==================== design 1
### config.mk
export PLATFORM = sky130hd
export DESIGN_NAME = irq_controller_vec_flat
export DESIGN_NICKNAME = d
export VERILOG_FILES = /design/src/rtl/irq_controller_vec_if.sv /design/src/rtl/irq_controller_vec.sv /design/src/flat_wrapper.sv
export SDC_FILE = /design/constraint.sdc
export NUM_CORES = 1
export LEC_CHECK = 0
export ABC_AREA = 1
export CAP_MARGIN = 25
export CELL_PAD_IN_SITES_DETAIL_PLACEMENT = 1
export CELL_PAD_IN_SITES_GLOBAL_PLACEMENT = 1
export CORE_UTILIZATION = 23
export DETAILED_ROUTE_END_ITERATION = 10
export PLACE_DENSITY = 0.89
export SETUP_SLACK_MARGIN = 0.3
export SYNTH_ARGS = -nofsm -noshare
export SYNTH_HDL_FRONTEND = slang
export SYNTH_SLANG_ARGS = --single-unit
### constraint.sdc
create_clock -name clk_i -period 1.7 [get_ports clk_i]
set_clock_uncertainty 0.15 [all_clocks]
set_input_delay 0.17 -clock clk_i [delete_from_list [all_inputs] [get_ports clk_i]]
set_output_delay 0.17 -clock clk_i [all_outputs]
set_load 0.02 [all_outputs]
### src/rtl/irq_controller_vec_if.sv
// Request/trap bundle between peripherals, the core and irq_controller_vec.
// slave = controller side, master = core/peripheral side.
interface irq_controller_vec_if #(
  parameter int IRQ_NUM = 16
);
  logic               exception_i;
  logic               mret_i;
  logic [IRQ_NUM-1:0] irq_req_i;
  logic [IRQ_NUM-1:0] mie_i;
  logic               irq_o;
  logic [31:0]        irq_cause_o;
  logic [IRQ_NUM-1:0] irq_ret_o;
  logic               busy_o;

  modport slave (
    input  exception_i,
    input  mret_i,
    input  irq_req_i,
    input  mie_i,
    output irq_o,
    output irq_cause_o,
    output irq_ret_o,
    output busy_o
  );

  modport master (
    output exception_i,
    output mret_i,
    output irq_req_i,
    output mie_i,
    input  irq_o,
    input  irq_cause_o,
    input  irq_ret_o,
    input  busy_o
  );
endinterface

### src/rtl/irq_controller_vec.sv
// Vectored multi-channel interrupt controller with handler tracking.
// Optional macro IRQ_ROUND_ROBIN_EN: round-robin instead of fixed priority.
module irq_controller_vec #(
  parameter int          IRQ_NUM        = 16,
  parameter logic [31:0] IRQ_CAUSE_BASE = 32'h8000_0010,
  parameter logic [31:0] EDGE_MASK      = 32'h0
) (
  input  logic               clk_i,
  input  logic               rst_i,
  irq_controller_vec_if.slave bus
);

  localparam int IW = (IRQ_NUM > 1) ? $clog2(IRQ_NUM) : 1;

  typedef logic [IRQ_NUM-1:0] vec_t;

  localparam vec_t EDGE = EDGE_MASK[IRQ_NUM-1:0];

  typedef enum logic [1:0] {
    IDLE    = 2'b00,
    EXC     = 2'b01,
    IRQ     = 2'b10,
    IRQ_EXC = 2'b11
  } state_t;

  state_t        state_q;
  state_t        state_d;
  vec_t          pend;
  vec_t          req_q;
  vec_t          cand;
  vec_t          take_mask;
  vec_t          ret;
  logic [IW-1:0] sel;
  logic [IW-1:0] cur_id;
  logic          irq_h;
  logic          exc_h;
  logic          irq;
  logic          pulse;

  function automatic logic [IW-1:0] lowest(input vec_t v);
    lowest = '0;
    for (int i = IRQ_NUM - 1; i >= 0; i--)
      if (v[i]) lowest = IW'(i);
  endfunction

  assign irq_h = state_q[1];
  assign exc_h = state_q[0];
  assign cand  = pend & bus.mie_i;
  assign irq   = (|cand) & ~irq_h & ~exc_h
               & ~bus.exception_i;

`ifdef IRQ_ROUND_ROBIN_EN
  logic [IW-1:0] rr_ptr;
  logic [2*IRQ_NUM-1:0] dbl;
  logic [IW:0] sum;

  // first candidate at or above rr_ptr, wrapping at IRQ_NUM
  always_comb begin
    dbl = {cand, cand} >> rr_ptr;
    sum = {1'b0, rr_ptr}
        + {1'b0, lowest(dbl[IRQ_NUM-1:0])};
    if (sum >= (IW+1)'(IRQ_NUM))
      sum = sum - (IW+1)'(IRQ_NUM);
    sel = sum[IW-1:0];
  end

  // pointer moves past each accepted channel
  always_ff @(posedge clk_i) begin
    if (rst_i)
      rr_ptr <= '0;
    else if (irq)
      rr_ptr <= (sel == IW'(IRQ_NUM - 1))
              ? '0 : sel + 1'b1;
  end
`else
  // fixed priority: channel 0 highest
  always_comb sel = lowest(cand);
`endif

  assign take_mask = irq ? (vec_t'(1) << sel) : '0;

  // request sampling; edge channels latch until taken
  always_ff @(posedge clk_i) begin
    if (rst_i) begin
      req_q <= '0;
      pend  <= '0;
    end else begin
      req_q <= bus.irq_req_i;
      pend  <= (EDGE & ((pend & ~take_mask)
                | (bus.irq_req_i & ~req_q)))
             | (~EDGE & bus.irq_req_i);
    end
  end

  // handler state and active channel id
  always_ff @(posedge clk_i) begin
    if (rst_i) begin
      state_q <= IDLE;
      cur_id  <= '0;
    end else begin
      state_q <= state_d;
      if (irq) cur_id <= sel;
    end
  end

  // exception always sets exc_h; mret unwinds exc first
  always_comb begin
    state_d = state_q;
    pulse   = 1'b0;
    unique case (state_q)
      IDLE: begin
        if (bus.exception_i) state_d = EXC;
        else if (irq)        state_d = IRQ;
      end
      IRQ: begin
        pulse = bus.mret_i;
        if (bus.exception_i)
          state_d = bus.mret_i ? EXC : IRQ_EXC;
        else if (bus.mret_i)
          state_d = IDLE;
      end
      EXC: begin
        if (!bus.exception_i && bus.mret_i)
          state_d = IDLE;
      end
      IRQ_EXC: begin
        if (!bus.exception_i && bus.mret_i)
          state_d = IRQ;
      end
      default: state_d = IDLE;
    endcase
  end

  assign ret = pulse ? (vec_t'(1) << cur_id) : '0;

  assign bus.irq_o       = irq;
  assign bus.irq_cause_o = IRQ_CAUSE_BASE
                         + 32'(irq ? sel : cur_id);
  assign bus.irq_ret_o   = ret;
  assign bus.busy_o      = irq_h;

endmodule

### src/flat_wrapper.sv
// flat-port wrapper written by rule: the top's interface ports become plain ports
module irq_controller_vec_flat 
#(
  parameter int          IRQ_NUM        = 16,
  parameter logic [31:0] IRQ_CAUSE_BASE = 32'h8000_0010,
  parameter logic [31:0] EDGE_MASK      = 32'h0
)
  (clk_i, rst_i, bus_exception_i, bus_mret_i, bus_irq_req_i, bus_mie_i, bus_irq_o, bus_irq_cause_o, bus_irq_ret_o, bus_busy_o);
  irq_controller_vec_if #(.IRQ_NUM(IRQ_NUM)) bus_i ();
  input  logic clk_i;
  input  logic rst_i;
  input wire logic [$bits(bus_i.exception_i)-1:0] bus_exception_i;
  input wire logic [$bits(bus_i.mret_i)-1:0] bus_mret_i;
  input wire logic [$bits(bus_i.irq_req_i)-1:0] bus_irq_req_i;
  input wire logic [$bits(bus_i.mie_i)-1:0] bus_mie_i;
  output wire logic [$bits(bus_i.irq_o)-1:0] bus_irq_o;
  output wire logic [$bits(bus_i.irq_cause_o)-1:0] bus_irq_cause_o;
  output wire logic [$bits(bus_i.irq_ret_o)-1:0] bus_irq_ret_o;
  output wire logic [$bits(bus_i.busy_o)-1:0] bus_busy_o;
  assign bus_i.exception_i = bus_exception_i;
  assign bus_i.mret_i = bus_mret_i;
  assign bus_i.irq_req_i = bus_irq_req_i;
  assign bus_i.mie_i = bus_mie_i;
  assign bus_irq_o = bus_i.irq_o;
  assign bus_irq_cause_o = bus_i.irq_cause_o;
  assign bus_irq_ret_o = bus_i.irq_ret_o;
  assign bus_busy_o = bus_i.busy_o;
  irq_controller_vec #(.IRQ_NUM(IRQ_NUM), .IRQ_CAUSE_BASE(IRQ_CAUSE_BASE), .EDGE_MASK(EDGE_MASK)) u_core (.clk_i(clk_i), .rst_i(rst_i), .bus(bus_i));
endmodule
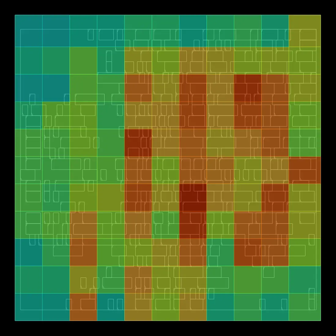
**Above:** design 1 (congestion heat map).
total track usage: 0.1433
Top Usage Layer GRT: met2
GR Util met2: 0.2777

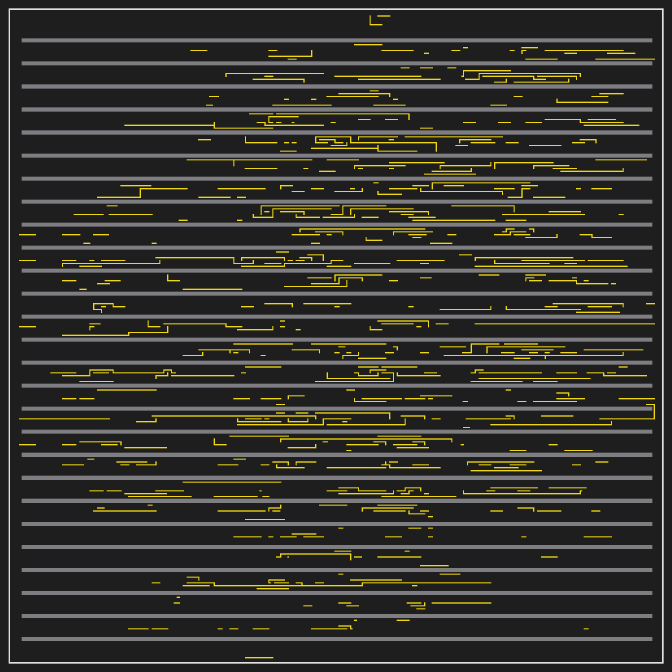
**Above:** design 1 (M1 wires).
Supply wires on this layer in gray.
share of all routed wire: 36%
longest straight run: 21.2 um
wire length on this layer: 1770 um
nets with wire on the layer: 292
main direction: horizontal
Vias: 1511
final WL: 4918 um
GR Util met1: 0.1530

==> results.cfg <==
; synthesis and place-and-route metrics
[critical_path]
crit_path_end = bus_irq_cause_o[1]
critPathRequiredTime_ns = 1.38
r2r_cells = 12
critical_path.top_delay_family = AND-OR/OR-AND gates
worst-path-stages = 8
crit_top_cell = nand2_2
worstSetupPathType = register to primary output
cp_slowest_cell = o41ai_4

[synth]
top_cell = nand2_1
synthMuxAreaShare = 0
topCombFamilyByArea = simple AND/OR/NAND/NOR gates

[clocking]
htree_levels = 1
clkTransAtPathRegs_ns = 0.08
clock_sinks = 22

[pwr]
power-top-group = combinational cells
p_seq_mw = 0.583
pg_clk_mw = 0.334
netSwitchingFraction = 0.3525
totalPowerFinal_mw = 1.666

[status]
violations = setup timing
run_status = finished, violations left

[drt]
wl_met1_um = 1770
post_drt_wl_per_cell_um = 13.01
wl_met3_um = 172

[layout]
layout-drive-gt1-share = 0.4318
seq_share = 0.1645
sh_comb_area = 0.3341
clock_area_frac = 0.01525
antenna_cells = 0
layout_top_cell = buf_6

[sta]
rsz0062_at_grt = yes
setup_violations = 26
layout_setup_ws_ns = -0.3826

[global_routing]
grt_use_met3 = 0.01786

[place]
dp_cells = 349

==================== design 2
**Design 2: M1 wires**

Supply wires on this layer in gray.
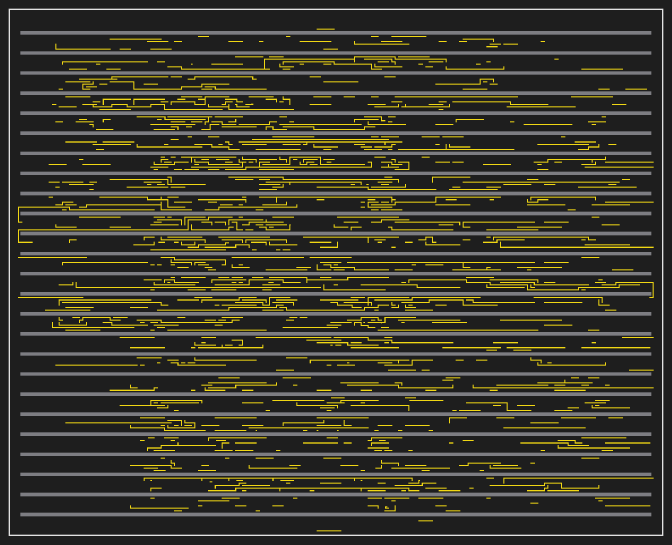
**Design 2: congestion heat map**

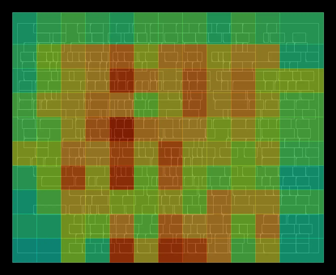
File: src/rtl/mem_arbiter.sv
// mem_arbiter: shares one pipelined single-port memory between the I-cache
// fill handler and the D-cache fill/write-through handler. A fill issues
// WORDS consecutive word addresses, steers returned words to the winner
// with a word index, and pulses done on the final return. A D-side write
// is a single-cycle memory write.
//
// Optional feature: define MEM_ARB_RR_EN to give round-robin priority
// under contention (last-served register). Left undefined, D always wins.
module mem_arbiter #(
    parameter int unsigned WORDS   = 8,
    parameter int unsigned MEM_LAT = 4
) (
    input  logic                       clk,
    input  logic                       rst,
    input  logic                       i_req,
    input  logic [15:0]                i_addr,
    input  logic                       d_req,
    input  logic                       d_we,
    input  logic [15:0]                d_addr,
    input  logic [15:0]                d_wdata,
    output logic                       i_grant,
    output logic                       d_grant,
    output logic                       i_fill_valid,
    output logic                       d_fill_valid,
    output logic [15:0]                fill_data,
    output logic [$clog2(WORDS)-1:0]   fill_idx,
    output logic                       i_done,
    output logic                       d_done,
    output logic                       mem_en,
    output logic                       mem_wr,
    output logic [15:0]                mem_addr,
    output logic [15:0]                mem_wdata,
    input  logic [15:0]                mem_rdata,
    input  logic                       mem_valid
);

    localparam int unsigned IW = $clog2(WORDS);
    // Byte-address bits covering one block (16-bit words, so one extra bit).
    localparam logic [15:0] BASE_MASK = ~16'(2 * WORDS - 1);
    localparam logic [IW:0] ISS_END   = (IW + 1)'(WORDS);
    localparam logic [IW-1:0] RET_LAST = IW'(WORDS - 1);

    // Reject configurations the counters cannot represent.
    if ((WORDS < 2) || ((WORDS & (WORDS - 1)) != 0) || (MEM_LAT < 1)) begin : g_bad_cfg
        $error("mem_arbiter: WORDS must be a power of two >= 2 and MEM_LAT >= 1");
    end

    typedef enum logic [1:0] {
        IDLE    = 2'd0,
        FILL_I  = 2'd1,
        FILL_D  = 2'd2,
        WRITE_D = 2'd3
    } state_t;

    state_t        state_q, state_d;
    logic [15:0]   addr_q, addr_d;
    logic [15:0]   wdata_q, wdata_d;
    logic [IW:0]   iss_q, iss_d;
    logic [IW-1:0] ret_q, ret_d;
    logic          pick_d;
    logic [15:0]   iss_off;

`ifdef MEM_ARB_RR_EN
    // last_q: 1 = D side was granted most recently, 0 = I side.
    logic          last_q, last_d;

    // Under contention the side not served last wins.
    always_comb begin
        pick_d = d_req & (~i_req | ~last_q);
    end

    // Last-served register tracks every grant taken from IDLE.
    always_comb begin
        last_d = last_q;
        if (state_q == IDLE) begin
            if (pick_d) begin
                last_d = 1'b1;
            end else if (i_req) begin
                last_d = 1'b0;
            end
        end
    end

    // Round-robin history, reset to "I served last" so D goes first.
    always_ff @(posedge clk or posedge rst) begin
        if (rst) begin
            last_q <= 1'b0;
        end else begin
            last_q <= last_d;
        end
    end
`else
    // Fixed priority: any pending D request beats the I side.
    always_comb begin
        pick_d = d_req;
    end
`endif

    // Word offset of the next issued address within the block.
    always_comb begin
        iss_off = 16'({iss_q[IW-1:0], 1'b0});
    end

    // State register plus captured address, write data and counters.
    always_ff @(posedge clk or posedge rst) begin
        if (rst) begin
            state_q <= IDLE;
            addr_q  <= '0;
            wdata_q <= '0;
            iss_q   <= '0;
            ret_q   <= '0;
        end else begin
            state_q <= state_d;
            addr_q  <= addr_d;
            wdata_q <= wdata_d;
            iss_q   <= iss_d;
            ret_q   <= ret_d;
        end
    end

    // Next-state logic and all memory/requester outputs.
    always_comb begin
        state_d      = state_q;
        addr_d       = addr_q;
        wdata_d      = wdata_q;
        iss_d        = iss_q;
        ret_d        = ret_q;
        i_grant      = 1'b0;
        d_grant      = 1'b0;
        i_fill_valid = 1'b0;
        d_fill_valid = 1'b0;
        fill_data    = '0;
        i_done       = 1'b0;
        d_done       = 1'b0;
        mem_en       = 1'b0;
        mem_wr       = 1'b0;
        mem_addr     = '0;
        mem_wdata    = '0;

        unique case (state_q)
            IDLE: begin
                iss_d = '0;
                ret_d = '0;
                if (pick_d) begin
                    wdata_d = d_wdata;
                    if (d_we) begin
                        state_d = WRITE_D;
                        addr_d  = d_addr;
                    end else begin
                        state_d = FILL_D;
                        addr_d  = d_addr & BASE_MASK;
                    end
                end else if (i_req) begin
                    state_d = FILL_I;
                    addr_d  = i_addr & BASE_MASK;
                end
            end

            FILL_I, FILL_D: begin
                i_grant = (state_q == FILL_I);
                d_grant = (state_q == FILL_D);
                // Issue side runs ahead of the return side by MEM_LAT cycles.
                if (iss_q < ISS_END) begin
                    mem_en   = 1'b1;
                    mem_addr = addr_q + iss_off;
                    iss_d    = iss_q + {{IW{1'b0}}, 1'b1};
                end
                if (mem_valid) begin
                    fill_data    = mem_rdata;
                    i_fill_valid = (state_q == FILL_I);
                    d_fill_valid = (state_q == FILL_D);
                    ret_d        = ret_q + {{(IW-1){1'b0}}, 1'b1};
                    if (ret_q == RET_LAST) begin
                        i_done  = (state_q == FILL_I);
                        d_done  = (state_q == FILL_D);
                        state_d = IDLE;
                    end
                end
            end

            WRITE_D: begin
                d_grant   = 1'b1;
                mem_en    = 1'b1;
                mem_wr    = 1'b1;
                mem_addr  = addr_q;
                mem_wdata = wdata_q;
                d_done    = 1'b1;
                state_d   = IDLE;
            end

            default: begin
                state_d = IDLE;
            end
        endcase
    end

    // Return count doubles as the word index of the current returned word.
    always_comb begin
        fill_idx = ret_q;
    end

endmodule

File: config.mk
export PLATFORM = sky130hd
export DESIGN_NAME = mem_arbiter
export DESIGN_NICKNAME = d
export VERILOG_FILES = /design/src/rtl/mem_arbiter.sv
export SDC_FILE = /design/constraint.sdc
export NUM_CORES = 1
export LEC_CHECK = 0
export CAP_MARGIN = 25
export CORE_ASPECT_RATIO = 0.8
export CORE_UTILIZATION = 44
export DETAILED_ROUTE_END_ITERATION = 8
export PLACE_DENSITY_LB_ADDON = 0.3
export SYNTH_ARGS = -nofsm -noshare
export SYNTH_HDL_FRONTEND = slang
export SYNTH_SLANG_ARGS = --single-unit
File: constraint.sdc
create_clock -name clk -period 4.2 [get_ports clk]
set_clock_uncertainty 0.05 [all_clocks]
set_input_delay 0.84 -clock clk [delete_from_list [all_inputs] [get_ports clk]]
set_output_delay 0.84 -clock clk [all_outputs]
set_load 0.03 [all_outputs]
==> results.cfg <==
; synthesis and place-and-route metrics
[synth]
netlist_area_sq_um = 2626
top_area_frac = 0.3907
ys_seq_share = 0.3907
topCombFamilyByArea = simple AND/OR/NAND/NOR gates
top_cell = dfrtp_1
top_cells_by_area = dfrtp_1 (39%), mux2_2 (7.7%), ha_1 (6.2%)
synthArstFlopShare = 1.000

[clocking]
clk_latency_ns = 0.29
cts_tree = done

[sta]
layout_setup_ws_ns = 0.2254
worst_pin_slew_ns = 0.6619
final_max_slew_viol_count = 0

[status]
run_status = finished, final reports clean

[flow_run]
warning_count = 36

[pwr]
power.internal_mw = 1.470
vdd_ir_drop_max_v = 0.0003878

[layout]
seq_share = 0.2529
fillers = 434
num-clock-buffers = 6
stdcell_area_sq_um = 4056
inverters_excl_clock = 5
sh_comb_area = 0.3711
top_regs = addr_q (16), wdata_q (16), iss_q (4)

[place]
dp_cells = 467
hpwl_um = 5400
post-place-ws_ns = 0.4746

[drt]
routed_via_density = 5.339

[global_routing]
grt_pass1_wl_um = 11290
antenna_found_initial = 0
grt_use_met3 = 0.05484
grt.overflow.total = 0

[floorplanning]
die_h_um = 71.10
taps = 78

[worst_hold_path]
min_from = wdata_q[5]

[critical_path]
cp-end-kind = primary output
startpoint = state_q[0]
## Picture notes: 'M1 wires' of design 2
share of all routed wire: 44%
nets with wire on the layer: 409
longest straight run: 36.3 um
GR Util met1: 0.2909
Vias: 2536
final WL: 7096 um

## Picture notes: 'congestion heat map' of design 2
GR Util met2: 0.4009
DR WL/cell: 14.94 um


==================== design 3
## src/rtl/alu_ctrl_pipe.sv

```systemverilog
// Registered, handshaked ALU control decoder with a one-deep output bundle.
// Define ALU_CTRL_MUL_EN to build the iterative shift-add multiplier for opcode 00010.
module alu_ctrl_pipe #(
  parameter int unsigned WIDTH = 16
) (
  input  logic             clk,
  input  logic             rst_n,
  input  logic             in_valid,
  output logic             in_ready,
  input  logic [4:0]       opcode,
  input  logic [1:0]       func,
  input  logic [WIDTH-1:0] a,
  input  logic [WIDTH-1:0] b,
  output logic             out_valid,
  input  logic             out_ready,
  output logic             cin,
  output logic             inv_a,
  output logic             inv_b,
  output logic             sign,
  output logic [4:0]       op,
  output logic [WIDTH-1:0] a_q,
  output logic [WIDTH-1:0] b_q,
  output logic [WIDTH-1:0] mul_p,
  output logic             err
);

  logic [4:0]       dec_op;
  logic             dec_cin, dec_inv_a, dec_inv_b, dec_sign, dec_err, dec_mul;

  logic             ov_q, ov_d;
  logic             cin_q, cin_d, inva_q, inva_d, invb_q, invb_d, sign_q, sign_d;
  logic             err_q, err_d;
  logic [4:0]       op_q, op_d;
  logic [WIDTH-1:0] aq_q, aq_d, bq_q, bq_d, mulp_q, mulp_d;
  logic             accept;

  // Combinational decode of the incoming instruction
  always_comb begin
    dec_op    = '0;
    dec_cin   = 1'b0;
    dec_inv_a = 1'b0;
    dec_inv_b = 1'b0;
    dec_sign  = 1'b0;
    dec_err   = 1'b0;
    dec_mul   = 1'b0;
    casez (opcode)
      5'b00000, 5'b00001: ;
`ifdef ALU_CTRL_MUL_EN
      5'b00010: dec_mul = 1'b1;
`endif
      5'b01000: begin dec_op = 5'b00100; dec_sign = 1'b1; end
      5'b01001: begin dec_op = 5'b00100; dec_cin = 1'b1; dec_inv_a = 1'b1; dec_sign = 1'b1; end
      5'b01010: dec_op = 5'b00110;
      5'b01011: begin dec_op = 5'b00111; dec_inv_b = 1'b1; end
      5'b10100: dec_op = 5'b00000;
      5'b10101: dec_op = 5'b00001;
      5'b10110: begin dec_op = 5'b01000; dec_cin = 1'b1; end
      5'b10111: dec_op = 5'b00011;
      5'b1000?, 5'b10011, 5'b11000, 5'b001??: begin dec_op = 5'b00100; dec_sign = 1'b1; end
      5'b11001: begin dec_op = 5'b01001; dec_sign = 1'b1; end
      5'b10010: dec_op = 5'b10000;
      5'b11100, 5'b01100: begin dec_op = 5'b01010; dec_sign = 1'b1; end
      5'b11101, 5'b01110: begin
        dec_op = 5'b01011; dec_cin = 1'b1; dec_inv_b = 1'b1; dec_sign = 1'b1;
      end
      5'b11110: begin dec_op = 5'b01100; dec_cin = 1'b1; dec_inv_b = 1'b1; dec_sign = 1'b1; end
      5'b11111: begin dec_op = 5'b01101; dec_sign = 1'b1; end
      5'b01101: begin dec_op = 5'b01110; dec_sign = 1'b1; end
      5'b01111: begin dec_op = 5'b01111; dec_cin = 1'b1; dec_inv_b = 1'b1; dec_sign = 1'b1; end
      5'b11011: begin
        case (func)
          2'b00: begin dec_op = 5'b00100; dec_sign = 1'b1; end
          2'b01: begin dec_op = 5'b00100; dec_cin = 1'b1; dec_inv_a = 1'b1; dec_sign = 1'b1; end
          2'b10: dec_op = 5'b00110;
          default: begin dec_op = 5'b00111; dec_inv_b = 1'b1; end
        endcase
      end
      5'b11010: begin
        dec_cin = 1'b1;
        case (func)
          2'b00: dec_op = 5'b00000;
          2'b01: dec_op = 5'b00001;
          2'b10: dec_op = 5'b01000;
          default: dec_op = 5'b00011;
        endcase
      end
      default: dec_err = 1'b1;
    endcase
  end

`ifdef ALU_CTRL_MUL_EN
  localparam logic [0:0] S_IDLE = 1'b0;
  localparam logic [0:0] S_MUL  = 1'b1;
  localparam int unsigned CW = $clog2(WIDTH);
  localparam logic [CW-1:0] CNT_LAST = CW'(WIDTH - 1);

  logic [0:0]       state_q, state_d;
  logic [CW-1:0]    cnt_q, cnt_d;
  logic [WIDTH-1:0] acc_q, acc_d, acc_next;

  assign in_ready = (state_q == S_IDLE) && (!ov_q || out_ready);
`else
  assign in_ready = !ov_q || out_ready;
`endif

  assign accept = in_valid && in_ready;

  always_comb begin
    ov_d   = ov_q;
    cin_d  = cin_q;
    inva_d = inva_q;
    invb_d = invb_q;
    sign_d = sign_q;
    err_d  = err_q;
    op_d   = op_q;
    aq_d   = aq_q;
    bq_d   = bq_q;
    mulp_d = mulp_q;
    if (accept && !dec_mul) begin
      ov_d   = 1'b1;
      cin_d  = dec_cin;
      inva_d = dec_inv_a;
      invb_d = dec_inv_b;
      sign_d = dec_sign;
      err_d  = dec_err;
      op_d   = dec_op;
      aq_d   = a;
      bq_d   = b;
      mulp_d = '0;
    end else if (out_ready) begin
      ov_d = 1'b0;
    end
`ifdef ALU_CTRL_MUL_EN
    state_d  = state_q;
    cnt_d    = cnt_q;
    acc_d    = acc_q;
    acc_next = acc_q + (bq_q[cnt_q] ? (aq_q << cnt_q) : '0);
    if (accept && dec_mul) begin
      // a_q/b_q double as multiplicand/multiplier; no bundle is valid meanwhile
      state_d = S_MUL;
      aq_d    = a;
      bq_d    = b;
      acc_d   = '0;
      cnt_d   = '0;
    end
    if (state_q == S_MUL) begin
      acc_d = acc_next;
      cnt_d = cnt_q + 1'b1;
      if (cnt_q == CNT_LAST) begin
        state_d = S_IDLE;
        cnt_d   = '0;
        mulp_d  = acc_next;
        op_d    = 5'b00100;
        cin_d   = 1'b0;
        inva_d  = 1'b0;
        invb_d  = 1'b0;
        sign_d  = 1'b0;
        err_d   = 1'b0;
        ov_d    = 1'b1;
      end
    end
`endif
  end

  always_ff @(posedge clk or negedge rst_n) begin
    if (!rst_n) begin
      ov_q   <= 1'b0;
      cin_q  <= 1'b0;
      inva_q <= 1'b0;
      invb_q <= 1'b0;
      sign_q <= 1'b0;
      err_q  <= 1'b0;
      op_q   <= '0;
      aq_q   <= '0;
      bq_q   <= '0;
      mulp_q <= '0;
    end else begin
      ov_q   <= ov_d;
      cin_q  <= cin_d;
      inva_q <= inva_d;
      invb_q <= invb_d;
      sign_q <= sign_d;
      err_q  <= err_d;
      op_q   <= op_d;
      aq_q   <= aq_d;
      bq_q   <= bq_d;
      mulp_q <= mulp_d;
    end
  end

`ifdef ALU_CTRL_MUL_EN
  always_ff @(posedge clk or negedge rst_n) begin
    if (!rst_n) begin
      state_q <= S_IDLE;
      cnt_q   <= '0;
      acc_q   <= '0;
    end else begin
      state_q <= state_d;
      cnt_q   <= cnt_d;
      acc_q   <= acc_d;
    end
  end
`endif

  assign out_valid = ov_q;
  assign cin       = cin_q;
  assign inv_a     = inva_q;
  assign inv_b     = invb_q;
  assign sign      = sign_q;
  assign err       = err_q;
  assign op        = op_q;
  assign a_q       = aq_q;
  assign b_q       = bq_q;
  assign mul_p     = mulp_q;

endmodule

```

## config.mk

```make
export PLATFORM = sky130hd
export DESIGN_NAME = alu_ctrl_pipe
export DESIGN_NICKNAME = d
export VERILOG_FILES = /design/src/rtl/alu_ctrl_pipe.sv
export SDC_FILE = /design/constraint.sdc
export NUM_CORES = 1
export LEC_CHECK = 0
export ABC_CLOCK_PERIOD_IN_PS = 1200
export CAP_MARGIN = 20
export CORE_MARGIN = 2
export CORE_UTILIZATION = 30
export DETAILED_ROUTE_END_ITERATION = 6
export GPL_ROUTABILITY_DRIVEN = 0
export PLACE_DENSITY_LB_ADDON = 0.1
export SLEW_MARGIN = 40
export SYNTH_ARGS = -nofsm -noshare
export SYNTH_HDL_FRONTEND = slang
export SYNTH_SLANG_ARGS = --single-unit
```

## constraint.sdc

```tcl
create_clock -name clk -period 1.2 [get_ports clk]
set_input_delay 0.12 -clock clk [delete_from_list [all_inputs] [get_ports clk]]
set_output_delay 0.12 -clock clk [all_outputs]
set_load 0.01 [all_outputs]
```

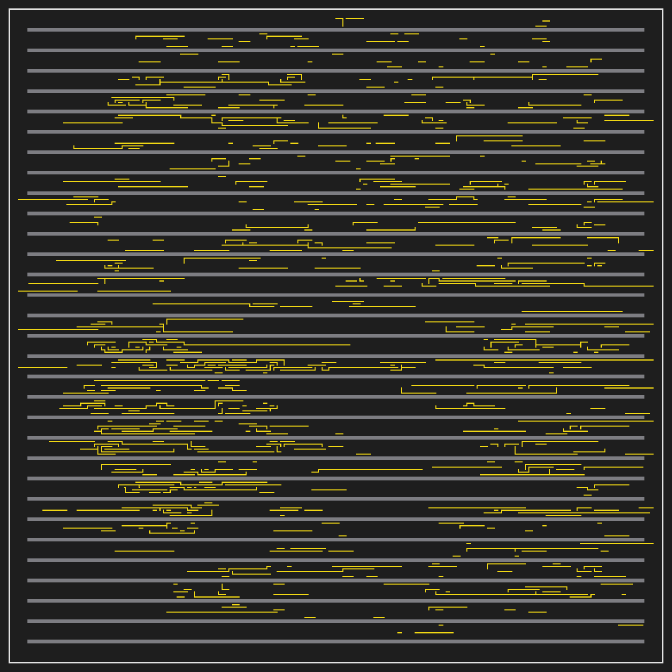
**Above:** design 3 (M1 wires).
Supply wires on this layer in gray.
share of all routed wire: 46%
longest straight run: 29.0 um
nets with wire on the layer: 325
main direction: horizontal
wire length on this layer: 2310 um

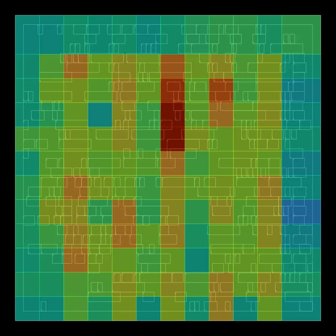
**Above:** design 3 (congestion heat map).
Top Usage Layer GRT: met2
Final Util: 0.4665
GR Util met2: 0.2248
DR WL/cell: 11.97 um

==> results.cfg <==
; synthesis and place-and-route metrics
[status]
run_status = finished, final reports clean

[critical_path]
r2r-start = out_valid

[pwr]
switchingPower_mw = 1.040
vdd_ir_drop_max_v = 0.0004366
netSwitchingFraction = 0.2931
p_comb_frac = 0.265

[global_routing]
antenna_found_initial = 0
grt_pass1_vias = 1710

[clocking]
cts_tree = done

[flow_run]
maxCapViolations = 0

[drt]
wl_met3_um = 302
routed_via_density = 4.410

[floorplanning]
core_area_sq_um = 6719

[layout]
flops = 43
fin_cells = 420
sh_comb_area = 0.2739

[place]
post-place-ws_ns = -0.4169
hpwl_um = 3637

[sta]
layout_setup_ws_ns = 0.05484

==================== design 4
**Design 4: cells colored by class**

Bar = 20 um. Fill, decap, tap and diode cells in gray.
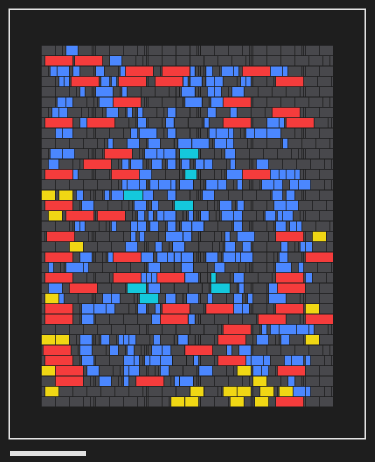
**Design 4: port wiring**

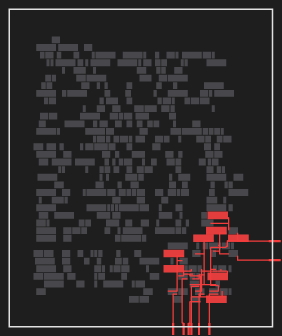
$ cat src/rtl/dvp_frame_gen.sv
// DVP (OV5640-style) test-pattern transmitter: vsync/href/RGB565 byte stream.
// Replaces the sensor at the capture input; runs in the pixel-clock domain.
module dvp_frame_gen #(
    parameter int H_DISP   = 640,
    parameter int V_DISP   = 480,
    parameter int H_BLANK  = 144,
    parameter int VS_WIDTH = 4,
    parameter int V_BACK   = 16,
    parameter int V_FRONT  = 8
) (
    input  logic       clk,
    input  logic       rst,
    input  logic       en,
    input  logic [1:0] pattern_sel,
    output logic       dvp_vsync,
    output logic       dvp_href,
    output logic [7:0] dvp_data,
    output logic       frame_done,
    output logic [7:0] frame_cnt
);

    localparam int LINE_LEN = 2 * H_DISP + H_BLANK;

    localparam int V_MAX_A = (VS_WIDTH > V_BACK) ? VS_WIDTH : V_BACK;
    localparam int V_MAX_B = (V_DISP > V_FRONT) ? V_DISP : V_FRONT;
    localparam int V_MAX   = (V_MAX_A > V_MAX_B) ? V_MAX_A : V_MAX_B;

    localparam int HW = $clog2(LINE_LEN);
    localparam int VW = $clog2(V_MAX + 1);

    // Colour bars are tracked with a small counter pair instead of a divider.
    localparam int BAR_W = H_DISP / 8;
    localparam int BW    = $clog2(BAR_W + 1);

    localparam logic [HW-1:0] H_LAST  = HW'(LINE_LEN - 1);
    localparam logic [HW-1:0] H_ACT   = HW'(2 * H_DISP);
    localparam logic [VW-1:0] VS_LAST = VW'(VS_WIDTH - 1);
    localparam logic [VW-1:0] VB_LAST = VW'(V_BACK - 1);
    localparam logic [VW-1:0] VA_LAST = VW'(V_DISP - 1);
    localparam logic [VW-1:0] VF_LAST = VW'(V_FRONT - 1);
    localparam logic [BW-1:0] B_LAST  = BW'(BAR_W - 1);

    typedef enum logic [2:0] {
        IDLE,
        VSYNC,
        VBACK,
        ACTIVE,
        VFRONT
    } state_t;

    // Position registers describe the clock currently shown on the outputs.
    state_t         state_q, state_d;
    logic [HW-1:0]  h_q, h_d;
    logic [VW-1:0]  v_q, v_d;
    logic [1:0]     pat_q, pat_d;
    logic [2:0]     bar_q, bar_d;
    logic [BW-1:0]  bpix_q, bpix_d;

    logic           vsync_q, vsync_d;
    logic           href_q, href_d;
    logic [7:0]     data_q, data_d;
    logic           fdone_q, fdone_d;
    logic [7:0]     fcnt_q, fcnt_d;

    logic [VW-1:0]  v_last;
    logic           line_end;
    logic           state_end;
    logic [15:0]    pix;
    logic [15:0]    bar_rgb;
    logic [5:0]     g6;
    logic           chk;

    // Next position in the frame: line/clock counters and state sequencing.
    always_comb begin
        state_d = state_q;
        h_d     = h_q;
        v_d     = v_q;
        pat_d   = pat_q;
        v_last  = VS_LAST;

        unique case (state_q)
            VSYNC:   v_last = VS_LAST;
            VBACK:   v_last = VB_LAST;
            ACTIVE:  v_last = VA_LAST;
            VFRONT:  v_last = VF_LAST;
            default: v_last = VS_LAST;
        endcase

        line_end  = (h_q == H_LAST);
        state_end = line_end && (v_q == v_last);

        if (state_q == IDLE) begin
            h_d = '0;
            v_d = '0;
            if (en) begin
                state_d = VSYNC;
                pat_d   = pattern_sel;
            end
        end else begin
            h_d = line_end ? '0 : h_q + 1'b1;

            if (state_end) begin
                v_d = '0;
            end else if (line_end) begin
                v_d = v_q + 1'b1;
            end

            if (state_end) begin
                unique case (state_q)
                    VSYNC:  state_d = VBACK;
                    VBACK:  state_d = ACTIVE;
                    ACTIVE: state_d = VFRONT;
                    VFRONT: begin
                        // Back-to-back frames re-latch the pattern here.
                        if (en) begin
                            state_d = VSYNC;
                            pat_d   = pattern_sel;
                        end else begin
                            state_d = IDLE;
                        end
                    end
                    default: state_d = IDLE;
                endcase
            end
        end
    end

    // Bar index and pixel-within-bar for the pixel x = h_d >> 1.
    always_comb begin
        bar_d  = bar_q;
        bpix_d = bpix_q;
        if (h_d == '0) begin
            bar_d  = '0;
            bpix_d = '0;
        end else if (h_q[0]) begin
            if (bpix_q == B_LAST) begin
                bpix_d = '0;
                bar_d  = bar_q + 1'b1;
            end else begin
                bpix_d = bpix_q + 1'b1;
            end
        end
    end

    // Pixel colour for the next position, from the latched pattern.
    always_comb begin
        bar_rgb = 16'h0000;
        unique case (bar_d)
            3'd0: bar_rgb = 16'hFFFF;
            3'd1: bar_rgb = 16'hFFE0;
            3'd2: bar_rgb = 16'h07FF;
            3'd3: bar_rgb = 16'h07E0;
            3'd4: bar_rgb = 16'hF81F;
            3'd5: bar_rgb = 16'hF800;
            3'd6: bar_rgb = 16'h001F;
            3'd7: bar_rgb = 16'h0000;
            default: bar_rgb = 16'h0000;
        endcase

        // g6 is x[7:2]; the 5-bit channels reuse its top five bits.
        g6  = 6'(h_d >> 3);
        chk = (((32'(h_d) >> 6) ^ (32'(v_d) >> 5)) & 32'd1) != 32'd0;

        pix = 16'h0000;
        unique case (pat_q)
            2'd0: pix = bar_rgb;
            2'd1: pix = {g6[5:1], g6, g6[5:1]};
            2'd2: pix = chk ? 16'hFFFF : 16'h0000;
            2'd3: pix = 16'hF800;
            default: pix = 16'h0000;
        endcase
    end

    // Output values that belong to the next position.
    always_comb begin
        vsync_d = (state_d == VSYNC);
        href_d  = (state_d == ACTIVE) && (h_d < H_ACT);
        data_d  = 8'h00;
        if (href_d) begin
            data_d = h_d[0] ? pix[7:0] : pix[15:8];
        end
        fdone_d = (state_d == VFRONT) && (h_d == H_LAST) &&
                  (v_d == VF_LAST);
        fcnt_d  = fcnt_q + 8'(fdone_d);
    end

    // Frame FSM with registered outputs; synchronous reset aborts any frame.
    always_ff @(posedge clk) begin
        if (rst) begin
            state_q <= IDLE;
            h_q     <= '0;
            v_q     <= '0;
            pat_q   <= '0;
            bar_q   <= '0;
            bpix_q  <= '0;
            vsync_q <= 1'b0;
            href_q  <= 1'b0;
            data_q  <= 8'h00;
            fdone_q <= 1'b0;
            fcnt_q  <= 8'h00;
        end else begin
            state_q <= state_d;
            h_q     <= h_d;
            v_q     <= v_d;
            pat_q   <= pat_d;
            bar_q   <= bar_d;
            bpix_q  <= bpix_d;
            vsync_q <= vsync_d;
            href_q  <= href_d;
            data_q  <= data_d;
            fdone_q <= fdone_d;
            fcnt_q  <= fcnt_d;
        end
    end

    assign dvp_vsync  = vsync_q;
    assign dvp_href   = href_q;
    assign dvp_data   = data_q;
    assign frame_done = fdone_q;
    assign frame_cnt  = fcnt_q;

endmodule
$ cat config.mk
export PLATFORM = sky130hd
export DESIGN_NAME = dvp_frame_gen
export DESIGN_NICKNAME = d
export VERILOG_FILES = /design/src/rtl/dvp_frame_gen.sv
export SDC_FILE = /design/constraint.sdc
export NUM_CORES = 1
export LEC_CHECK = 0
export ABC_CLOCK_PERIOD_IN_PS = 5350
export CELL_PAD_IN_SITES_DETAIL_PLACEMENT = 0
export CELL_PAD_IN_SITES_GLOBAL_PLACEMENT = 2
export CORE_ASPECT_RATIO = 1.25
export CORE_MARGIN = 8
export CORE_UTILIZATION = 38
export DETAILED_ROUTE_END_ITERATION = 12
export GPL_ROUTABILITY_DRIVEN = 0
export PLACE_DENSITY_LB_ADDON = 0.1
export SLEW_MARGIN = 20
export SYNTH_ARGS = -nofsm -noshare
export SYNTH_HDL_FRONTEND = slang
export SYNTH_SLANG_ARGS = --single-unit
$ cat constraint.sdc
create_clock -name clk -period 5.35 [get_ports clk]
set_input_delay 0.535 -clock clk [delete_from_list [all_inputs] [get_ports clk]]
set_output_delay 0.535 -clock clk [all_outputs]
set_load 0.02 [all_outputs]
==> results.cfg <==
; synthesis and place-and-route metrics
[critical_path]
worstPathMaxFanout = 12
cp-end-kind = register
worstSetupPathType = register to register
crit_path_end = frame_cnt[5]

[global_routing]
use_met1 = 0.1644
antenna_found_initial = 0
top_usage_layer = met2

[floorplanning]
fp_util = 0.3884
taps = 92
die_w_um = 93.33
core_area_sq_um = 7313
ios = 24

[synth]
syn_nets = 337
synth_cells = 326
top_cell = dfxtp_1

[layout]
largest_register_ffs = 11
flops = 54
fin_cells = 432

[place]
hpwl_um = 5527

[sta]
finalHoldViolations = 0
max_slew_margin = 0.4554
fmax_ghz = 0.2813

[drt]
met2WireLength_um = 3720
vias = 2383
drt.antenna.violating_nets = 0

[pwr]
power-top-group = sequential cells
clkPwrFrac = 0.350

[flow_run]
warning_count = 26

[worst_hold_path]
min_from = bpix_q[6]

[clocking]
cts_resized = 0

[status]
run_status = finished, final reports clean
Notes on 'cells colored by class' of design 4 above:
legend:
  yellow:
    class: other buffers and delay cells
    cells: 23
    share_of_their_area: 7.5%
  cyan:
    class: clock drivers and dummy loads
    cells: 8
    share_of_their_area: 3.1%
  blue:
    class: all other logic
    cells: 255
    share_of_their_area: 54%
  red:
    class: flip-flops
    cells: 54
    share_of_their_area: 35%

Notes on 'port wiring' of design 4 above:
legend:
  red:
    port: frame_cnt
    bits: 8
    direction: output
    end_cells: 8
    buffers: 8
    wire: 297 um


==================== design 5
[src/rtl/mult_seq_ctrl_if.sv]
// Operand/result and shared-adder bundle between the execute stage and the
// shift-add multiplier controller.
//   master : execute stage side (issues requests, owns the shared adder)
//   slave  : mult_seq_ctrl
interface mult_seq_ctrl_if #(
  parameter int WIDTH = 32
);
  logic             start;
  logic             is_signed;
  logic [WIDTH-1:0] op_a;
  logic [WIDTH-1:0] op_b;
  logic [WIDTH-1:0] add_a;
  logic [WIDTH-1:0] add_b;
  logic [WIDTH-1:0] add_sum;
  logic             busy;
  logic             done;
  logic [WIDTH-1:0] hi;
  logic [WIDTH-1:0] lo;

  modport master (
    output start, is_signed, op_a, op_b, add_sum,
    input  add_a, add_b, busy, done, hi, lo
  );

  modport slave (
    input  start, is_signed, op_a, op_b, add_sum,
    output add_a, add_b, busy, done, hi, lo
  );
endinterface

[src/rtl/mult_seq_ctrl.sv]
// Multi-cycle shift-add multiplier controller for MULT/MULTU.
// Borrows the execute-stage ripple adder through add_a/add_b/add_sum; one
// add and one multiplier bit per cycle, 64-bit product delivered on hi/lo.
// Optional macro MULT_SIGNED_EN: adds the ABS_A/ABS_B/NEG_LO/NEG_HI states
// for signed MULT. Without it every operation is unsigned and is_signed is
// ignored.
// Latency (start-sampling edge = cycle 0): unsigned done in WIDTH+1,
// signed done in WIDTH+5.
module mult_seq_ctrl #(
  parameter int WIDTH = 32
) (
  input  logic           clk,
  input  logic           reset,
  mult_seq_ctrl_if.slave bus
);

  localparam int CNT_W = $clog2(WIDTH);

  typedef enum logic [2:0] {
    S_IDLE   = 3'd0,
    S_MUL    = 3'd1,
    S_DONE   = 3'd2
`ifdef MULT_SIGNED_EN
    ,
    S_ABS_A  = 3'd3,
    S_ABS_B  = 3'd4,
    S_NEG_LO = 3'd5,
    S_NEG_HI = 3'd6
`endif
  } state_t;

  state_t           r_state;
  state_t           w_state_nxt;

  logic [WIDTH-1:0] r_p_hi;
  logic [WIDTH-1:0] r_p_lo;
  logic [WIDTH-1:0] r_mcand;
  logic [CNT_W-1:0] r_count;
  logic [WIDTH-1:0] r_hi;
  logic [WIDTH-1:0] r_lo;

  logic [WIDTH-1:0] w_p_hi_nxt;
  logic [WIDTH-1:0] w_p_lo_nxt;
  logic [WIDTH-1:0] w_mcand_nxt;
  logic [CNT_W-1:0] w_count_nxt;

  logic [WIDTH-1:0] w_add_a;
  logic [WIDTH-1:0] w_add_b;
  logic             w_carry;

`ifdef MULT_SIGNED_EN
  logic             r_sign;       // result must be negated
  logic             r_sgn;        // operation is signed MULT
  logic             r_neg_carry;  // carry from NEG_LO into NEG_HI
  logic             w_sign_nxt;
  logic             w_sgn_nxt;
  logic             w_neg_carry_nxt;
`else
  logic             w_unused_is_signed;
  assign w_unused_is_signed = bus.is_signed;
`endif

  // Adder operand selection; depends only on state and registers so the
  // external adder path never loops back through this block.
  always_comb begin
    // NOTE: every output of a combinational block gets a default first so
    // no path through the case leaves it unassigned (no inferred latch).
    w_add_a = '0;
    w_add_b = '0;
    case (r_state)
      S_MUL: begin
        w_add_a = r_p_hi;
        w_add_b = r_p_lo[0] ? r_mcand : '0;
      end
`ifdef MULT_SIGNED_EN
      S_ABS_A: begin
        w_add_a = ~r_mcand;
        w_add_b = WIDTH'(1);
      end
      S_ABS_B: begin
        w_add_a = ~r_p_lo;
        w_add_b = WIDTH'(1);
      end
      S_NEG_LO: begin
        w_add_a = ~r_p_lo;
        w_add_b = WIDTH'(1);
      end
      S_NEG_HI: begin
        w_add_a = ~r_p_hi;
        w_add_b = {{(WIDTH-1){1'b0}}, r_neg_carry};
      end
`endif
      default: ;
    endcase
  end

  // Carry out of the shared adder, rebuilt from the operand and sum MSBs
  // because the adder only exposes its sum.
  assign w_carry = (w_add_a[WIDTH-1] & w_add_b[WIDTH-1])
                 | ((w_add_a[WIDTH-1] | w_add_b[WIDTH-1]) & ~bus.add_sum[WIDTH-1]);

  // Next state and next datapath values.
  always_comb begin
    w_state_nxt     = r_state;
    w_p_hi_nxt      = r_p_hi;
    w_p_lo_nxt      = r_p_lo;
    w_mcand_nxt     = r_mcand;
    w_count_nxt     = r_count;
`ifdef MULT_SIGNED_EN
    w_sign_nxt      = r_sign;
    w_sgn_nxt       = r_sgn;
    w_neg_carry_nxt = r_neg_carry;
`endif
    case (r_state)
      S_IDLE: begin
        if (bus.start) begin
          w_mcand_nxt = bus.op_a;
          w_p_lo_nxt  = bus.op_b;
          w_p_hi_nxt  = '0;
          w_count_nxt = '0;
`ifdef MULT_SIGNED_EN
          w_sign_nxt  = bus.op_a[WIDTH-1] ^ bus.op_b[WIDTH-1];
          w_sgn_nxt   = bus.is_signed;
          w_state_nxt = bus.is_signed ? S_ABS_A : S_MUL;
`else
          w_state_nxt = S_MUL;
`endif
        end
      end
`ifdef MULT_SIGNED_EN
      // Both ABS steps always take their cycle so signed latency is fixed.
      S_ABS_A: begin
        if (r_mcand[WIDTH-1]) w_mcand_nxt = bus.add_sum;
        w_state_nxt = S_ABS_B;
      end
      S_ABS_B: begin
        if (r_p_lo[WIDTH-1]) w_p_lo_nxt = bus.add_sum;
        w_state_nxt = S_MUL;
      end
`endif
      S_MUL: begin
        w_p_hi_nxt  = {w_carry, bus.add_sum[WIDTH-1:1]};
        w_p_lo_nxt  = {bus.add_sum[0], r_p_lo[WIDTH-1:1]};
        w_count_nxt = r_count + 1'b1;
        if (r_count == CNT_W'(WIDTH-1)) begin
`ifdef MULT_SIGNED_EN
          w_state_nxt = r_sgn ? S_NEG_LO : S_DONE;
`else
          w_state_nxt = S_DONE;
`endif
        end
      end
`ifdef MULT_SIGNED_EN
      // Negation cycles run for every signed op; they only write the
      // product when the result sign is negative.
      S_NEG_LO: begin
        if (r_sign) begin
          w_p_lo_nxt      = bus.add_sum;
          w_neg_carry_nxt = w_carry;
        end
        w_state_nxt = S_NEG_HI;
      end
      S_NEG_HI: begin
        if (r_sign) w_p_hi_nxt = bus.add_sum;
        w_state_nxt = S_DONE;
      end
`endif
      S_DONE: begin
        w_state_nxt = S_IDLE;
      end
      default: begin
        w_state_nxt = S_IDLE;
      end
    endcase
  end

  // State register.
  always_ff @(posedge clk or posedge reset) begin
    // NOTE: sequential state uses non-blocking assignments so every register
    // samples pre-edge values, independent of statement order.
    if (reset) r_state <= S_IDLE;
    else       r_state <= w_state_nxt;
  end

  // Datapath registers; hi/lo load on entry to DONE so they are valid in
  // the done cycle and hold untouched until the next DONE.
  always_ff @(posedge clk or posedge reset) begin
    // NOTE: every register here is control-visible and small, so all of it
    // is reset; nothing here is a memory array that would be left unreset.
    if (reset) begin
      r_p_hi      <= '0;
      r_p_lo      <= '0;
      r_mcand     <= '0;
      r_count     <= '0;
      r_hi        <= '0;
      r_lo        <= '0;
`ifdef MULT_SIGNED_EN
      r_sign      <= 1'b0;
      r_sgn       <= 1'b0;
      r_neg_carry <= 1'b0;
`endif
    end else begin
      r_p_hi      <= w_p_hi_nxt;
      r_p_lo      <= w_p_lo_nxt;
      r_mcand     <= w_mcand_nxt;
      r_count     <= w_count_nxt;
`ifdef MULT_SIGNED_EN
      r_sign      <= w_sign_nxt;
      r_sgn       <= w_sgn_nxt;
      r_neg_carry <= w_neg_carry_nxt;
`endif
      if (w_state_nxt == S_DONE) begin
        r_hi <= w_p_hi_nxt;
        r_lo <= w_p_lo_nxt;
      end
    end
  end

  assign bus.add_a = w_add_a;
  assign bus.add_b = w_add_b;
  assign bus.busy  = (r_state != S_IDLE);
  assign bus.done  = (r_state == S_DONE);
  assign bus.hi    = r_hi;
  assign bus.lo    = r_lo;

endmodule

[src/flat_wrapper.sv]
// flat-port wrapper written by rule: the top's interface ports become plain ports
module mult_seq_ctrl_flat 
#(
  parameter int WIDTH = 32
)
  (clk, reset, bus_start, bus_is_signed, bus_op_a, bus_op_b, bus_add_sum, bus_add_a, bus_add_b, bus_busy, bus_done, bus_hi, bus_lo);
  mult_seq_ctrl_if #(.WIDTH(WIDTH)) bus_i ();
  input  logic clk;
  input  logic reset;
  input wire logic [$bits(bus_i.start)-1:0] bus_start;
  input wire logic [$bits(bus_i.is_signed)-1:0] bus_is_signed;
  input wire logic [$bits(bus_i.op_a)-1:0] bus_op_a;
  input wire logic [$bits(bus_i.op_b)-1:0] bus_op_b;
  input wire logic [$bits(bus_i.add_sum)-1:0] bus_add_sum;
  output wire logic [$bits(bus_i.add_a)-1:0] bus_add_a;
  output wire logic [$bits(bus_i.add_b)-1:0] bus_add_b;
  output wire logic [$bits(bus_i.busy)-1:0] bus_busy;
  output wire logic [$bits(bus_i.done)-1:0] bus_done;
  output wire logic [$bits(bus_i.hi)-1:0] bus_hi;
  output wire logic [$bits(bus_i.lo)-1:0] bus_lo;
  assign bus_i.start = bus_start;
  assign bus_i.is_signed = bus_is_signed;
  assign bus_i.op_a = bus_op_a;
  assign bus_i.op_b = bus_op_b;
  assign bus_i.add_sum = bus_add_sum;
  assign bus_add_a = bus_i.add_a;
  assign bus_add_b = bus_i.add_b;
  assign bus_busy = bus_i.busy;
  assign bus_done = bus_i.done;
  assign bus_hi = bus_i.hi;
  assign bus_lo = bus_i.lo;
  mult_seq_ctrl #(.WIDTH(WIDTH)) u_core (.clk(clk), .reset(reset), .bus(bus_i));
endmodule
[config.mk]
export PLATFORM = sky130hd
export DESIGN_NAME = mult_seq_ctrl_flat
export DESIGN_NICKNAME = d
export VERILOG_FILES = /design/src/rtl/mult_seq_ctrl_if.sv /design/src/rtl/mult_seq_ctrl.sv /design/src/flat_wrapper.sv
export SDC_FILE = /design/constraint.sdc
export NUM_CORES = 1
export LEC_CHECK = 0
export CELL_PAD_IN_SITES_DETAIL_PLACEMENT = 1
export CELL_PAD_IN_SITES_GLOBAL_PLACEMENT = 2
export CORE_UTILIZATION = 27
export DETAILED_ROUTE_END_ITERATION = 12
export PLACE_DENSITY_LB_ADDON = 0.1
export SYNTH_ARGS = -nofsm -noshare
export SYNTH_HDL_FRONTEND = slang
export SYNTH_SLANG_ARGS = --single-unit
[constraint.sdc]
create_clock -name clk -period 6.7 [get_ports clk]
set_input_delay 2.01 -clock clk [delete_from_list [all_inputs] [get_ports clk]]
set_output_delay 2.01 -clock clk [all_outputs]
set_load 0.01 [all_outputs]
==> results.cfg <==
; synthesis and place-and-route metrics
[floorplanning]
chipArea_sq_um = 27250

[place]
place.gp.congestion = 0.6970

[sta]
skew_ns = 0.01249
setup_violations = 0

[pwr]
p_comb_frac = 0.147
power.internal_mw = 1.910
clkPwrFrac = 0.384
totalPowerFinal_mw = 2.641
netSwitchingFraction = 0.2768

[layout]
num-clock-buffers = 20
clock_area_frac = 0.05797
syn_to_final_growth_pct = 43.71
comb_cells = 362
sh_comb_area = 0.2622
layout_top_cells = clkdlybuf4s50_1 (228), dfrtp_1 (167), mux2_2 (60), nand2_1 (49), a22o_1 (34)

[critical_path]
cp.arrival_ns = 2.71
worstPathMaxFanout = 89
r2r-start = u_core.r_count[0]

[status]
run_status = finished, final reports clean

[worst_hold_path]
hp-class = register to register
hold_end = u_core.bus.lo[1]

[synth]
ys_area_sq_um = 7179
aoi_share = 0.1480
top_area_cell = dfrtp_1

[clocking]
cts_root_buf = clkbuf_16
cts_buffer_depth = 2

[drt]
post_drt_wl_per_cell_um = 19.60
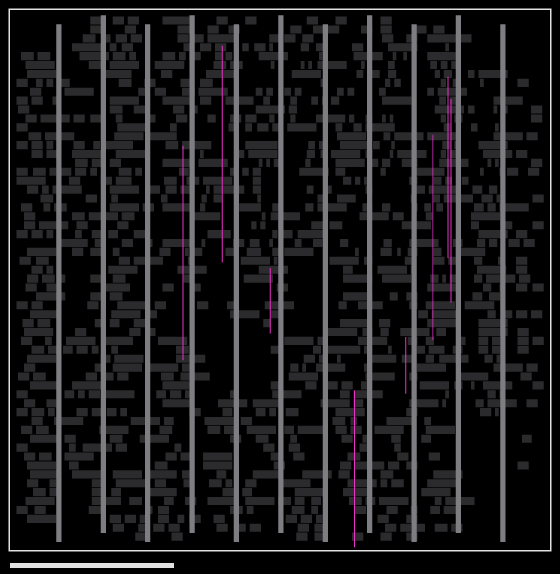
**Above:** design 5 (the metal 4 layer).
Bar = 50 um. Supply wires on this layer in gray. Cells faint in the background.
main direction: vertical
longest straight run: 66.0 um
share of all routed wire: 1.8%
final WL: 22320 um
Vias: 5599

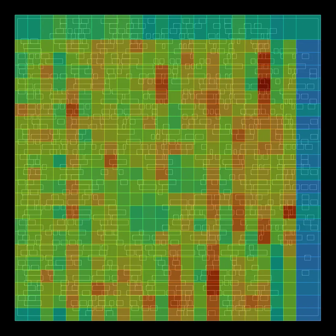
**Above:** design 5 (congestion heat map).
Final Util: 0.3959
GR Util met2: 0.2649
routing usage on met3: 0.05370


==================== design 6
File: src/rtl/muldiv_ctrl_pkg.sv
// rtl/muldiv_ctrl_pkg.sv - shared state encoding and width defaults for the mul/div sequencer
package muldiv_ctrl_pkg;

  localparam int MD_DATA_W   = 32;
  localparam int MD_DIV_ITER = MD_DATA_W;

  typedef enum logic [1:0] {
    MD_IDLE = 2'd0,
    MD_MULT = 2'd1,
    MD_DIV  = 2'd2,
    MD_DONE = 2'd3
  } md_state_e;

endpackage

File: src/rtl/muldiv_ctrl_if.sv
// rtl/muldiv_ctrl_if.sv - E-stage request / HI-LO result bundle for the mul/div sequencer
interface muldiv_ctrl_if #(
  parameter int DATA_W = 32
);
  logic              ismultE;
  logic              signedmultE;
  logic              isdivE;
  logic              signeddivE;
  logic [DATA_W-1:0] srcaE;
  logic [DATA_W-1:0] srcbE;
  logic              cancel;
  logic              stall_muldiv;
  logic              busy;
  logic              hilo_we;
  logic [DATA_W-1:0] hi_o;
  logic [DATA_W-1:0] lo_o;

  modport master (
    output ismultE, signedmultE, isdivE, signeddivE, srcaE, srcbE, cancel,
    input  stall_muldiv, busy, hilo_we, hi_o, lo_o
  );

  modport slave (
    input  ismultE, signedmultE, isdivE, signeddivE, srcaE, srcbE, cancel,
    output stall_muldiv, busy, hilo_we, hi_o, lo_o
  );
endinterface

File: src/rtl/muldiv_ctrl_div_radix2.sv
// rtl/muldiv_ctrl_div_radix2.sv - restoring radix-2 divider on magnitudes, one quotient bit per cycle
module div_radix2
  import muldiv_ctrl_pkg::*;
#(
  parameter int W    = MD_DATA_W,
  parameter int ITER = MD_DIV_ITER
) (
  input  logic         clk,
  input  logic         rst,
  input  logic         start,
  input  logic         cancel,
  input  logic         signed_op,
  input  logic [W-1:0] dividend,
  input  logic [W-1:0] divisor,
  output logic         done,
  output logic [W-1:0] quotient,
  output logic [W-1:0] remainder
);

  localparam int CW = $clog2(ITER + 1);

  logic          active;
  logic [CW-1:0] cnt;
  logic [W-1:0]  rem_q, quo_q, dvs_q;
  logic          neg_quo, neg_rem;
  logic [W:0]    shifted, trial;
  logic          fits;
  logic [W-1:0]  rem_n, quo_n;

  assign shifted = {rem_q, quo_q[W-1]};
  assign trial   = shifted - {1'b0, dvs_q};
  assign fits    = ~trial[W];
  assign rem_n   = fits ? trial[W-1:0] : shifted[W-1:0];
  assign quo_n   = {quo_q[W-2:0], fits};

  // Result is presented combinationally in the last iteration so the
  // controller can capture it on the same edge it enters DONE.
  assign done      = active & (cnt == CW'(ITER - 1));
  assign quotient  = neg_quo ? -quo_n : quo_n;
  assign remainder = neg_rem ? -rem_n : rem_n;

  always_ff @(posedge clk or posedge rst) begin
    if (rst) begin
      active  <= 1'b0;
      cnt     <= '0;
      rem_q   <= '0;
      quo_q   <= '0;
      dvs_q   <= '0;
      neg_quo <= 1'b0;
      neg_rem <= 1'b0;
    end else if (cancel) begin
      active <= 1'b0;
    end else if (start) begin
      active  <= 1'b1;
      cnt     <= '0;
      rem_q   <= '0;
      quo_q   <= (signed_op & dividend[W-1]) ? -dividend : dividend;
      dvs_q   <= (signed_op & divisor[W-1]) ? -divisor : divisor;
      neg_quo <= signed_op & (dividend[W-1] ^ divisor[W-1]);
      neg_rem <= signed_op & dividend[W-1];
    end else if (active) begin
      rem_q <= rem_n;
      quo_q <= quo_n;
      cnt   <= cnt + CW'(1);
      if (done) active <= 1'b0;
    end
  end

endmodule

File: src/rtl/muldiv_ctrl.sv
// rtl/muldiv_ctrl.sv - E-stage MULT/MULTU/DIV/DIVU sequencer with stall and HI/LO write strobe
// Optional MULDIV_EARLY_OUT_EN: divides with |dividend| < |divisor| finish in one cycle.
module muldiv_ctrl
  import muldiv_ctrl_pkg::*;
#(
  parameter int DATA_W   = MD_DATA_W,
  parameter int DIV_ITER = MD_DIV_ITER
) (
  input logic         clk,
  input logic         rst,
  muldiv_ctrl_if.slave md
);

  md_state_e             state_q, state_d;
  logic [DATA_W-1:0]     op_a_q, op_b_q;
  logic                  sgn_q;
  logic [DATA_W-1:0]     hi_q, lo_q;
  logic                  accept, div_zero, early_out;
  logic                  div_start, div_done;
  logic [DATA_W-1:0]     div_quo, div_rem;
  logic [2*DATA_W-1:0]   ext_a, ext_b, product;
  logic                  res_load;
  logic [DATA_W-1:0]     res_hi_d, res_lo_d;

  assign accept   = (state_q == MD_IDLE) & (md.ismultE | md.isdivE) & ~md.cancel;
  assign div_zero = (md.srcbE == '0);

`ifdef MULDIV_EARLY_OUT_EN
  logic [DATA_W-1:0] mag_a, mag_b;
  assign mag_a     = (md.signeddivE & md.srcaE[DATA_W-1]) ? -md.srcaE : md.srcaE;
  assign mag_b     = (md.signeddivE & md.srcbE[DATA_W-1]) ? -md.srcbE : md.srcbE;
  assign early_out = (mag_a < mag_b);
`else
  assign early_out = 1'b0;
`endif

  assign ext_a   = sgn_q ? {{DATA_W{op_a_q[DATA_W-1]}}, op_a_q} : {{DATA_W{1'b0}}, op_a_q};
  assign ext_b   = sgn_q ? {{DATA_W{op_b_q[DATA_W-1]}}, op_b_q} : {{DATA_W{1'b0}}, op_b_q};
  assign product = ext_a * ext_b;

  div_radix2 #(
    .W    (DATA_W),
    .ITER (DIV_ITER)
  ) u_div (
    .clk       (clk),
    .rst       (rst),
    .start     (div_start),
    .cancel    (md.cancel),
    .signed_op (md.signeddivE),
    .dividend  (md.srcaE),
    .divisor   (md.srcbE),
    .done      (div_done),
    .quotient  (div_quo),
    .remainder (div_rem)
  );

  always_ff @(posedge clk or posedge rst) begin
    if (rst) state_q <= MD_IDLE;
    else     state_q <= state_d;
  end

  always_comb begin
    state_d   = state_q;
    div_start = 1'b0;
    res_load  = 1'b0;
    res_hi_d  = hi_q;
    res_lo_d  = lo_q;
    case (state_q)
      MD_IDLE: begin
        if (accept) begin
          if (md.isdivE) begin
            if (div_zero) begin
              state_d  = MD_DONE;
              res_load = 1'b1;
              res_hi_d = md.srcaE;
              res_lo_d = '1;
            end else if (early_out) begin
              state_d  = MD_DONE;
              res_load = 1'b1;
              res_hi_d = md.srcaE;
              res_lo_d = '0;
            end else begin
              state_d   = MD_DIV;
              div_start = 1'b1;
            end
          end else begin
            state_d = MD_MULT;
          end
        end
      end
      MD_MULT: begin
        state_d              = MD_DONE;
        res_load             = 1'b1;
        {res_hi_d, res_lo_d} = product;
      end
      MD_DIV: begin
        if (div_done) begin
          state_d  = MD_DONE;
          res_load = 1'b1;
          res_hi_d = div_rem;
          res_lo_d = div_quo;
        end
      end
      MD_DONE: state_d = MD_IDLE;
      default: state_d = MD_IDLE;
    endcase
    // A flush drops the operation before any result reaches HI/LO.
    if (md.cancel) begin
      state_d   = MD_IDLE;
      res_load  = 1'b0;
      div_start = 1'b0;
    end
  end

  always_ff @(posedge clk or posedge rst) begin
    if (rst) begin
      op_a_q <= '0;
      op_b_q <= '0;
      sgn_q  <= 1'b0;
      hi_q   <= '0;
      lo_q   <= '0;
    end else begin
      if (accept) begin
        op_a_q <= md.srcaE;
        op_b_q <= md.srcbE;
        sgn_q  <= md.isdivE ? md.signeddivE : md.signedmultE;
      end
      if (res_load) begin
        hi_q <= res_hi_d;
        lo_q <= res_lo_d;
      end
    end
  end

  assign md.busy         = (state_q != MD_IDLE);
  assign md.stall_muldiv = ~rst & (accept | (state_q == MD_MULT) | (state_q == MD_DIV));
  assign md.hilo_we      = (state_q == MD_DONE) & ~md.cancel;
  assign md.hi_o         = hi_q;
  assign md.lo_o         = lo_q;

endmodule
File: src/flat_wrapper.sv
// flat-port wrapper written by rule: the top's interface ports become plain ports
module muldiv_ctrl_flat import muldiv_ctrl_pkg::*;
#(
  parameter int DATA_W   = MD_DATA_W,
  parameter int DIV_ITER = MD_DIV_ITER
)
  (clk, rst, md_ismultE, md_signedmultE, md_isdivE, md_signeddivE, md_srcaE, md_srcbE, md_cancel, md_stall_muldiv, md_busy, md_hilo_we, md_hi_o, md_lo_o);
  muldiv_ctrl_if #(.DATA_W(DATA_W)) md_i ();
  input logic clk;
  input logic rst;
  input wire logic [$bits(md_i.ismultE)-1:0] md_ismultE;
  input wire logic [$bits(md_i.signedmultE)-1:0] md_signedmultE;
  input wire logic [$bits(md_i.isdivE)-1:0] md_isdivE;
  input wire logic [$bits(md_i.signeddivE)-1:0] md_signeddivE;
  input wire logic [$bits(md_i.srcaE)-1:0] md_srcaE;
  input wire logic [$bits(md_i.srcbE)-1:0] md_srcbE;
  input wire logic [$bits(md_i.cancel)-1:0] md_cancel;
  output wire logic [$bits(md_i.stall_muldiv)-1:0] md_stall_muldiv;
  output wire logic [$bits(md_i.busy)-1:0] md_busy;
  output wire logic [$bits(md_i.hilo_we)-1:0] md_hilo_we;
  output wire logic [$bits(md_i.hi_o)-1:0] md_hi_o;
  output wire logic [$bits(md_i.lo_o)-1:0] md_lo_o;
  assign md_i.ismultE = md_ismultE;
  assign md_i.signedmultE = md_signedmultE;
  assign md_i.isdivE = md_isdivE;
  assign md_i.signeddivE = md_signeddivE;
  assign md_i.srcaE = md_srcaE;
  assign md_i.srcbE = md_srcbE;
  assign md_i.cancel = md_cancel;
  assign md_stall_muldiv = md_i.stall_muldiv;
  assign md_busy = md_i.busy;
  assign md_hilo_we = md_i.hilo_we;
  assign md_hi_o = md_i.hi_o;
  assign md_lo_o = md_i.lo_o;
  muldiv_ctrl #(.DATA_W(DATA_W), .DIV_ITER(DIV_ITER)) u_core (.clk(clk), .rst(rst), .md(md_i));
endmodule
File: config.mk
export PLATFORM = sky130hd
export DESIGN_NAME = muldiv_ctrl_flat
export DESIGN_NICKNAME = d
export VERILOG_FILES = /design/src/rtl/muldiv_ctrl_pkg.sv /design/src/rtl/muldiv_ctrl_if.sv /design/src/rtl/muldiv_ctrl_div_radix2.sv /design/src/rtl/muldiv_ctrl.sv /design/src/flat_wrapper.sv
export SDC_FILE = /design/constraint.sdc
export NUM_CORES = 2
export LEC_CHECK = 0
export CAP_MARGIN = 20
export CORE_MARGIN = 2
export CORE_UTILIZATION = 52
export DETAILED_ROUTE_END_ITERATION = 10
export DONT_BUFFER_PORTS = 1
export GPL_TIMING_DRIVEN = 0
export PLACE_DENSITY = 0.67
export RECOVER_POWER = 50
export SYNTH_ARGS = -nofsm -noshare
export SYNTH_HDL_FRONTEND = slang
export SYNTH_HIERARCHICAL = 1
export SYNTH_SLANG_ARGS = --single-unit
File: constraint.sdc
create_clock -name clk -period 10.3 [get_ports clk]
set_input_delay 1.03 -clock clk [delete_from_list [all_inputs] [get_ports clk]]
set_output_delay 1.03 -clock clk [all_outputs]
set_load 0.005 [all_outputs]
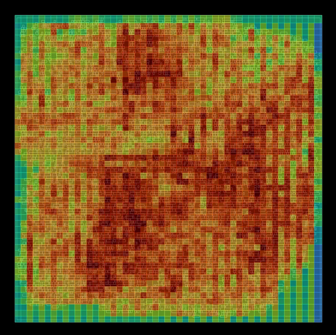
**Above:** design 6 (congestion heat map).
GR Util met2: 0.6241
total track usage: 0.4067
GR Util met1: 0.5224
routing usage on met3: 0.1071

==> results.cfg <==
; synthesis and place-and-route metrics
[synth]
ys_seq_share = 0.09274
edf_count = 0
synthArstFlopShare = 1.000
aoi_share = 0.08294

[drt]
vias = 50980
drt_pass1_iterations = 6

[flow_run]
maxCapViolations = 4

[worst_hold_path]
min_from = u_core/u_div/dvs_q[10]

[status]
violations = capacitance limit, slew limit
run_status = finished, violations left

[floorplanning]
die_w_um = 353.9
chipArea_sq_um = 125300

[clocking]
cts_hold_buffers = 0
cts_root_buf = clkbuf_16

[critical_path]
rrSetupSlack_ns = 0.05
cp_slowest_cell = buf_1

[layout]
inverters_excl_clock = 1588
antenna_cells = 12

[sta]
fin_hold_ws_ns = 0.4905
final_max_slew_viol_count = 242
max_slew_margin = -1.678
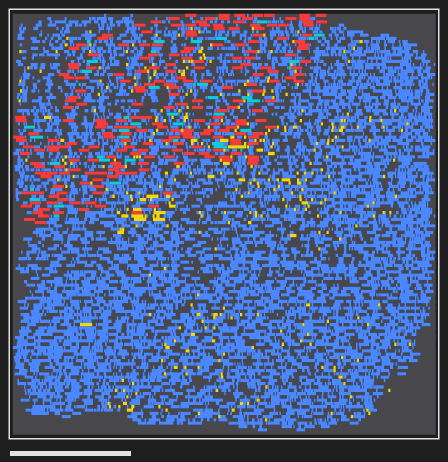
**Above:** design 6 (cells colored by class).
Bar = 100 um. Fill, decap, tap and diode cells in gray.
legend:
  red:
    class: flip-flops
    cells: 236
    share_of_their_area: 9.1%
  cyan:
    class: clock drivers and dummy loads
    cells: 48
    share_of_their_area: 1.4%
  yellow:
    class: other buffers and delay cells
    cells: 384
    share_of_their_area: 3.0%
  blue:
    class: all other logic
    cells: 6325
    share_of_their_area: 87%
row cnt: 128
Finished Cell Area: 67300 sq um
sequential share of cell area: 0.08808
Final Util: 0.5530


==================== design 7
## src/rtl/dlm_pkg.sv

```systemverilog
// Shared types and helpers for the dataflow deadlock monitor: FSM state encoding,
// wait-for graph masking and lowest-index selection.
package dlm_pkg;

  localparam int MAX_PROC = 32;

  typedef enum logic [2:0] {
    IDLE,
    SETTLE,
    SEARCH,
    EVAL,
    HOLD,
    REPORT
  } dlm_state_e;

  // One edge of the effective graph: only blocked processes wait, and self-waits never count.
  function automatic logic mask_graph(input logic dep_bit, input logic blk_bit,
                                      input int i, input int j);
    return dep_bit & blk_bit & (i != j);
  endfunction

  function automatic int lowest_set_idx(input logic [MAX_PROC-1:0] v);
    int idx;
    idx = 0;
    for (int i = MAX_PROC - 1; i >= 0; i--) begin
      if (v[i]) idx = i;
    end
    return idx;
  endfunction

endpackage

```

## src/rtl/dlm_reach_step.sv

```systemverilog
// One hop of reachability closure: a row gains every successor of every node it already reaches.
module dlm_reach_step #(
  parameter int N_PROC = 4
) (
  input  logic [N_PROC*N_PROC-1:0] r_in,
  input  logic [N_PROC*N_PROC-1:0] d_in,
  output logic [N_PROC*N_PROC-1:0] r_out
);

  // NOTE: assigning r_out before the loop gives every path a value, so no latch is inferred.
  always_comb begin
    r_out = r_in;
    for (int i = 0; i < N_PROC; i++) begin
      for (int j = 0; j < N_PROC; j++) begin
        if (r_in[i*N_PROC+j]) begin
          r_out[i*N_PROC +: N_PROC] = r_out[i*N_PROC +: N_PROC] | d_in[j*N_PROC +: N_PROC];
        end
      end
    end
  end

endmodule

```

## src/rtl/dataflow_deadlock_monitor.sv

```systemverilog
// Watches blocked flags and the wait-for matrix, waits for a stable pattern, then searches for cycles.
// Optional DLM_SNAPSHOT_EN adds snap_mat, the wait-for matrix captured at detection.
module dataflow_deadlock_monitor
  import dlm_pkg::*;
#(
  parameter  int N_PROC        = 4,
  parameter  int STABLE_CYCLES = 16,
  localparam int IDX_W         = $clog2(N_PROC),
  localparam int CNT_W         = $clog2(STABLE_CYCLES + 1),
  localparam int MAT_W         = N_PROC * N_PROC
) (
  input  logic              clock,
  input  logic              reset,
  input  logic              enable,
  input  logic [N_PROC-1:0] proc_blk,
  input  logic [MAT_W-1:0]  dep_mat,
  input  logic              dl_clear,
  output logic              busy,
  output logic              dl_detect,
  output logic [N_PROC-1:0] dl_cycle_vec,
  output logic [IDX_W-1:0]  dl_origin
`ifdef DLM_SNAPSHOT_EN
  ,
  output logic [MAT_W-1:0]  snap_mat
`endif
);

  dlm_state_e        state_q, state_d;
  logic [CNT_W-1:0]  cnt_q, cnt_d;
  logic [IDX_W-1:0]  step_q, step_d;
  logic [N_PROC-1:0] lat_blk_q, lat_blk_d;
  logic [MAT_W-1:0]  lat_dep_q, lat_dep_d;
  logic [MAT_W-1:0]  reach_q, reach_d;
  logic              dl_detect_q, dl_detect_d;
  logic [N_PROC-1:0] dl_cycle_vec_q, dl_cycle_vec_d;
  logic [IDX_W-1:0]  dl_origin_q, dl_origin_d;
`ifdef DLM_SNAPSHOT_EN
  logic [MAT_W-1:0]  snap_q, snap_d;
`endif

  logic [MAT_W-1:0]    graph;
  logic [MAT_W-1:0]    reach_next;
  logic [N_PROC-1:0]   cyc;
  logic [MAX_PROC-1:0] cyc_wide;
  logic                inputs_same;

  assign inputs_same = (proc_blk == lat_blk_q) && (dep_mat == lat_dep_q);

  always_comb begin
    graph    = '0;
    cyc      = '0;
    cyc_wide = '0;
    for (int i = 0; i < N_PROC; i++) begin
      for (int j = 0; j < N_PROC; j++) begin
        graph[i*N_PROC+j] = mask_graph(lat_dep_q[i*N_PROC+j], lat_blk_q[i], i, j);
      end
      cyc[i] = reach_q[i*N_PROC+i];
    end
    cyc_wide[N_PROC-1:0] = cyc;
  end

  dlm_reach_step #(.N_PROC(N_PROC)) u_reach_step (
    .r_in  (reach_q),
    .d_in  (graph),
    .r_out (reach_next)
  );

  always_comb begin
    state_d        = state_q;
    cnt_d          = cnt_q;
    step_d         = step_q;
    lat_blk_d      = lat_blk_q;
    lat_dep_d      = lat_dep_q;
    reach_d        = reach_q;
    dl_detect_d    = dl_detect_q;
    dl_cycle_vec_d = dl_cycle_vec_q;
    dl_origin_d    = dl_origin_q;
`ifdef DLM_SNAPSHOT_EN
    snap_d         = snap_q;
`endif
    if (!enable) begin
      state_d = IDLE;
    end else begin
      unique case (state_q)
        IDLE: begin
          if (|proc_blk) begin
            lat_blk_d = proc_blk;
            lat_dep_d = dep_mat;
            cnt_d     = CNT_W'(1);
            state_d   = SETTLE;
          end
        end
        SETTLE: begin
          // A changed pattern takes priority over a terminal count: restart on the new pattern.
          if (proc_blk == '0) begin
            state_d = IDLE;
          end else if (!inputs_same) begin
            lat_blk_d = proc_blk;
            lat_dep_d = dep_mat;
            cnt_d     = CNT_W'(1);
          end else if (cnt_q == CNT_W'(STABLE_CYCLES)) begin
            reach_d = graph;
            step_d  = '0;
            state_d = SEARCH;
          end else begin
            cnt_d = cnt_q + CNT_W'(1);
          end
        end
        SEARCH: begin
          if (!inputs_same) begin
            state_d = IDLE;
          end else begin
            reach_d = reach_next;
            if (step_q == IDX_W'(N_PROC - 2)) state_d = EVAL;
            else                              step_d  = step_q + IDX_W'(1);
          end
        end
        EVAL: begin
          if (|cyc) begin
            dl_detect_d    = 1'b1;
            dl_cycle_vec_d = cyc;
            dl_origin_d    = IDX_W'(lowest_set_idx(cyc_wide));
`ifdef DLM_SNAPSHOT_EN
            snap_d         = lat_dep_q;
`endif
            state_d        = REPORT;
          end else begin
            state_d = HOLD;
          end
        end
        HOLD: begin
          if (!inputs_same) state_d = IDLE;
        end
        REPORT: begin
          if (dl_clear) begin
            dl_detect_d    = 1'b0;
            dl_cycle_vec_d = '0;
            dl_origin_d    = '0;
`ifdef DLM_SNAPSHOT_EN
            snap_d         = '0;
`endif
            state_d        = IDLE;
          end
        end
        default: state_d = IDLE;
      endcase
    end
  end

  // NOTE: the reach matrix is a handful of flops, not a RAM, so it is reset with everything else.
  always_ff @(posedge clock or negedge reset) begin
    if (!reset) begin
      state_q        <= IDLE;
      cnt_q          <= '0;
      step_q         <= '0;
      lat_blk_q      <= '0;
      lat_dep_q      <= '0;
      reach_q        <= '0;
      dl_detect_q    <= 1'b0;
      dl_cycle_vec_q <= '0;
      dl_origin_q    <= '0;
`ifdef DLM_SNAPSHOT_EN
      snap_q         <= '0;
`endif
    end else begin
      // NOTE: non-blocking updates so every flop samples the pre-edge values of the others.
      state_q        <= state_d;
      cnt_q          <= cnt_d;
      step_q         <= step_d;
      lat_blk_q      <= lat_blk_d;
      lat_dep_q      <= lat_dep_d;
      reach_q        <= reach_d;
      dl_detect_q    <= dl_detect_d;
      dl_cycle_vec_q <= dl_cycle_vec_d;
      dl_origin_q    <= dl_origin_d;
`ifdef DLM_SNAPSHOT_EN
      snap_q         <= snap_d;
`endif
    end
  end

  assign busy         = (state_q == SETTLE) || (state_q == SEARCH) || (state_q == EVAL);
  assign dl_detect    = dl_detect_q;
  assign dl_cycle_vec = dl_cycle_vec_q;
  assign dl_origin    = dl_origin_q;
`ifdef DLM_SNAPSHOT_EN
  assign snap_mat     = snap_q;
`endif

endmodule

```

## config.mk

```make
export PLATFORM = sky130hd
export DESIGN_NAME = dataflow_deadlock_monitor
export DESIGN_NICKNAME = d
export VERILOG_FILES = /design/src/rtl/dlm_pkg.sv /design/src/rtl/dlm_reach_step.sv /design/src/rtl/dataflow_deadlock_monitor.sv
export SDC_FILE = /design/constraint.sdc
export NUM_CORES = 1
export LEC_CHECK = 0
export CELL_PAD_IN_SITES_DETAIL_PLACEMENT = 1
export CELL_PAD_IN_SITES_GLOBAL_PLACEMENT = 2
export CORE_ASPECT_RATIO = 2
export CORE_MARGIN = 4
export CORE_UTILIZATION = 36
export DETAILED_ROUTE_END_ITERATION = 8
export PLACE_DENSITY_LB_ADDON = 0.3
export SLEW_MARGIN = 5
export SYNTH_ARGS = -nofsm -noshare
export SYNTH_HDL_FRONTEND = slang
export SYNTH_SLANG_ARGS = --single-unit
```

## constraint.sdc

```tcl
create_clock -name clock -period 3 [get_ports clock]
set_clock_uncertainty 0.2 [all_clocks]
set_input_delay 0.45 -clock clock [delete_from_list [all_inputs] [get_ports clock]]
set_output_delay 0.45 -clock clock [all_outputs]
set_load 0.02 [all_outputs]
```

==> results.cfg <==
; synthesis and place-and-route metrics
[pwr]
vdd_ir_drop_max_v = 0.0003291
power-top-group = sequential cells
p_seq_mw = 0.835
pg_clk_mw = 0.664
totalPowerFinal_mw = 1.830

[global_routing]
grt.overflow.total = 0

[drt]
wirelength_um = 8877
vias = 2615
drc = 0

[synth]
aoi_share = 0.1624
synth.distinct_cells = 45
ff_type = dfrtp_1

[layout]
num-clock-buffers = 6
fillers = 953
inverters_excl_clock = 7

[worst_hold_path]
hp-class = input pin to async pin

[critical_path]
crit_chain = inv_1 > ha_1 > nor4bb_1 > nand2_1 > a221oi_1 > nand3_1 > buf_4 > a31oi_1 > a2bb2oi_1
start_kind = register
startpoint = cnt_q[0]

[place]
io_buffers = 31

[clocking]
cts_buffer_depth = 2
cts_tree = done

[status]
run_status = finished, final reports clean

[flow_run]
warning_count = 27

[sta]
fin_hold_ws_ns = 0.06590
layout_setup_ws_ns = 0.3900
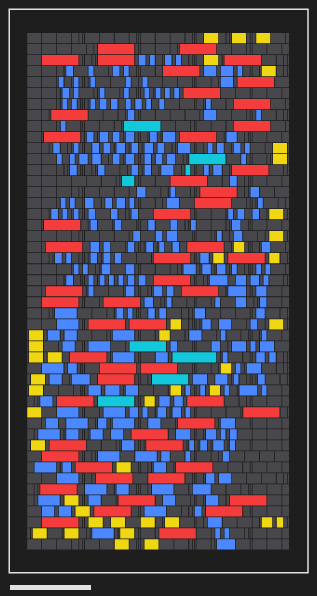
**Above:** design 7 (cells colored by class).
Bar = 20 um. Fill, decap, tap and diode cells in gray.
legend:
  cyan:
    class: clock drivers and dummy loads
    cells: 8
    share_of_their_area: 4.7%
  red:
    class: flip-flops
    cells: 53
    share_of_their_area: 37%
  yellow:
    class: other buffers and delay cells
    cells: 41
    share_of_their_area: 11%
  blue:
    class: all other logic
    cells: 257
    share_of_their_area: 47%
Core ar.: 8292 sq um
Final Util: 0.4427
sequential share of cell area: 0.3613
Finished Cell Area: 3671 sq um

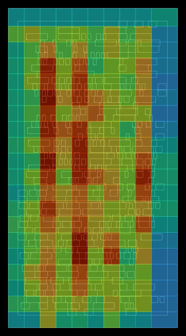
**Above:** design 7 (congestion heat map).
total track usage: 0.1868
GR Util met1: 0.2047
GR Util met2: 0.3462
routing usage on met3: 0.02177


==================== design 8
**Design 8: congestion heat map**

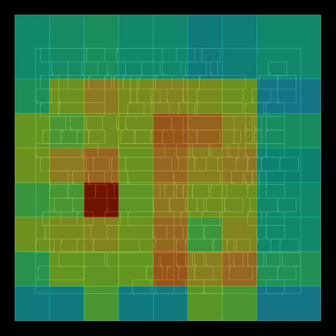
**Design 8: cells colored by class**

Bar = 20 um. Fill, decap, tap and diode cells in gray.
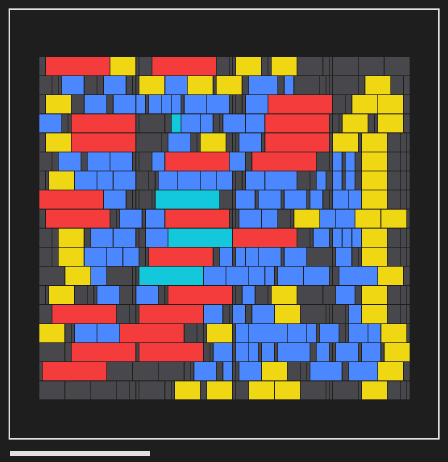
--- src/rtl/multicycle_main_control_pkg.sv ---
// Shared types and constants for the multicycle main control FSM.
// ADDI_EN adds the addi execute/writeback states; the encodings exist in both builds.
package ctrl_pkg;

  typedef enum logic [3:0] {
    S_IDLE      = 4'd0,
    S_FETCH     = 4'd1,
    S_DECODE    = 4'd2,
    S_MEM_ADDR  = 4'd3,
    S_MEM_READ  = 4'd4,
    S_MEM_WB    = 4'd5,
    S_MEM_WRITE = 4'd6,
    S_R_EXEC    = 4'd7,
    S_R_WB      = 4'd8,
    S_BRANCH    = 4'd9,
    S_JUMP      = 4'd10,
    S_ILLEGAL   = 4'd11,
    S_ADDI_EXEC = 4'd12,
    S_ADDI_WB   = 4'd13
  } state_t;

  localparam logic [5:0] OP_RTYPE = 6'h00;
  localparam logic [5:0] OP_J     = 6'h02;
  localparam logic [5:0] OP_BEQ   = 6'h04;
  localparam logic [5:0] OP_ADDI  = 6'h08;
  localparam logic [5:0] OP_LW    = 6'h23;
  localparam logic [5:0] OP_SW    = 6'h2B;

  localparam logic [1:0] ALUOP_ADD   = 2'b00;
  localparam logic [1:0] ALUOP_SUB   = 2'b01;
  localparam logic [1:0] ALUOP_FUNCT = 2'b10;

  localparam logic [1:0] SRCB_REG    = 2'b00;
  localparam logic [1:0] SRCB_FOUR   = 2'b01;
  localparam logic [1:0] SRCB_IMM    = 2'b10;
  localparam logic [1:0] SRCB_IMM_SH = 2'b11;

  localparam logic [1:0] PCSRC_ALU    = 2'b00;
  localparam logic [1:0] PCSRC_ALUOUT = 2'b01;
  localparam logic [1:0] PCSRC_JUMP   = 2'b10;

  typedef struct packed {
    logic       pc_write;
    logic       pc_write_cond;
    logic       i_or_d;
    logic       mem_read;
    logic       mem_write;
    logic       ir_write;
    logic       mem_to_reg;
    logic       reg_dst;
    logic       reg_write;
    logic       alu_src_a;
    logic [1:0] alu_src_b;
    logic [1:0] alu_op;
    logic [1:0] pc_source;
  } ctrl_out_t;

endpackage

--- src/rtl/multicycle_main_control_if.sv ---
// Bundle between the main control FSM (master) and the datapath/memory (slave).
interface multicycle_main_control_if #(
  parameter int INSTR_CNT_W = 16
);
  // Memory handshake: mem_read/mem_write are requests held steady by the FSM;
  // a transfer completes in any cycle where a request is high and mem_ready is 1.
  // mem_ready is ignored when no request is raised.
  logic [5:0]             opcode;
  logic                   mem_ready;
  logic                   pc_write;
  logic                   pc_write_cond;
  logic                   i_or_d;
  logic                   mem_read;
  logic                   mem_write;
  logic                   ir_write;
  logic                   mem_to_reg;
  logic                   reg_dst;
  logic                   reg_write;
  logic                   alu_src_a;
  logic [1:0]             alu_src_b;
  logic [1:0]             alu_op;
  logic [1:0]             pc_source;
  logic                   illegal;
  logic [INSTR_CNT_W-1:0] instr_retired;
  logic [3:0]             state_dbg;

  modport master (
    input  opcode, mem_ready,
    output pc_write, pc_write_cond, i_or_d, mem_read, mem_write, ir_write,
           mem_to_reg, reg_dst, reg_write, alu_src_a, alu_src_b, alu_op,
           pc_source, illegal, instr_retired, state_dbg
  );

  modport slave (
    output opcode, mem_ready,
    input  pc_write, pc_write_cond, i_or_d, mem_read, mem_write, ir_write,
           mem_to_reg, reg_dst, reg_write, alu_src_a, alu_src_b, alu_op,
           pc_source, illegal, instr_retired, state_dbg
  );
endinterface

--- src/rtl/multicycle_main_control_out_decode.sv ---
// Combinational state-to-strobe decoder; Moore except FETCH's ir_write/pc_write.
// ADDI_EN adds decode of the addi execute/writeback states.
module ctrl_out_decode
  import ctrl_pkg::*;
(
  input  state_t    state,
  input  logic      mem_ready,
  output ctrl_out_t ctrl
);

  always_comb begin
    ctrl = '0;
    case (state)
      S_FETCH: begin
        ctrl.mem_read  = 1'b1;
        ctrl.alu_src_b = SRCB_FOUR;
        ctrl.alu_op    = ALUOP_ADD;
        ctrl.pc_source = PCSRC_ALU;
        // IR and PC+4 commit only on the cycle the instruction word arrives
        ctrl.ir_write  = mem_ready;
        ctrl.pc_write  = mem_ready;
      end
      S_DECODE: begin
        ctrl.alu_src_b = SRCB_IMM_SH;
        ctrl.alu_op    = ALUOP_ADD;
      end
      S_MEM_ADDR: begin
        ctrl.alu_src_a = 1'b1;
        ctrl.alu_src_b = SRCB_IMM;
        ctrl.alu_op    = ALUOP_ADD;
      end
      S_MEM_READ: begin
        ctrl.mem_read = 1'b1;
        ctrl.i_or_d   = 1'b1;
      end
      S_MEM_WB: begin
        ctrl.reg_write  = 1'b1;
        ctrl.mem_to_reg = 1'b1;
      end
      S_MEM_WRITE: begin
        ctrl.mem_write = 1'b1;
        ctrl.i_or_d    = 1'b1;
      end
      S_R_EXEC: begin
        ctrl.alu_src_a = 1'b1;
        ctrl.alu_src_b = SRCB_REG;
        ctrl.alu_op    = ALUOP_FUNCT;
      end
      S_R_WB: begin
        ctrl.reg_write = 1'b1;
        ctrl.reg_dst   = 1'b1;
      end
      S_BRANCH: begin
        ctrl.alu_src_a     = 1'b1;
        ctrl.alu_src_b     = SRCB_REG;
        ctrl.alu_op        = ALUOP_SUB;
        ctrl.pc_write_cond = 1'b1;
        ctrl.pc_source     = PCSRC_ALUOUT;
      end
      S_JUMP: begin
        ctrl.pc_write  = 1'b1;
        ctrl.pc_source = PCSRC_JUMP;
      end
`ifdef ADDI_EN
      S_ADDI_EXEC: begin
        ctrl.alu_src_a = 1'b1;
        ctrl.alu_src_b = SRCB_IMM;
        ctrl.alu_op    = ALUOP_ADD;
      end
      S_ADDI_WB: begin
        ctrl.reg_write = 1'b1;
      end
`endif
      default: ctrl = '0;
    endcase
  end

endmodule

--- src/rtl/multicycle_main_control.sv ---
// Multicycle MIPS-subset main control: state register, dispatch, retire counter, illegal flag.
// Defining ADDI_EN adds addi (opcode 0x08) support; otherwise 0x08 traps as illegal.
module multicycle_main_control
  import ctrl_pkg::*;
#(
  parameter int INSTR_CNT_W = 16
) (
  input logic                       clock,
  input logic                       reset_n,
  multicycle_main_control_if.master bus
);

  state_t                 state;
  state_t                 state_next;
  logic                   retire;
  logic                   illegal_q;
  logic [INSTR_CNT_W-1:0] retired_q;
  ctrl_out_t              ctrl;

  always_ff @(posedge clock or negedge reset_n) begin
    if (!reset_n) begin
      state     <= S_IDLE;
      retired_q <= '0;
      illegal_q <= 1'b0;
    end else begin
      state <= state_next;
      if (retire) retired_q <= retired_q + INSTR_CNT_W'(1);
      if (state_next == S_ILLEGAL) illegal_q <= 1'b1;
    end
  end

  always_comb begin
    state_next = state;
    retire     = 1'b0;
    case (state)
      S_IDLE:  state_next = S_FETCH;
      S_FETCH: if (bus.mem_ready) state_next = S_DECODE;
      S_DECODE: begin
        case (bus.opcode)
          OP_LW, OP_SW: state_next = S_MEM_ADDR;
          OP_RTYPE:     state_next = S_R_EXEC;
          OP_BEQ:       state_next = S_BRANCH;
          OP_J:         state_next = S_JUMP;
`ifdef ADDI_EN
          OP_ADDI:      state_next = S_ADDI_EXEC;
`else
          OP_ADDI:      state_next = S_ILLEGAL;
`endif
          default:      state_next = S_ILLEGAL;
        endcase
      end
      // Opcode is held stable past FETCH, so only lw/sw can reach here
      S_MEM_ADDR: state_next = (bus.opcode == OP_LW) ? S_MEM_READ : S_MEM_WRITE;
      S_MEM_READ: if (bus.mem_ready) state_next = S_MEM_WB;
      S_MEM_WB: begin
        state_next = S_FETCH;
        retire     = 1'b1;
      end
      S_MEM_WRITE: begin
        if (bus.mem_ready) begin
          state_next = S_FETCH;
          retire     = 1'b1;
        end
      end
      S_R_EXEC: state_next = S_R_WB;
      S_R_WB, S_BRANCH, S_JUMP: begin
        state_next = S_FETCH;
        retire     = 1'b1;
      end
      S_ILLEGAL: state_next = S_ILLEGAL;
`ifdef ADDI_EN
      S_ADDI_EXEC: state_next = S_ADDI_WB;
      S_ADDI_WB: begin
        state_next = S_FETCH;
        retire     = 1'b1;
      end
`endif
      default: state_next = S_IDLE;
    endcase
  end

  ctrl_out_decode u_out_decode (
    .state     (state),
    .mem_ready (bus.mem_ready),
    .ctrl      (ctrl)
  );

  assign bus.pc_write      = ctrl.pc_write;
  assign bus.pc_write_cond = ctrl.pc_write_cond;
  assign bus.i_or_d        = ctrl.i_or_d;
  assign bus.mem_read      = ctrl.mem_read;
  assign bus.mem_write     = ctrl.mem_write;
  assign bus.ir_write      = ctrl.ir_write;
  assign bus.mem_to_reg    = ctrl.mem_to_reg;
  assign bus.reg_dst       = ctrl.reg_dst;
  assign bus.reg_write     = ctrl.reg_write;
  assign bus.alu_src_a     = ctrl.alu_src_a;
  assign bus.alu_src_b     = ctrl.alu_src_b;
  assign bus.alu_op        = ctrl.alu_op;
  assign bus.pc_source     = ctrl.pc_source;
  assign bus.illegal       = illegal_q;
  assign bus.instr_retired = retired_q;
  assign bus.state_dbg     = state;

endmodule

--- src/flat_wrapper.sv ---
// flat-port wrapper written by rule: the top's interface ports become plain ports
module multicycle_main_control_flat import ctrl_pkg::*;
#(
  parameter int INSTR_CNT_W = 16
)
  (clock, reset_n, bus_opcode, bus_mem_ready, bus_pc_write, bus_pc_write_cond, bus_i_or_d, bus_mem_read, bus_mem_write, bus_ir_write, bus_mem_to_reg, bus_reg_dst, bus_reg_write, bus_alu_src_a, bus_alu_src_b, bus_alu_op, bus_pc_source, bus_illegal, bus_instr_retired, bus_state_dbg);
  multicycle_main_control_if #(.INSTR_CNT_W(INSTR_CNT_W)) bus_i ();
  input logic clock;
  input logic reset_n;
  input wire logic [$bits(bus_i.opcode)-1:0] bus_opcode;
  input wire logic [$bits(bus_i.mem_ready)-1:0] bus_mem_ready;
  output wire logic [$bits(bus_i.pc_write)-1:0] bus_pc_write;
  output wire logic [$bits(bus_i.pc_write_cond)-1:0] bus_pc_write_cond;
  output wire logic [$bits(bus_i.i_or_d)-1:0] bus_i_or_d;
  output wire logic [$bits(bus_i.mem_read)-1:0] bus_mem_read;
  output wire logic [$bits(bus_i.mem_write)-1:0] bus_mem_write;
  output wire logic [$bits(bus_i.ir_write)-1:0] bus_ir_write;
  output wire logic [$bits(bus_i.mem_to_reg)-1:0] bus_mem_to_reg;
  output wire logic [$bits(bus_i.reg_dst)-1:0] bus_reg_dst;
  output wire logic [$bits(bus_i.reg_write)-1:0] bus_reg_write;
  output wire logic [$bits(bus_i.alu_src_a)-1:0] bus_alu_src_a;
  output wire logic [$bits(bus_i.alu_src_b)-1:0] bus_alu_src_b;
  output wire logic [$bits(bus_i.alu_op)-1:0] bus_alu_op;
  output wire logic [$bits(bus_i.pc_source)-1:0] bus_pc_source;
  output wire logic [$bits(bus_i.illegal)-1:0] bus_illegal;
  output wire logic [$bits(bus_i.instr_retired)-1:0] bus_instr_retired;
  output wire logic [$bits(bus_i.state_dbg)-1:0] bus_state_dbg;
  assign bus_i.opcode = bus_opcode;
  assign bus_i.mem_ready = bus_mem_ready;
  assign bus_pc_write = bus_i.pc_write;
  assign bus_pc_write_cond = bus_i.pc_write_cond;
  assign bus_i_or_d = bus_i.i_or_d;
  assign bus_mem_read = bus_i.mem_read;
  assign bus_mem_write = bus_i.mem_write;
  assign bus_ir_write = bus_i.ir_write;
  assign bus_mem_to_reg = bus_i.mem_to_reg;
  assign bus_reg_dst = bus_i.reg_dst;
  assign bus_reg_write = bus_i.reg_write;
  assign bus_alu_src_a = bus_i.alu_src_a;
  assign bus_alu_src_b = bus_i.alu_src_b;
  assign bus_alu_op = bus_i.alu_op;
  assign bus_pc_source = bus_i.pc_source;
  assign bus_illegal = bus_i.illegal;
  assign bus_instr_retired = bus_i.instr_retired;
  assign bus_state_dbg = bus_i.state_dbg;
  multicycle_main_control #(.INSTR_CNT_W(INSTR_CNT_W)) u_core (.clock(clock), .reset_n(reset_n), .bus(bus_i));
endmodule
--- config.mk ---
export PLATFORM = sky130hd
export DESIGN_NAME = multicycle_main_control_flat
export DESIGN_NICKNAME = d
export VERILOG_FILES = /design/src/rtl/multicycle_main_control_pkg.sv /design/src/rtl/multicycle_main_control_if.sv /design/src/rtl/multicycle_main_control_out_decode.sv /design/src/rtl/multicycle_main_control.sv /design/src/flat_wrapper.sv
export SDC_FILE = /design/constraint.sdc
export NUM_CORES = 1
export LEC_CHECK = 0
export CORE_MARGIN = 4
export CORE_UTILIZATION = 49
export CTS_BUF_LIST = sky130_fd_sc_hd__clkbuf_16
export DETAILED_ROUTE_END_ITERATION = 16
export PLACE_DENSITY = 0.86
export SLEW_MARGIN = 20
export SYNTH_ARGS = -nofsm -noshare
export SYNTH_HDL_FRONTEND = slang
export SYNTH_HIERARCHICAL = 1
export SYNTH_SLANG_ARGS = --single-unit
--- constraint.sdc ---
create_clock -name clock -period 4.85 [get_ports clock]
set_clock_uncertainty 0.15 [all_clocks]
set_input_delay 0.485 -clock clock [delete_from_list [all_inputs] [get_ports clock]]
set_output_delay 0.485 -clock clock [all_outputs]
set_load 0.05 [all_outputs]
==> results.cfg <==
; synthesis and place-and-route metrics
[clocking]
cts_tree = done
cts_root_buf = clkbuf_16
clock_sinks = 21
clkTransAtPathRegs_ns = 0.06

[synth]
synth.ff_latch_count = 21
top_cells_by_area = dfrtp_1 (38%), xnor2_1 (11%), o2111ai_1 (6.4%)
synth_stat.cells = 139
synthMuxAreaShare = 0.008167

[drt]
drt.antenna.violating_nets = 0
met2WireLength_um = 1528

[layout]
clock_area_frac = 0.04217
logic_area_sq_um = 769.5
layout_top_cells = clkdlybuf4s50_1 (45), dfrtp_1 (21), xnor2_1 (17), nor2_1 (12), o2111ai_1 (10)
fin_cells = 207
dominant_cells = combinational gates

[critical_path]
critPathRequiredTime_ns = 4.22
cp-end-kind = primary output
worst-path-stages = 3

[pwr]
pwr_density_cell_nw_per_um2 = 676.9

[flow_run]
maxCapViolations = 0

[place]
dp_cells = 203

[floorplanning]
num_rows = 18
taps = 30

[status]
run_status = finished, final reports clean
## Picture notes: 'congestion heat map' of design 8
GR Util met2: 0.3082
Final Util: 0.7217
total track usage: 0.1813
Top Usage Layer GRT: met2
routing usage on met3: 0.02725

## Picture notes: 'cells colored by class' of design 8
legend:
  yellow:
    class: other buffers and delay cells
    cells: 45
    share_of_their_area: 25%
  cyan:
    class: clock drivers and dummy loads
    cells: 4
    share_of_their_area: 4.3%
  blue:
    class: all other logic
    cells: 107
    share_of_their_area: 42%
  red:
    class: flip-flops
    cells: 21
    share_of_their_area: 29%


==================== design 9
--- src/rtl/comparator_8bit_using_1bit_pkg.sv ---
// Shared types and constants for the cascaded magnitude comparator.
// Result packing: one bit each for greater, equal and lesser.
package comparator_8bit_using_1bit_pkg;

  localparam int DEFAULT_WIDTH = 8;

  localparam int CMP_LT_BIT = 0;
  localparam int CMP_EQ_BIT = 1;
  localparam int CMP_GT_BIT = 2;

  typedef logic [2:0] cmp_res_t;

  localparam cmp_res_t CMP_NONE = 3'b000;

  function automatic cmp_res_t pack_flags(
    input logic gt,
    input logic eq,
    input logic lt
  );
    cmp_res_t r;
    r = CMP_NONE;
    r[CMP_GT_BIT] = gt;
    r[CMP_EQ_BIT] = eq;
    r[CMP_LT_BIT] = lt;
    return r;
  endfunction

endpackage

--- src/rtl/comparator_8bit_using_1bit_bit.sv ---
// One slice of the comparator chain.
// Carries the decision from the more significant bits downward.
module comparator_1bit (
  input  logic a,
  input  logic b,
  input  logic gt_in,
  input  logic eq_in,
  input  logic lt_in,
  output logic gt_out,
  output logic eq_out,
  output logic lt_out
);

  logic g_i;
  logic e_i;
  logic l_i;

  // Local bit relation, then merge with the upstream decision
  always_comb begin
    g_i    = a & ~b;
    e_i    = ~(a ^ b);
    l_i    = ~a & b;
    gt_out = gt_in | (eq_in & g_i);
    lt_out = lt_in | (eq_in & l_i);
    eq_out = eq_in & e_i;
  end

endmodule

--- src/rtl/comparator_8bit_using_1bit.sv ---
// Unsigned WIDTH-bit comparator built from a chain of 1-bit slices.
// Flags are registered; result appears one cycle after in_valid.
module comparator_8bit_using_1bit
  import comparator_8bit_using_1bit_pkg::*;
#(
  parameter int WIDTH = DEFAULT_WIDTH
) (
  input  logic             clk,
  input  logic             rst_n,
  input  logic             in_valid,
  input  logic [WIDTH-1:0] A,
  input  logic [WIDTH-1:0] B,
  output logic             out_valid,
  output logic             A_greater_B,
  output logic             A_equal_B,
  output logic             A_lesser_B
);

  // Node i+1 feeds slice i; node WIDTH is the MSB-side seed
  logic [WIDTH:0] gt_c;
  logic [WIDTH:0] eq_c;
  logic [WIDTH:0] lt_c;

  assign gt_c[WIDTH] = 1'b0;
  assign eq_c[WIDTH] = 1'b1;
  assign lt_c[WIDTH] = 1'b0;

  for (genvar i = 0; i < WIDTH; i++) begin : g_slice
    comparator_1bit u_bit (
      .a      (A[i]),
      .b      (B[i]),
      .gt_in  (gt_c[i+1]),
      .eq_in  (eq_c[i+1]),
      .lt_in  (lt_c[i+1]),
      .gt_out (gt_c[i]),
      .eq_out (eq_c[i]),
      .lt_out (lt_c[i])
    );
  end

  cmp_res_t res_d;
  cmp_res_t res_q;
  logic     vld_q;

  // Pack the final cascade outputs
  always_comb begin
    res_d = pack_flags(gt_c[0], eq_c[0], lt_c[0]);
  end

  // Capture on in_valid, hold flags otherwise
  always_ff @(posedge clk or negedge rst_n) begin
    if (!rst_n) begin
      res_q <= CMP_NONE;
      vld_q <= 1'b0;
    end else begin
      vld_q <= in_valid;
      if (in_valid) begin
        res_q <= res_d;
      end
    end
  end

  assign out_valid   = vld_q;
  assign A_greater_B = res_q[CMP_GT_BIT];
  assign A_equal_B   = res_q[CMP_EQ_BIT];
  assign A_lesser_B  = res_q[CMP_LT_BIT];

endmodule

--- config.mk ---
export PLATFORM = sky130hd
export DESIGN_NAME = comparator_8bit_using_1bit
export DESIGN_NICKNAME = d
export VERILOG_FILES = /design/src/rtl/comparator_8bit_using_1bit_pkg.sv /design/src/rtl/comparator_8bit_using_1bit_bit.sv /design/src/rtl/comparator_8bit_using_1bit.sv
export SDC_FILE = /design/constraint.sdc
export NUM_CORES = 1
export LEC_CHECK = 0
export ABC_AREA = 1
export CAP_MARGIN = 20
export CELL_PAD_IN_SITES_DETAIL_PLACEMENT = 1
export CELL_PAD_IN_SITES_GLOBAL_PLACEMENT = 1
export CORE_UTILIZATION = 31
export DETAILED_ROUTE_END_ITERATION = 16
export GPL_ROUTABILITY_DRIVEN = 1
export GPL_TIMING_DRIVEN = 1
export PLACE_DENSITY = 0.81
export SLEW_MARGIN = 10
export SYNTH_ARGS = -nofsm -noshare
export SYNTH_HDL_FRONTEND = slang
export SYNTH_HIERARCHICAL = 1
export SYNTH_SLANG_ARGS = --single-unit
--- constraint.sdc ---
create_clock -name clk -period 1 [get_ports clk]
set_input_delay 0.2 -clock clk [delete_from_list [all_inputs] [get_ports clk]]
set_output_delay 0.2 -clock clk [all_outputs]
set_load 0.005 [all_outputs]
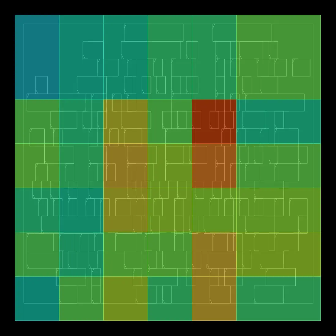
**Above:** design 9 (congestion heat map).
GR Util met1: 0.1244
Top Usage Layer GRT: met2
GR Util met2: 0.3096

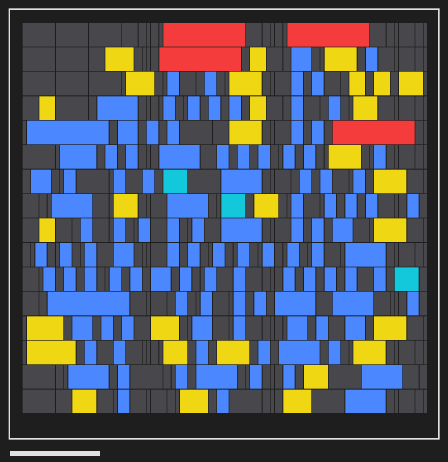
**Above:** design 9 (cells colored by class).
Bar = 10 um. Fill, decap, tap and diode cells in gray.
legend:
  yellow:
    class: other buffers and delay cells
    cells: 29
    share_of_their_area: 25%
  red:
    class: flip-flops
    cells: 4
    share_of_their_area: 10%
  blue:
    class: all other logic
    cells: 111
    share_of_their_area: 63%
  cyan:
    class: cells driving clock nets
    cells: 3
    share_of_their_area: 2.3%
sequential share of cell area: 0.09877
Core ar.: 1962 sq um
Finished Cell Area: 1013 sq um
Final Util: 0.5166

==> results.cfg <==
; synthesis and place-and-route metrics
[clocking]
clk_latency_ns = 0.24
clock_sinks = 4
htree_levels = 1

[critical_path]
start_kind = input pin
worstSetupPathType = input pin to register
slowest_delay_ns = 0.25

[floorplanning]
fp_util = 0.3291

[drt]
top_layer = met4
wl_met3_um = 60
drt_pass1_iterations = 3

[sta]
layout_setup_ws_ns = -0.3644
skew_ns = 0
setup_violations = 3
final_max_slew_viol_count = 0
fmax_ghz = 0.7329

[status]
violations = setup timing
run_status = finished, violations left

[layout]
fin_cells = 174

[synth]
synth.ff_latch_count = 4
aoi_share = 0

[flow_run]
warning_count = 37

[pwr]
power-top-group = combinational cells
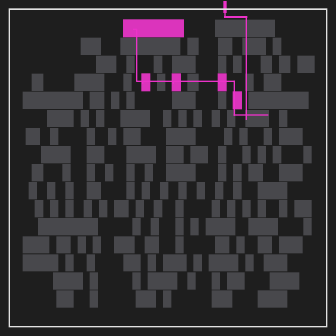
**Above:** design 9 (port wiring).
legend:
  magenta:
    port: in_valid
    bits: 1
    direction: input
    end_cells: 5
    buffers: 1
    wire: 53.5 um


==================== design 10
**Design 10: cells colored by class**

Bar = 50 um. Fill, decap, tap and diode cells in gray.
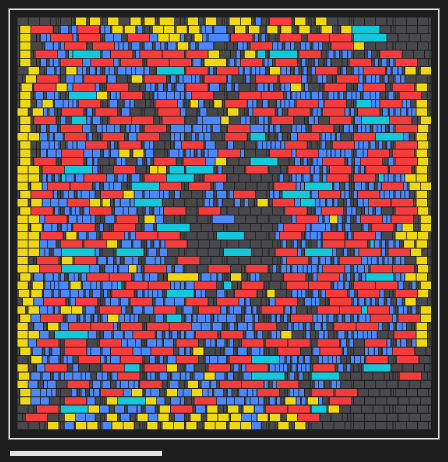
**Design 10: the metal 4 layer**

Bar = 50 um. Supply wires on this layer in gray. Cells faint in the background.
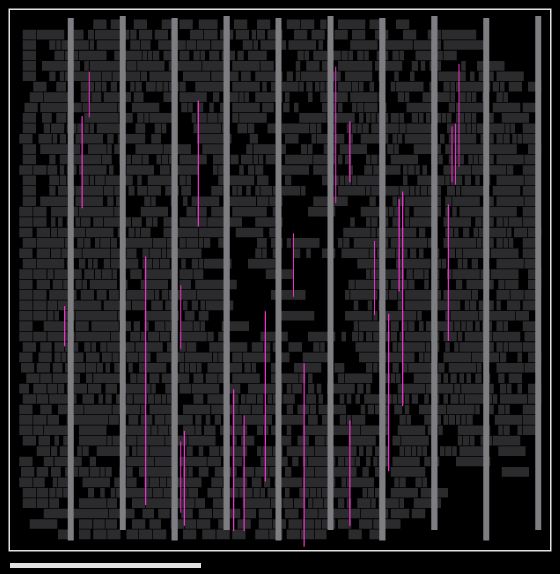
$ cat config.mk
export PLATFORM = sky130hd
export DESIGN_NAME = serial_adder_controller
export DESIGN_NICKNAME = d
export VERILOG_FILES = /design/src/rtl/serial_adder_controller.sv
export SDC_FILE = /design/constraint.sdc
export NUM_CORES = 1
export LEC_CHECK = 0
export CORE_MARGIN = 2
export CORE_UTILIZATION = 56
export DETAILED_ROUTE_END_ITERATION = 10
export HOLD_SLACK_MARGIN = 0.02
export PLACE_DENSITY = 0.86
export SLEW_MARGIN = 20
export SYNTH_ARGS = -nofsm -noshare
export SYNTH_HDL_FRONTEND = slang
export SYNTH_HIERARCHICAL = 1
export SYNTH_SLANG_ARGS = --single-unit
$ cat constraint.sdc
create_clock -name clk -period 3.6 [get_ports clk]
set_input_delay 0.36 -clock clk [delete_from_list [all_inputs] [get_ports clk]]
set_output_delay 0.36 -clock clk [all_outputs]
set_load 0.02 [all_outputs]
$ cat src/rtl/serial_adder_controller.sv
// -----------------------------------------------------------------------------
// full_adder
//   Single-bit full adder cell; the only adder logic used by the serial engine.
//   Ports:
//     A, B       - operand bits
//     carry_in   - carry into this bit position
//     S          - sum bit
//     carry_out  - carry out of this bit position
// -----------------------------------------------------------------------------
module full_adder (
   input  logic A,
   input  logic B,
   input  logic carry_in,
   output logic S,
   output logic carry_out
);

   logic half_sum;

   always_comb begin
      half_sum  = A ^ B;
      S         = half_sum ^ carry_in;
      carry_out = (A & B) | (carry_in & half_sum);
   end

endmodule

// -----------------------------------------------------------------------------
// serial_adder_controller
//   Bit-serial add/subtract engine. One full_adder cell is reused across the
//   WIDTH-bit operands, LSB first, one bit per clock. Produces ARM-style NZCV
//   flags. Start/ready/done handshake; latency WIDTH+1 cycles to done.
//   Ports:
//     clk        - clock, rising edge
//     reset      - synchronous active-high reset
//     start      - request, accepted only while ready=1
//     sub        - 0: A+B, 1: A-B (sampled at accept)
//     A, B       - operands (sampled at accept)
//     ready      - high while idle
//     done       - one-cycle completion pulse
//     result     - registered sum/difference, held until next completion
//     negative   - result MSB
//     zero       - result == 0
//     carry_out  - carry out of MSB (1 = no borrow for subtract)
//     overflow   - signed overflow
// -----------------------------------------------------------------------------
module serial_adder_controller #(
   parameter int unsigned WIDTH = 64
) (
   input  logic             clk,
   input  logic             reset,
   input  logic             start,
   input  logic             sub,
   input  logic [WIDTH-1:0] A,
   input  logic [WIDTH-1:0] B,
   output logic             ready,
   output logic             done,
   output logic [WIDTH-1:0] result,
   output logic             negative,
   output logic             zero,
   output logic             carry_out,
   output logic             overflow
);

   localparam int unsigned CNT_W = (WIDTH > 1) ? $clog2(WIDTH) : 1;
   localparam logic [CNT_W-1:0] LAST_BIT = CNT_W'(WIDTH - 1);

   typedef enum logic [1:0] {
      IDLE = 2'd0,
      RUN  = 2'd1,
      DONE = 2'd2
   } state_t;

   state_t           state_q;
   state_t           state_d;

   logic [WIDTH-1:0] a_sh;
   logic [WIDTH-1:0] b_sh;
   logic [WIDTH-1:0] s_sh;
   logic             carry_reg;
   logic [CNT_W-1:0] count;

   logic             fa_s;
   logic             fa_cout;
   logic             accept;
   logic             last_bit;
   logic [WIDTH-1:0] sum_next;

   full_adder fa (
      .A         (a_sh[0]),
      .B         (b_sh[0]),
      .carry_in  (carry_reg),
      .S         (fa_s),
      .carry_out (fa_cout)
   );

   // Sum shift register after this cycle's bit lands in the MSB; on the final
   // bit this is the complete result.
   always_comb begin
      sum_next = {fa_s, s_sh[WIDTH-1:1]};
      accept   = (state_q == IDLE) && start;
      last_bit = (state_q == RUN) && (count == LAST_BIT);
   end

   // State register
   always_ff @(posedge clk) begin
      if (reset) begin
         state_q <= IDLE;
      end else begin
         state_q <= state_d;
      end
   end

   // Next-state and Moore outputs
   always_comb begin
      state_d = state_q;
      ready   = 1'b0;
      done    = 1'b0;
      case (state_q)
         IDLE: begin
            ready = 1'b1;
            if (start) begin
               state_d = RUN;
            end
         end
         RUN: begin
            if (count == LAST_BIT) begin
               state_d = DONE;
            end
         end
         DONE: begin
            done    = 1'b1;
            state_d = IDLE;
         end
         default: begin
            state_d = IDLE;
         end
      endcase
   end

   // Operand/sum shifting, carry feedback and bit counter
   always_ff @(posedge clk) begin
      if (reset) begin
         a_sh      <= '0;
         b_sh      <= '0;
         s_sh      <= '0;
         carry_reg <= 1'b0;
         count     <= '0;
      end else if (accept) begin
         // Subtract as A + ~B + 1: the +1 enters through the initial carry.
         a_sh      <= A;
         b_sh      <= sub ? ~B : B;
         carry_reg <= sub;
         count     <= '0;
      end else if (state_q == RUN) begin
         s_sh      <= sum_next;
         a_sh      <= {1'b0, a_sh[WIDTH-1:1]};
         b_sh      <= {1'b0, b_sh[WIDTH-1:1]};
         carry_reg <= fa_cout;
         count     <= count + 1'b1;
      end
   end

   // Result and flags update only on the final bit. At that point carry_reg
   // holds the carry into the MSB, so overflow is carry-in XOR carry-out.
   always_ff @(posedge clk) begin
      if (reset) begin
         result    <= '0;
         negative  <= 1'b0;
         zero      <= 1'b0;
         carry_out <= 1'b0;
         overflow  <= 1'b0;
      end else if (last_bit) begin
         result    <= sum_next;
         negative  <= fa_s;
         zero      <= (sum_next == '0);
         carry_out <= fa_cout;
         overflow  <= carry_reg ^ fa_cout;
      end
   end

endmodule

==> results.cfg <==
; synthesis and place-and-route metrics
[worst_hold_path]
hp-class = input pin to register

[status]
run_status = finished, final reports clean

[drt]
wl_met1_um = 10380

[critical_path]
cp-end-kind = register
crit_path_end = b_sh[43]

[layout]
num-clock-buffers = 39
ff_latch_area_sq_um = 5345
final_core_util = 0.7230
stdcell_area_sq_um = 13430
top_regs = a_sh (64), b_sh (64), result (64)
seq_share = 0.3979

[clocking]
cts_root_buf = clkbuf_16
cts_hold_buffers = 0

[place]
post-place-ws_ns = 0.8230

[global_routing]
grt_util_met2 = 0.4142
grt_use_met3 = 0.05163

[pwr]
leakage_nw = 4.641
netSwitchingFraction = 0.2289
p_seq_mw = 3.13

[sta]
setup_violations = 0
fin_hold_ws_ns = 0.4425
rsz0062_at_grt = no

[synth]
ys_area_sq_um = 10520
ff_type = dfxtp_1
syn_nets = 1406

[floorplanning]
chipArea_sq_um = 19900
num_rows = 50
Notes on 'cells colored by class' of design 10 above:
legend:
  blue:
    class: all other logic
    cells: 896
    share_of_their_area: 36%
  yellow:
    class: other buffers and delay cells
    cells: 213
    share_of_their_area: 16%
  cyan:
    class: clock drivers and dummy loads
    cells: 48
    share_of_their_area: 7.4%
  red:
    class: flip-flops
    cells: 267
    share_of_their_area: 41%

Notes on 'the metal 4 layer' of design 10 above:
main direction: vertical
nets with wire on the layer: 18
share of all routed wire: 2.7%
longest straight run: 64.6 um
wire length on this layer: 686 um


==================== design 11
File: config.mk
export PLATFORM = sky130hd
export DESIGN_NAME = hpdcache_mshr_refill
export DESIGN_NICKNAME = d
export VERILOG_FILES = /design/src/rtl/hpdcache_pkg.sv /design/src/rtl/hpdcache_refill_word_sel.sv /design/src/rtl/hpdcache_mshr_refill.sv
export SDC_FILE = /design/constraint.sdc
export NUM_CORES = 1
export LEC_CHECK = 0
export CORE_AREA = 5 5 163 165
export DETAILED_ROUTE_END_ITERATION = 10
export DIE_AREA = 0 0 168 170
export GPL_ROUTABILITY_DRIVEN = 0
export PLACE_DENSITY = 0.75
export SLEW_MARGIN = 40
export SYNTH_ARGS = -nofsm -noshare
export SYNTH_HDL_FRONTEND = slang
export SYNTH_HIERARCHICAL = 1
export SYNTH_SLANG_ARGS = --single-unit
File: constraint.sdc
create_clock -name clk_i -period 1.7 [get_ports clk_i]
set_input_delay 0.34 -clock clk_i [delete_from_list [all_inputs] [get_ports clk_i]]
set_output_delay 0.34 -clock clk_i [all_outputs]
set_load 0.005 [all_outputs]
File: src/rtl/hpdcache_pkg.sv
// Shared types for the HPDcache MSHR refill path.
// Refill error tracking is enabled by defining HPDCACHE_REFILL_ERROR_EN.
package hpdcache_pkg;

  localparam int unsigned HPDCACHE_SET_W  = 7;
  localparam int unsigned HPDCACHE_TAG_W  = 20;
  localparam int unsigned HPDCACHE_TID_W  = 8;
  localparam int unsigned HPDCACHE_SID_W  = 3;
  localparam int unsigned HPDCACHE_WIDX_W = 3;

  function automatic int unsigned clog2_min1(
    input int unsigned n
  );
    return (n > 1) ? $clog2(n) : 1;
  endfunction

  typedef enum logic [2:0] {
    REFILL_IDLE = 3'd0,
    REFILL_ARB  = 3'd1,
    REFILL_META = 3'd2,
    REFILL_FILL = 3'd3,
    REFILL_RSP  = 3'd4
  } hpdcache_refill_fsm_e;

  typedef struct packed {
    logic [HPDCACHE_TAG_W-1:0]  tag;
    logic [HPDCACHE_SET_W-1:0]  set;
    logic [HPDCACHE_TID_W-1:0]  tid;
    logic [HPDCACHE_SID_W-1:0]  sid;
    logic [HPDCACHE_WIDX_W-1:0] word;
    logic                       need_rsp;
    logic                       is_prefetch;
  } mshr_ack_meta_t;

endpackage

File: src/rtl/hpdcache_refill_word_sel.sv
// Picks one core word out of a refill beat.
module hpdcache_refill_word_sel
  import hpdcache_pkg::*;
#(
  parameter  int unsigned WordWidth    = 64,
  parameter  int unsigned WordsPerBeat = 2,
  localparam int unsigned OffWidth     = clog2_min1(WordsPerBeat)
) (
  input  logic [WordsPerBeat*WordWidth-1:0] beat_i,
  input  logic [OffWidth-1:0]               off_i,
  output logic [WordWidth-1:0]              word_o
);

  always_comb begin
    word_o = '0;
    for (int unsigned w = 0; w < WordsPerBeat; w++) begin
      if (off_i == OffWidth'(w)) begin
        word_o = beat_i[w*WordWidth +: WordWidth];
      end
    end
  end

endmodule

File: src/rtl/hpdcache_mshr_refill.sv
// MSHR refill responder: frees the MSHR slot, streams the line, answers the core.
// Define HPDCACHE_REFILL_ERROR_EN to track bus errors across the fill.
module hpdcache_mshr_refill
  import hpdcache_pkg::*;
#(
  parameter  int unsigned MshrSets      = 4,
  parameter  int unsigned MshrWays      = 4,
  parameter  int unsigned SetWidth      = HPDCACHE_SET_W,
  parameter  int unsigned TagWidth      = HPDCACHE_TAG_W,
  parameter  int unsigned WordWidth     = 64,
  parameter  int unsigned WordsPerBeat  = 2,
  parameter  int unsigned Beats         = 4,
  parameter  int unsigned TidWidth      = HPDCACHE_TID_W,
  parameter  int unsigned SidWidth      = HPDCACHE_SID_W,
  localparam int unsigned MshrSetWidth  = clog2_min1(MshrSets),
  localparam int unsigned MshrWayWidth  = clog2_min1(MshrWays),
  localparam int unsigned WordIdxWidth  = $clog2(Beats*WordsPerBeat),
  localparam int unsigned BeatWidth     = clog2_min1(Beats),
  localparam int unsigned BeatDataWidth = WordsPerBeat*WordWidth,
  localparam int unsigned OffWidth      = clog2_min1(WordsPerBeat)
) (
  input  logic                           clk_i,
  input  logic                           rst_ni,

  input  logic                           mem_rsp_valid_i,
  output logic                           mem_rsp_ready_o,
  input  logic [MshrWayWidth+MshrSetWidth-1:0] mem_rsp_id_i,
  input  logic [BeatDataWidth-1:0]       mem_rsp_data_i,
  input  logic                           mem_rsp_last_i,
  input  logic                           mem_rsp_error_i,

  output logic                           refill_req_o,
  input  logic                           refill_gnt_i,

  output logic                           mshr_ack_o,
  output logic                           mshr_ack_cs_o,
  output logic [MshrSetWidth-1:0]        mshr_ack_set_o,
  output logic [MshrWayWidth-1:0]        mshr_ack_way_o,
  input  logic [TidWidth-1:0]            mshr_ack_req_id_i,
  input  logic [SidWidth-1:0]            mshr_ack_src_id_i,
  input  logic [SetWidth-1:0]            mshr_ack_cache_set_i,
  input  logic [TagWidth-1:0]            mshr_ack_cache_tag_i,
  input  logic [WordIdxWidth-1:0]        mshr_ack_word_i,
  input  logic                           mshr_ack_need_rsp_i,
  input  logic                           mshr_ack_is_prefetch_i,

  output logic                           refill_write_o,
  output logic [SetWidth-1:0]            refill_set_o,
  output logic [TagWidth-1:0]            refill_tag_o,
  output logic [BeatWidth-1:0]           refill_beat_o,
  output logic [BeatDataWidth-1:0]       refill_data_o,
  output logic                           refill_dir_o,

  output logic                           core_rsp_valid_o,
  input  logic                           core_rsp_ready_i,
  output logic [TidWidth-1:0]            core_rsp_tid_o,
  output logic [SidWidth-1:0]            core_rsp_sid_o,
  output logic [WordWidth-1:0]           core_rsp_data_o,
  output logic                           core_rsp_error_o
);

  hpdcache_refill_fsm_e    state_q;
  logic [MshrSetWidth-1:0] set_q;
  logic [MshrWayWidth-1:0] way_q;
  mshr_ack_meta_t          meta_q;
  mshr_ack_meta_t          meta_in;
  logic [BeatWidth-1:0]    beat_q;
  logic [WordWidth-1:0]    word_q;

  logic                    beat_acc;
  logic                    beat_hit;
  logic                    beat_end;
  logic                    ack_drv;
  logic                    need_core_rsp;
  logic                    fill_err;
  logic                    rsp_err;
  logic [BeatWidth-1:0]    word_beat;
  logic [OffWidth-1:0]     word_off;
  logic [WordWidth-1:0]    sel_word;

  always_comb begin
    meta_in             = '0;
    meta_in.tag         = mshr_ack_cache_tag_i;
    meta_in.set         = mshr_ack_cache_set_i;
    meta_in.tid         = mshr_ack_req_id_i;
    meta_in.sid         = mshr_ack_src_id_i;
    meta_in.word        = mshr_ack_word_i;
    meta_in.need_rsp    = mshr_ack_need_rsp_i;
    meta_in.is_prefetch = mshr_ack_is_prefetch_i;
  end

  // Requested word lives in beat word/WordsPerBeat, at offset word%WordsPerBeat
  assign word_beat = BeatWidth'(32'(meta_q.word) / WordsPerBeat);
  assign word_off  = OffWidth'(32'(meta_q.word) % WordsPerBeat);

  assign beat_acc      = (state_q == REFILL_FILL) && mem_rsp_valid_i;
  assign beat_hit      = beat_acc && (beat_q == word_beat);
  assign beat_end      = beat_q == BeatWidth'(Beats-1);
  assign need_core_rsp = meta_q.need_rsp && !meta_q.is_prefetch;

  hpdcache_refill_word_sel #(
    .WordWidth    (WordWidth),
    .WordsPerBeat (WordsPerBeat)
  ) i_word_sel (
    .beat_i (mem_rsp_data_i),
    .off_i  (word_off),
    .word_o (sel_word)
  );

  always_ff @(posedge clk_i or negedge rst_ni) begin
    if (!rst_ni) begin
      state_q <= REFILL_IDLE;
      set_q   <= '0;
      way_q   <= '0;
      meta_q  <= '0;
      beat_q  <= '0;
      word_q  <= '0;
    end else begin
      unique case (state_q)
        REFILL_IDLE: begin
          if (mem_rsp_valid_i) begin
            set_q   <= mem_rsp_id_i[MshrSetWidth-1:0];
            way_q   <= mem_rsp_id_i[MshrSetWidth +: MshrWayWidth];
            state_q <= REFILL_ARB;
          end
        end
        REFILL_ARB: begin
          if (refill_gnt_i) state_q <= REFILL_META;
        end
        REFILL_META: begin
          meta_q  <= meta_in;
          state_q <= REFILL_FILL;
        end
        REFILL_FILL: begin
          if (mem_rsp_valid_i) begin
            if (beat_hit) word_q <= sel_word;
            if (mem_rsp_last_i) begin
              beat_q  <= '0;
              state_q <= need_core_rsp ? REFILL_RSP : REFILL_IDLE;
            end else begin
              beat_q  <= beat_q + BeatWidth'(1);
            end
          end
        end
        REFILL_RSP: begin
          if (core_rsp_ready_i) state_q <= REFILL_IDLE;
        end
        default: state_q <= REFILL_IDLE;
      endcase
    end
  end

`ifdef HPDCACHE_REFILL_ERROR_EN
  logic err_q;

  // Sticky over one fill; cleared when a new response wins IDLE
  always_ff @(posedge clk_i or negedge rst_ni) begin
    if (!rst_ni) begin
      err_q <= 1'b0;
    end else if ((state_q == REFILL_IDLE) && mem_rsp_valid_i) begin
      err_q <= 1'b0;
    end else if (beat_acc) begin
      err_q <= err_q | mem_rsp_error_i;
    end
  end

  assign fill_err = err_q | mem_rsp_error_i;
  assign rsp_err  = err_q;
`else
  logic unused_err;

  assign unused_err = mem_rsp_error_i;
  assign fill_err   = 1'b0;
  assign rsp_err    = 1'b0;
`endif

  assign ack_drv = (state_q == REFILL_ARB) || (state_q == REFILL_META);

  assign mem_rsp_ready_o = state_q == REFILL_FILL;
  assign refill_req_o    = state_q == REFILL_ARB;
  assign mshr_ack_o      = refill_req_o && refill_gnt_i;
  assign mshr_ack_cs_o   = mshr_ack_o;
  assign mshr_ack_set_o  = ack_drv ? set_q : '0;
  assign mshr_ack_way_o  = ack_drv ? way_q : '0;

  assign refill_write_o = beat_acc;
  assign refill_set_o   = beat_acc ? meta_q.set : '0;
  assign refill_tag_o   = beat_acc ? meta_q.tag : '0;
  assign refill_beat_o  = beat_acc ? beat_q : '0;
  assign refill_data_o  = beat_acc ? mem_rsp_data_i : '0;
  assign refill_dir_o   = beat_acc && mem_rsp_last_i && !fill_err;

  assign core_rsp_valid_o = state_q == REFILL_RSP;
  assign core_rsp_tid_o   = core_rsp_valid_o ? meta_q.tid : '0;
  assign core_rsp_sid_o   = core_rsp_valid_o ? meta_q.sid : '0;
  assign core_rsp_data_o  = core_rsp_valid_o ? word_q : '0;
  assign core_rsp_error_o = core_rsp_valid_o && rsp_err;

  a_last_on_final_beat: assert property (
    @(posedge clk_i) disable iff (!rst_ni)
    (beat_acc && beat_end) |-> mem_rsp_last_i
  );

  a_no_early_last: assert property (
    @(posedge clk_i) disable iff (!rst_ni)
    (beat_acc && mem_rsp_last_i) |-> beat_end
  );

endmodule

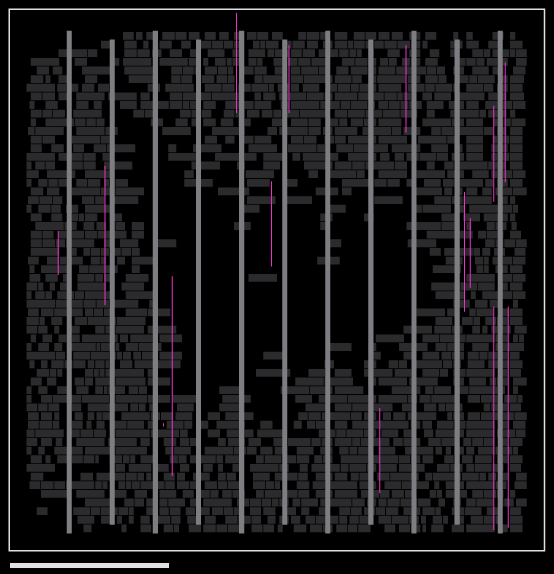
**Above:** design 11 (the metal 4 layer).
Bar = 50 um. Supply wires on this layer in gray. Cells faint in the background.
nets with wire on the layer: 14
share of all routed wire: 1.5%
Vias: 7176
final WL: 35510 um

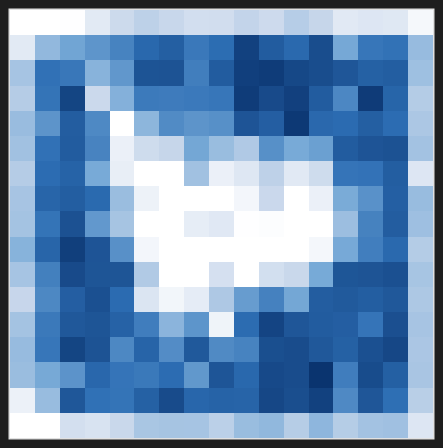
**Above:** design 11 (cell area per tile).
The die is cut into 17 by 17 equal tiles; white is low, dark blue is high, 0 to 100% covered.
tiles over 75% full: 35%
nearly empty tiles: 9.3%
fullest tile: 99%
emptiest ninth of the die: middle
mean over tiles: 53%
Final Util: 0.6202
Core ar.: 24890 sq um

==> results.cfg <==
; synthesis and place-and-route metrics
[pwr]
totalPowerFinal_mw = 21.23
pwr-share-seq = 0.238
comb_cell_power_mw = 12.6
power.internal_mw = 14.37

[critical_path]
worstPathMaxFanout = 7
worstSetupPathType = register to primary output

[sta]
finalHoldViolations = 0
layout_setup_ws_ns = -0.6457
setup_violations = 307

[layout]
inverters_excl_clock = 5
buf_share = 0.4434
nNetsFinal = 1411

[drt]
drt.antenna.violating_nets = 0

[clocking]
cts_buffers = 17
clk_latency_ns = 0.41

[status]
violations = setup timing
run_status = finished, violations left

[global_routing]
grt_pass1_vias = 7128

[floorplanning]
taps = 330
fp_util = 0.2873

[synth]
synth.ff_latch_count = 116
synth_stat.cells = 608
synth.distinct_cells = 29


==> gallery <==
Port wiring.
shot_01.png
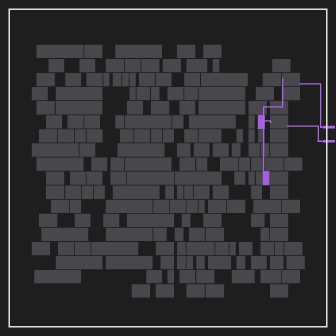
shot_02.png
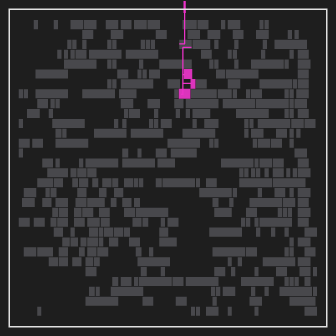
shot_03.png
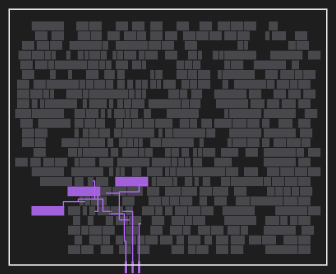
shot_04.png
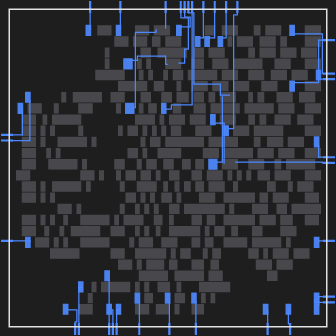
The one with the fewest cells is shot_01.png.
Design 3 is shot_02.png.
Design 1 is shot_04.png.
Design 2 is shot_03.png.
Design 8 is shot_01.png.

Key to shot_04.png:
legend:
  blue:
    port: bus_irq_cause_o
    bits: 32
    direction: output
    end_cells: 32
    buffers: 4
    wire: 381 um


==> notes/layouts.md <==
Pictures saved along the way, in no particular order.

Cell area per tile.
panel A
The die is cut into 10 by 10 equal tiles; white is low, dark blue is high, 0 to 100% covered.
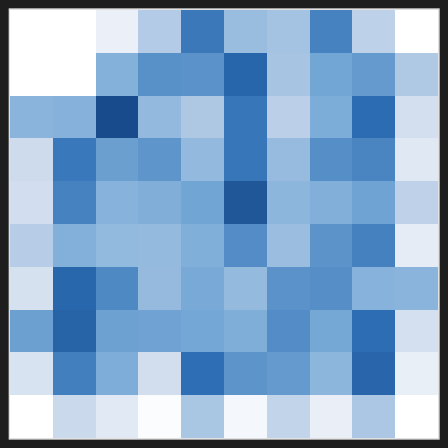
panel B
The die is cut into 9 by 11 equal tiles; white is low, dark blue is high, 0 to 100% covered.
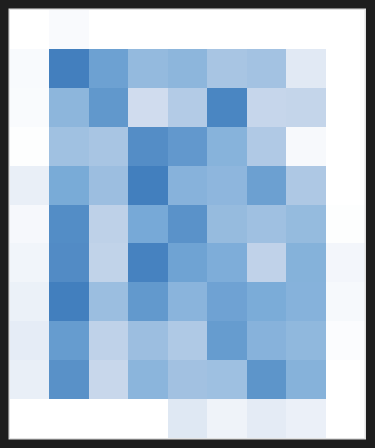
panel C
The die is cut into 14 by 14 equal tiles; white is low, dark blue is high, 0 to 100% covered.
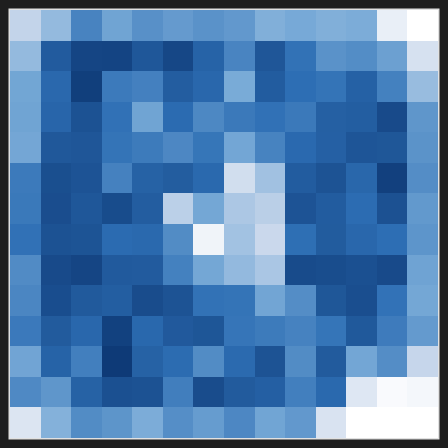
panel D
The die is cut into 9 by 9 equal tiles; white is low, dark blue is high, 0 to 100% covered.
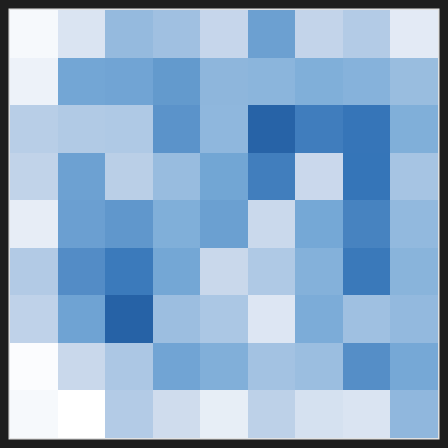
panel E
The die is cut into 17 by 17 equal tiles; white is low, dark blue is high, 0 to 100% covered.
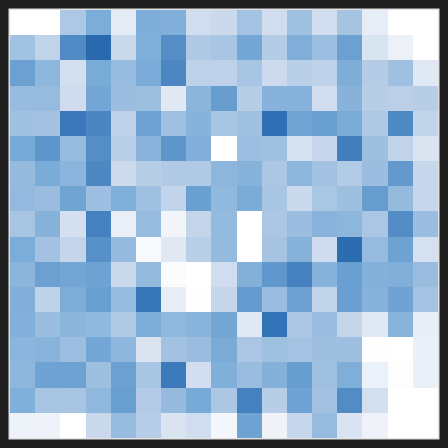
panel F
The die is cut into 9 by 7 equal tiles; white is low, dark blue is high, 0 to 100% covered.
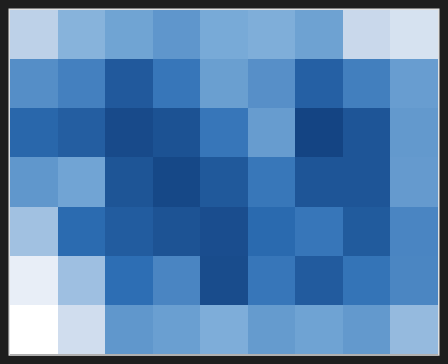
panel E -> design 5
panel C -> design 10
panel F -> design 2
panel A -> design 9
panel B -> design 4
panel D -> design 3

Power is estimated from default activity; no workload was simulated.
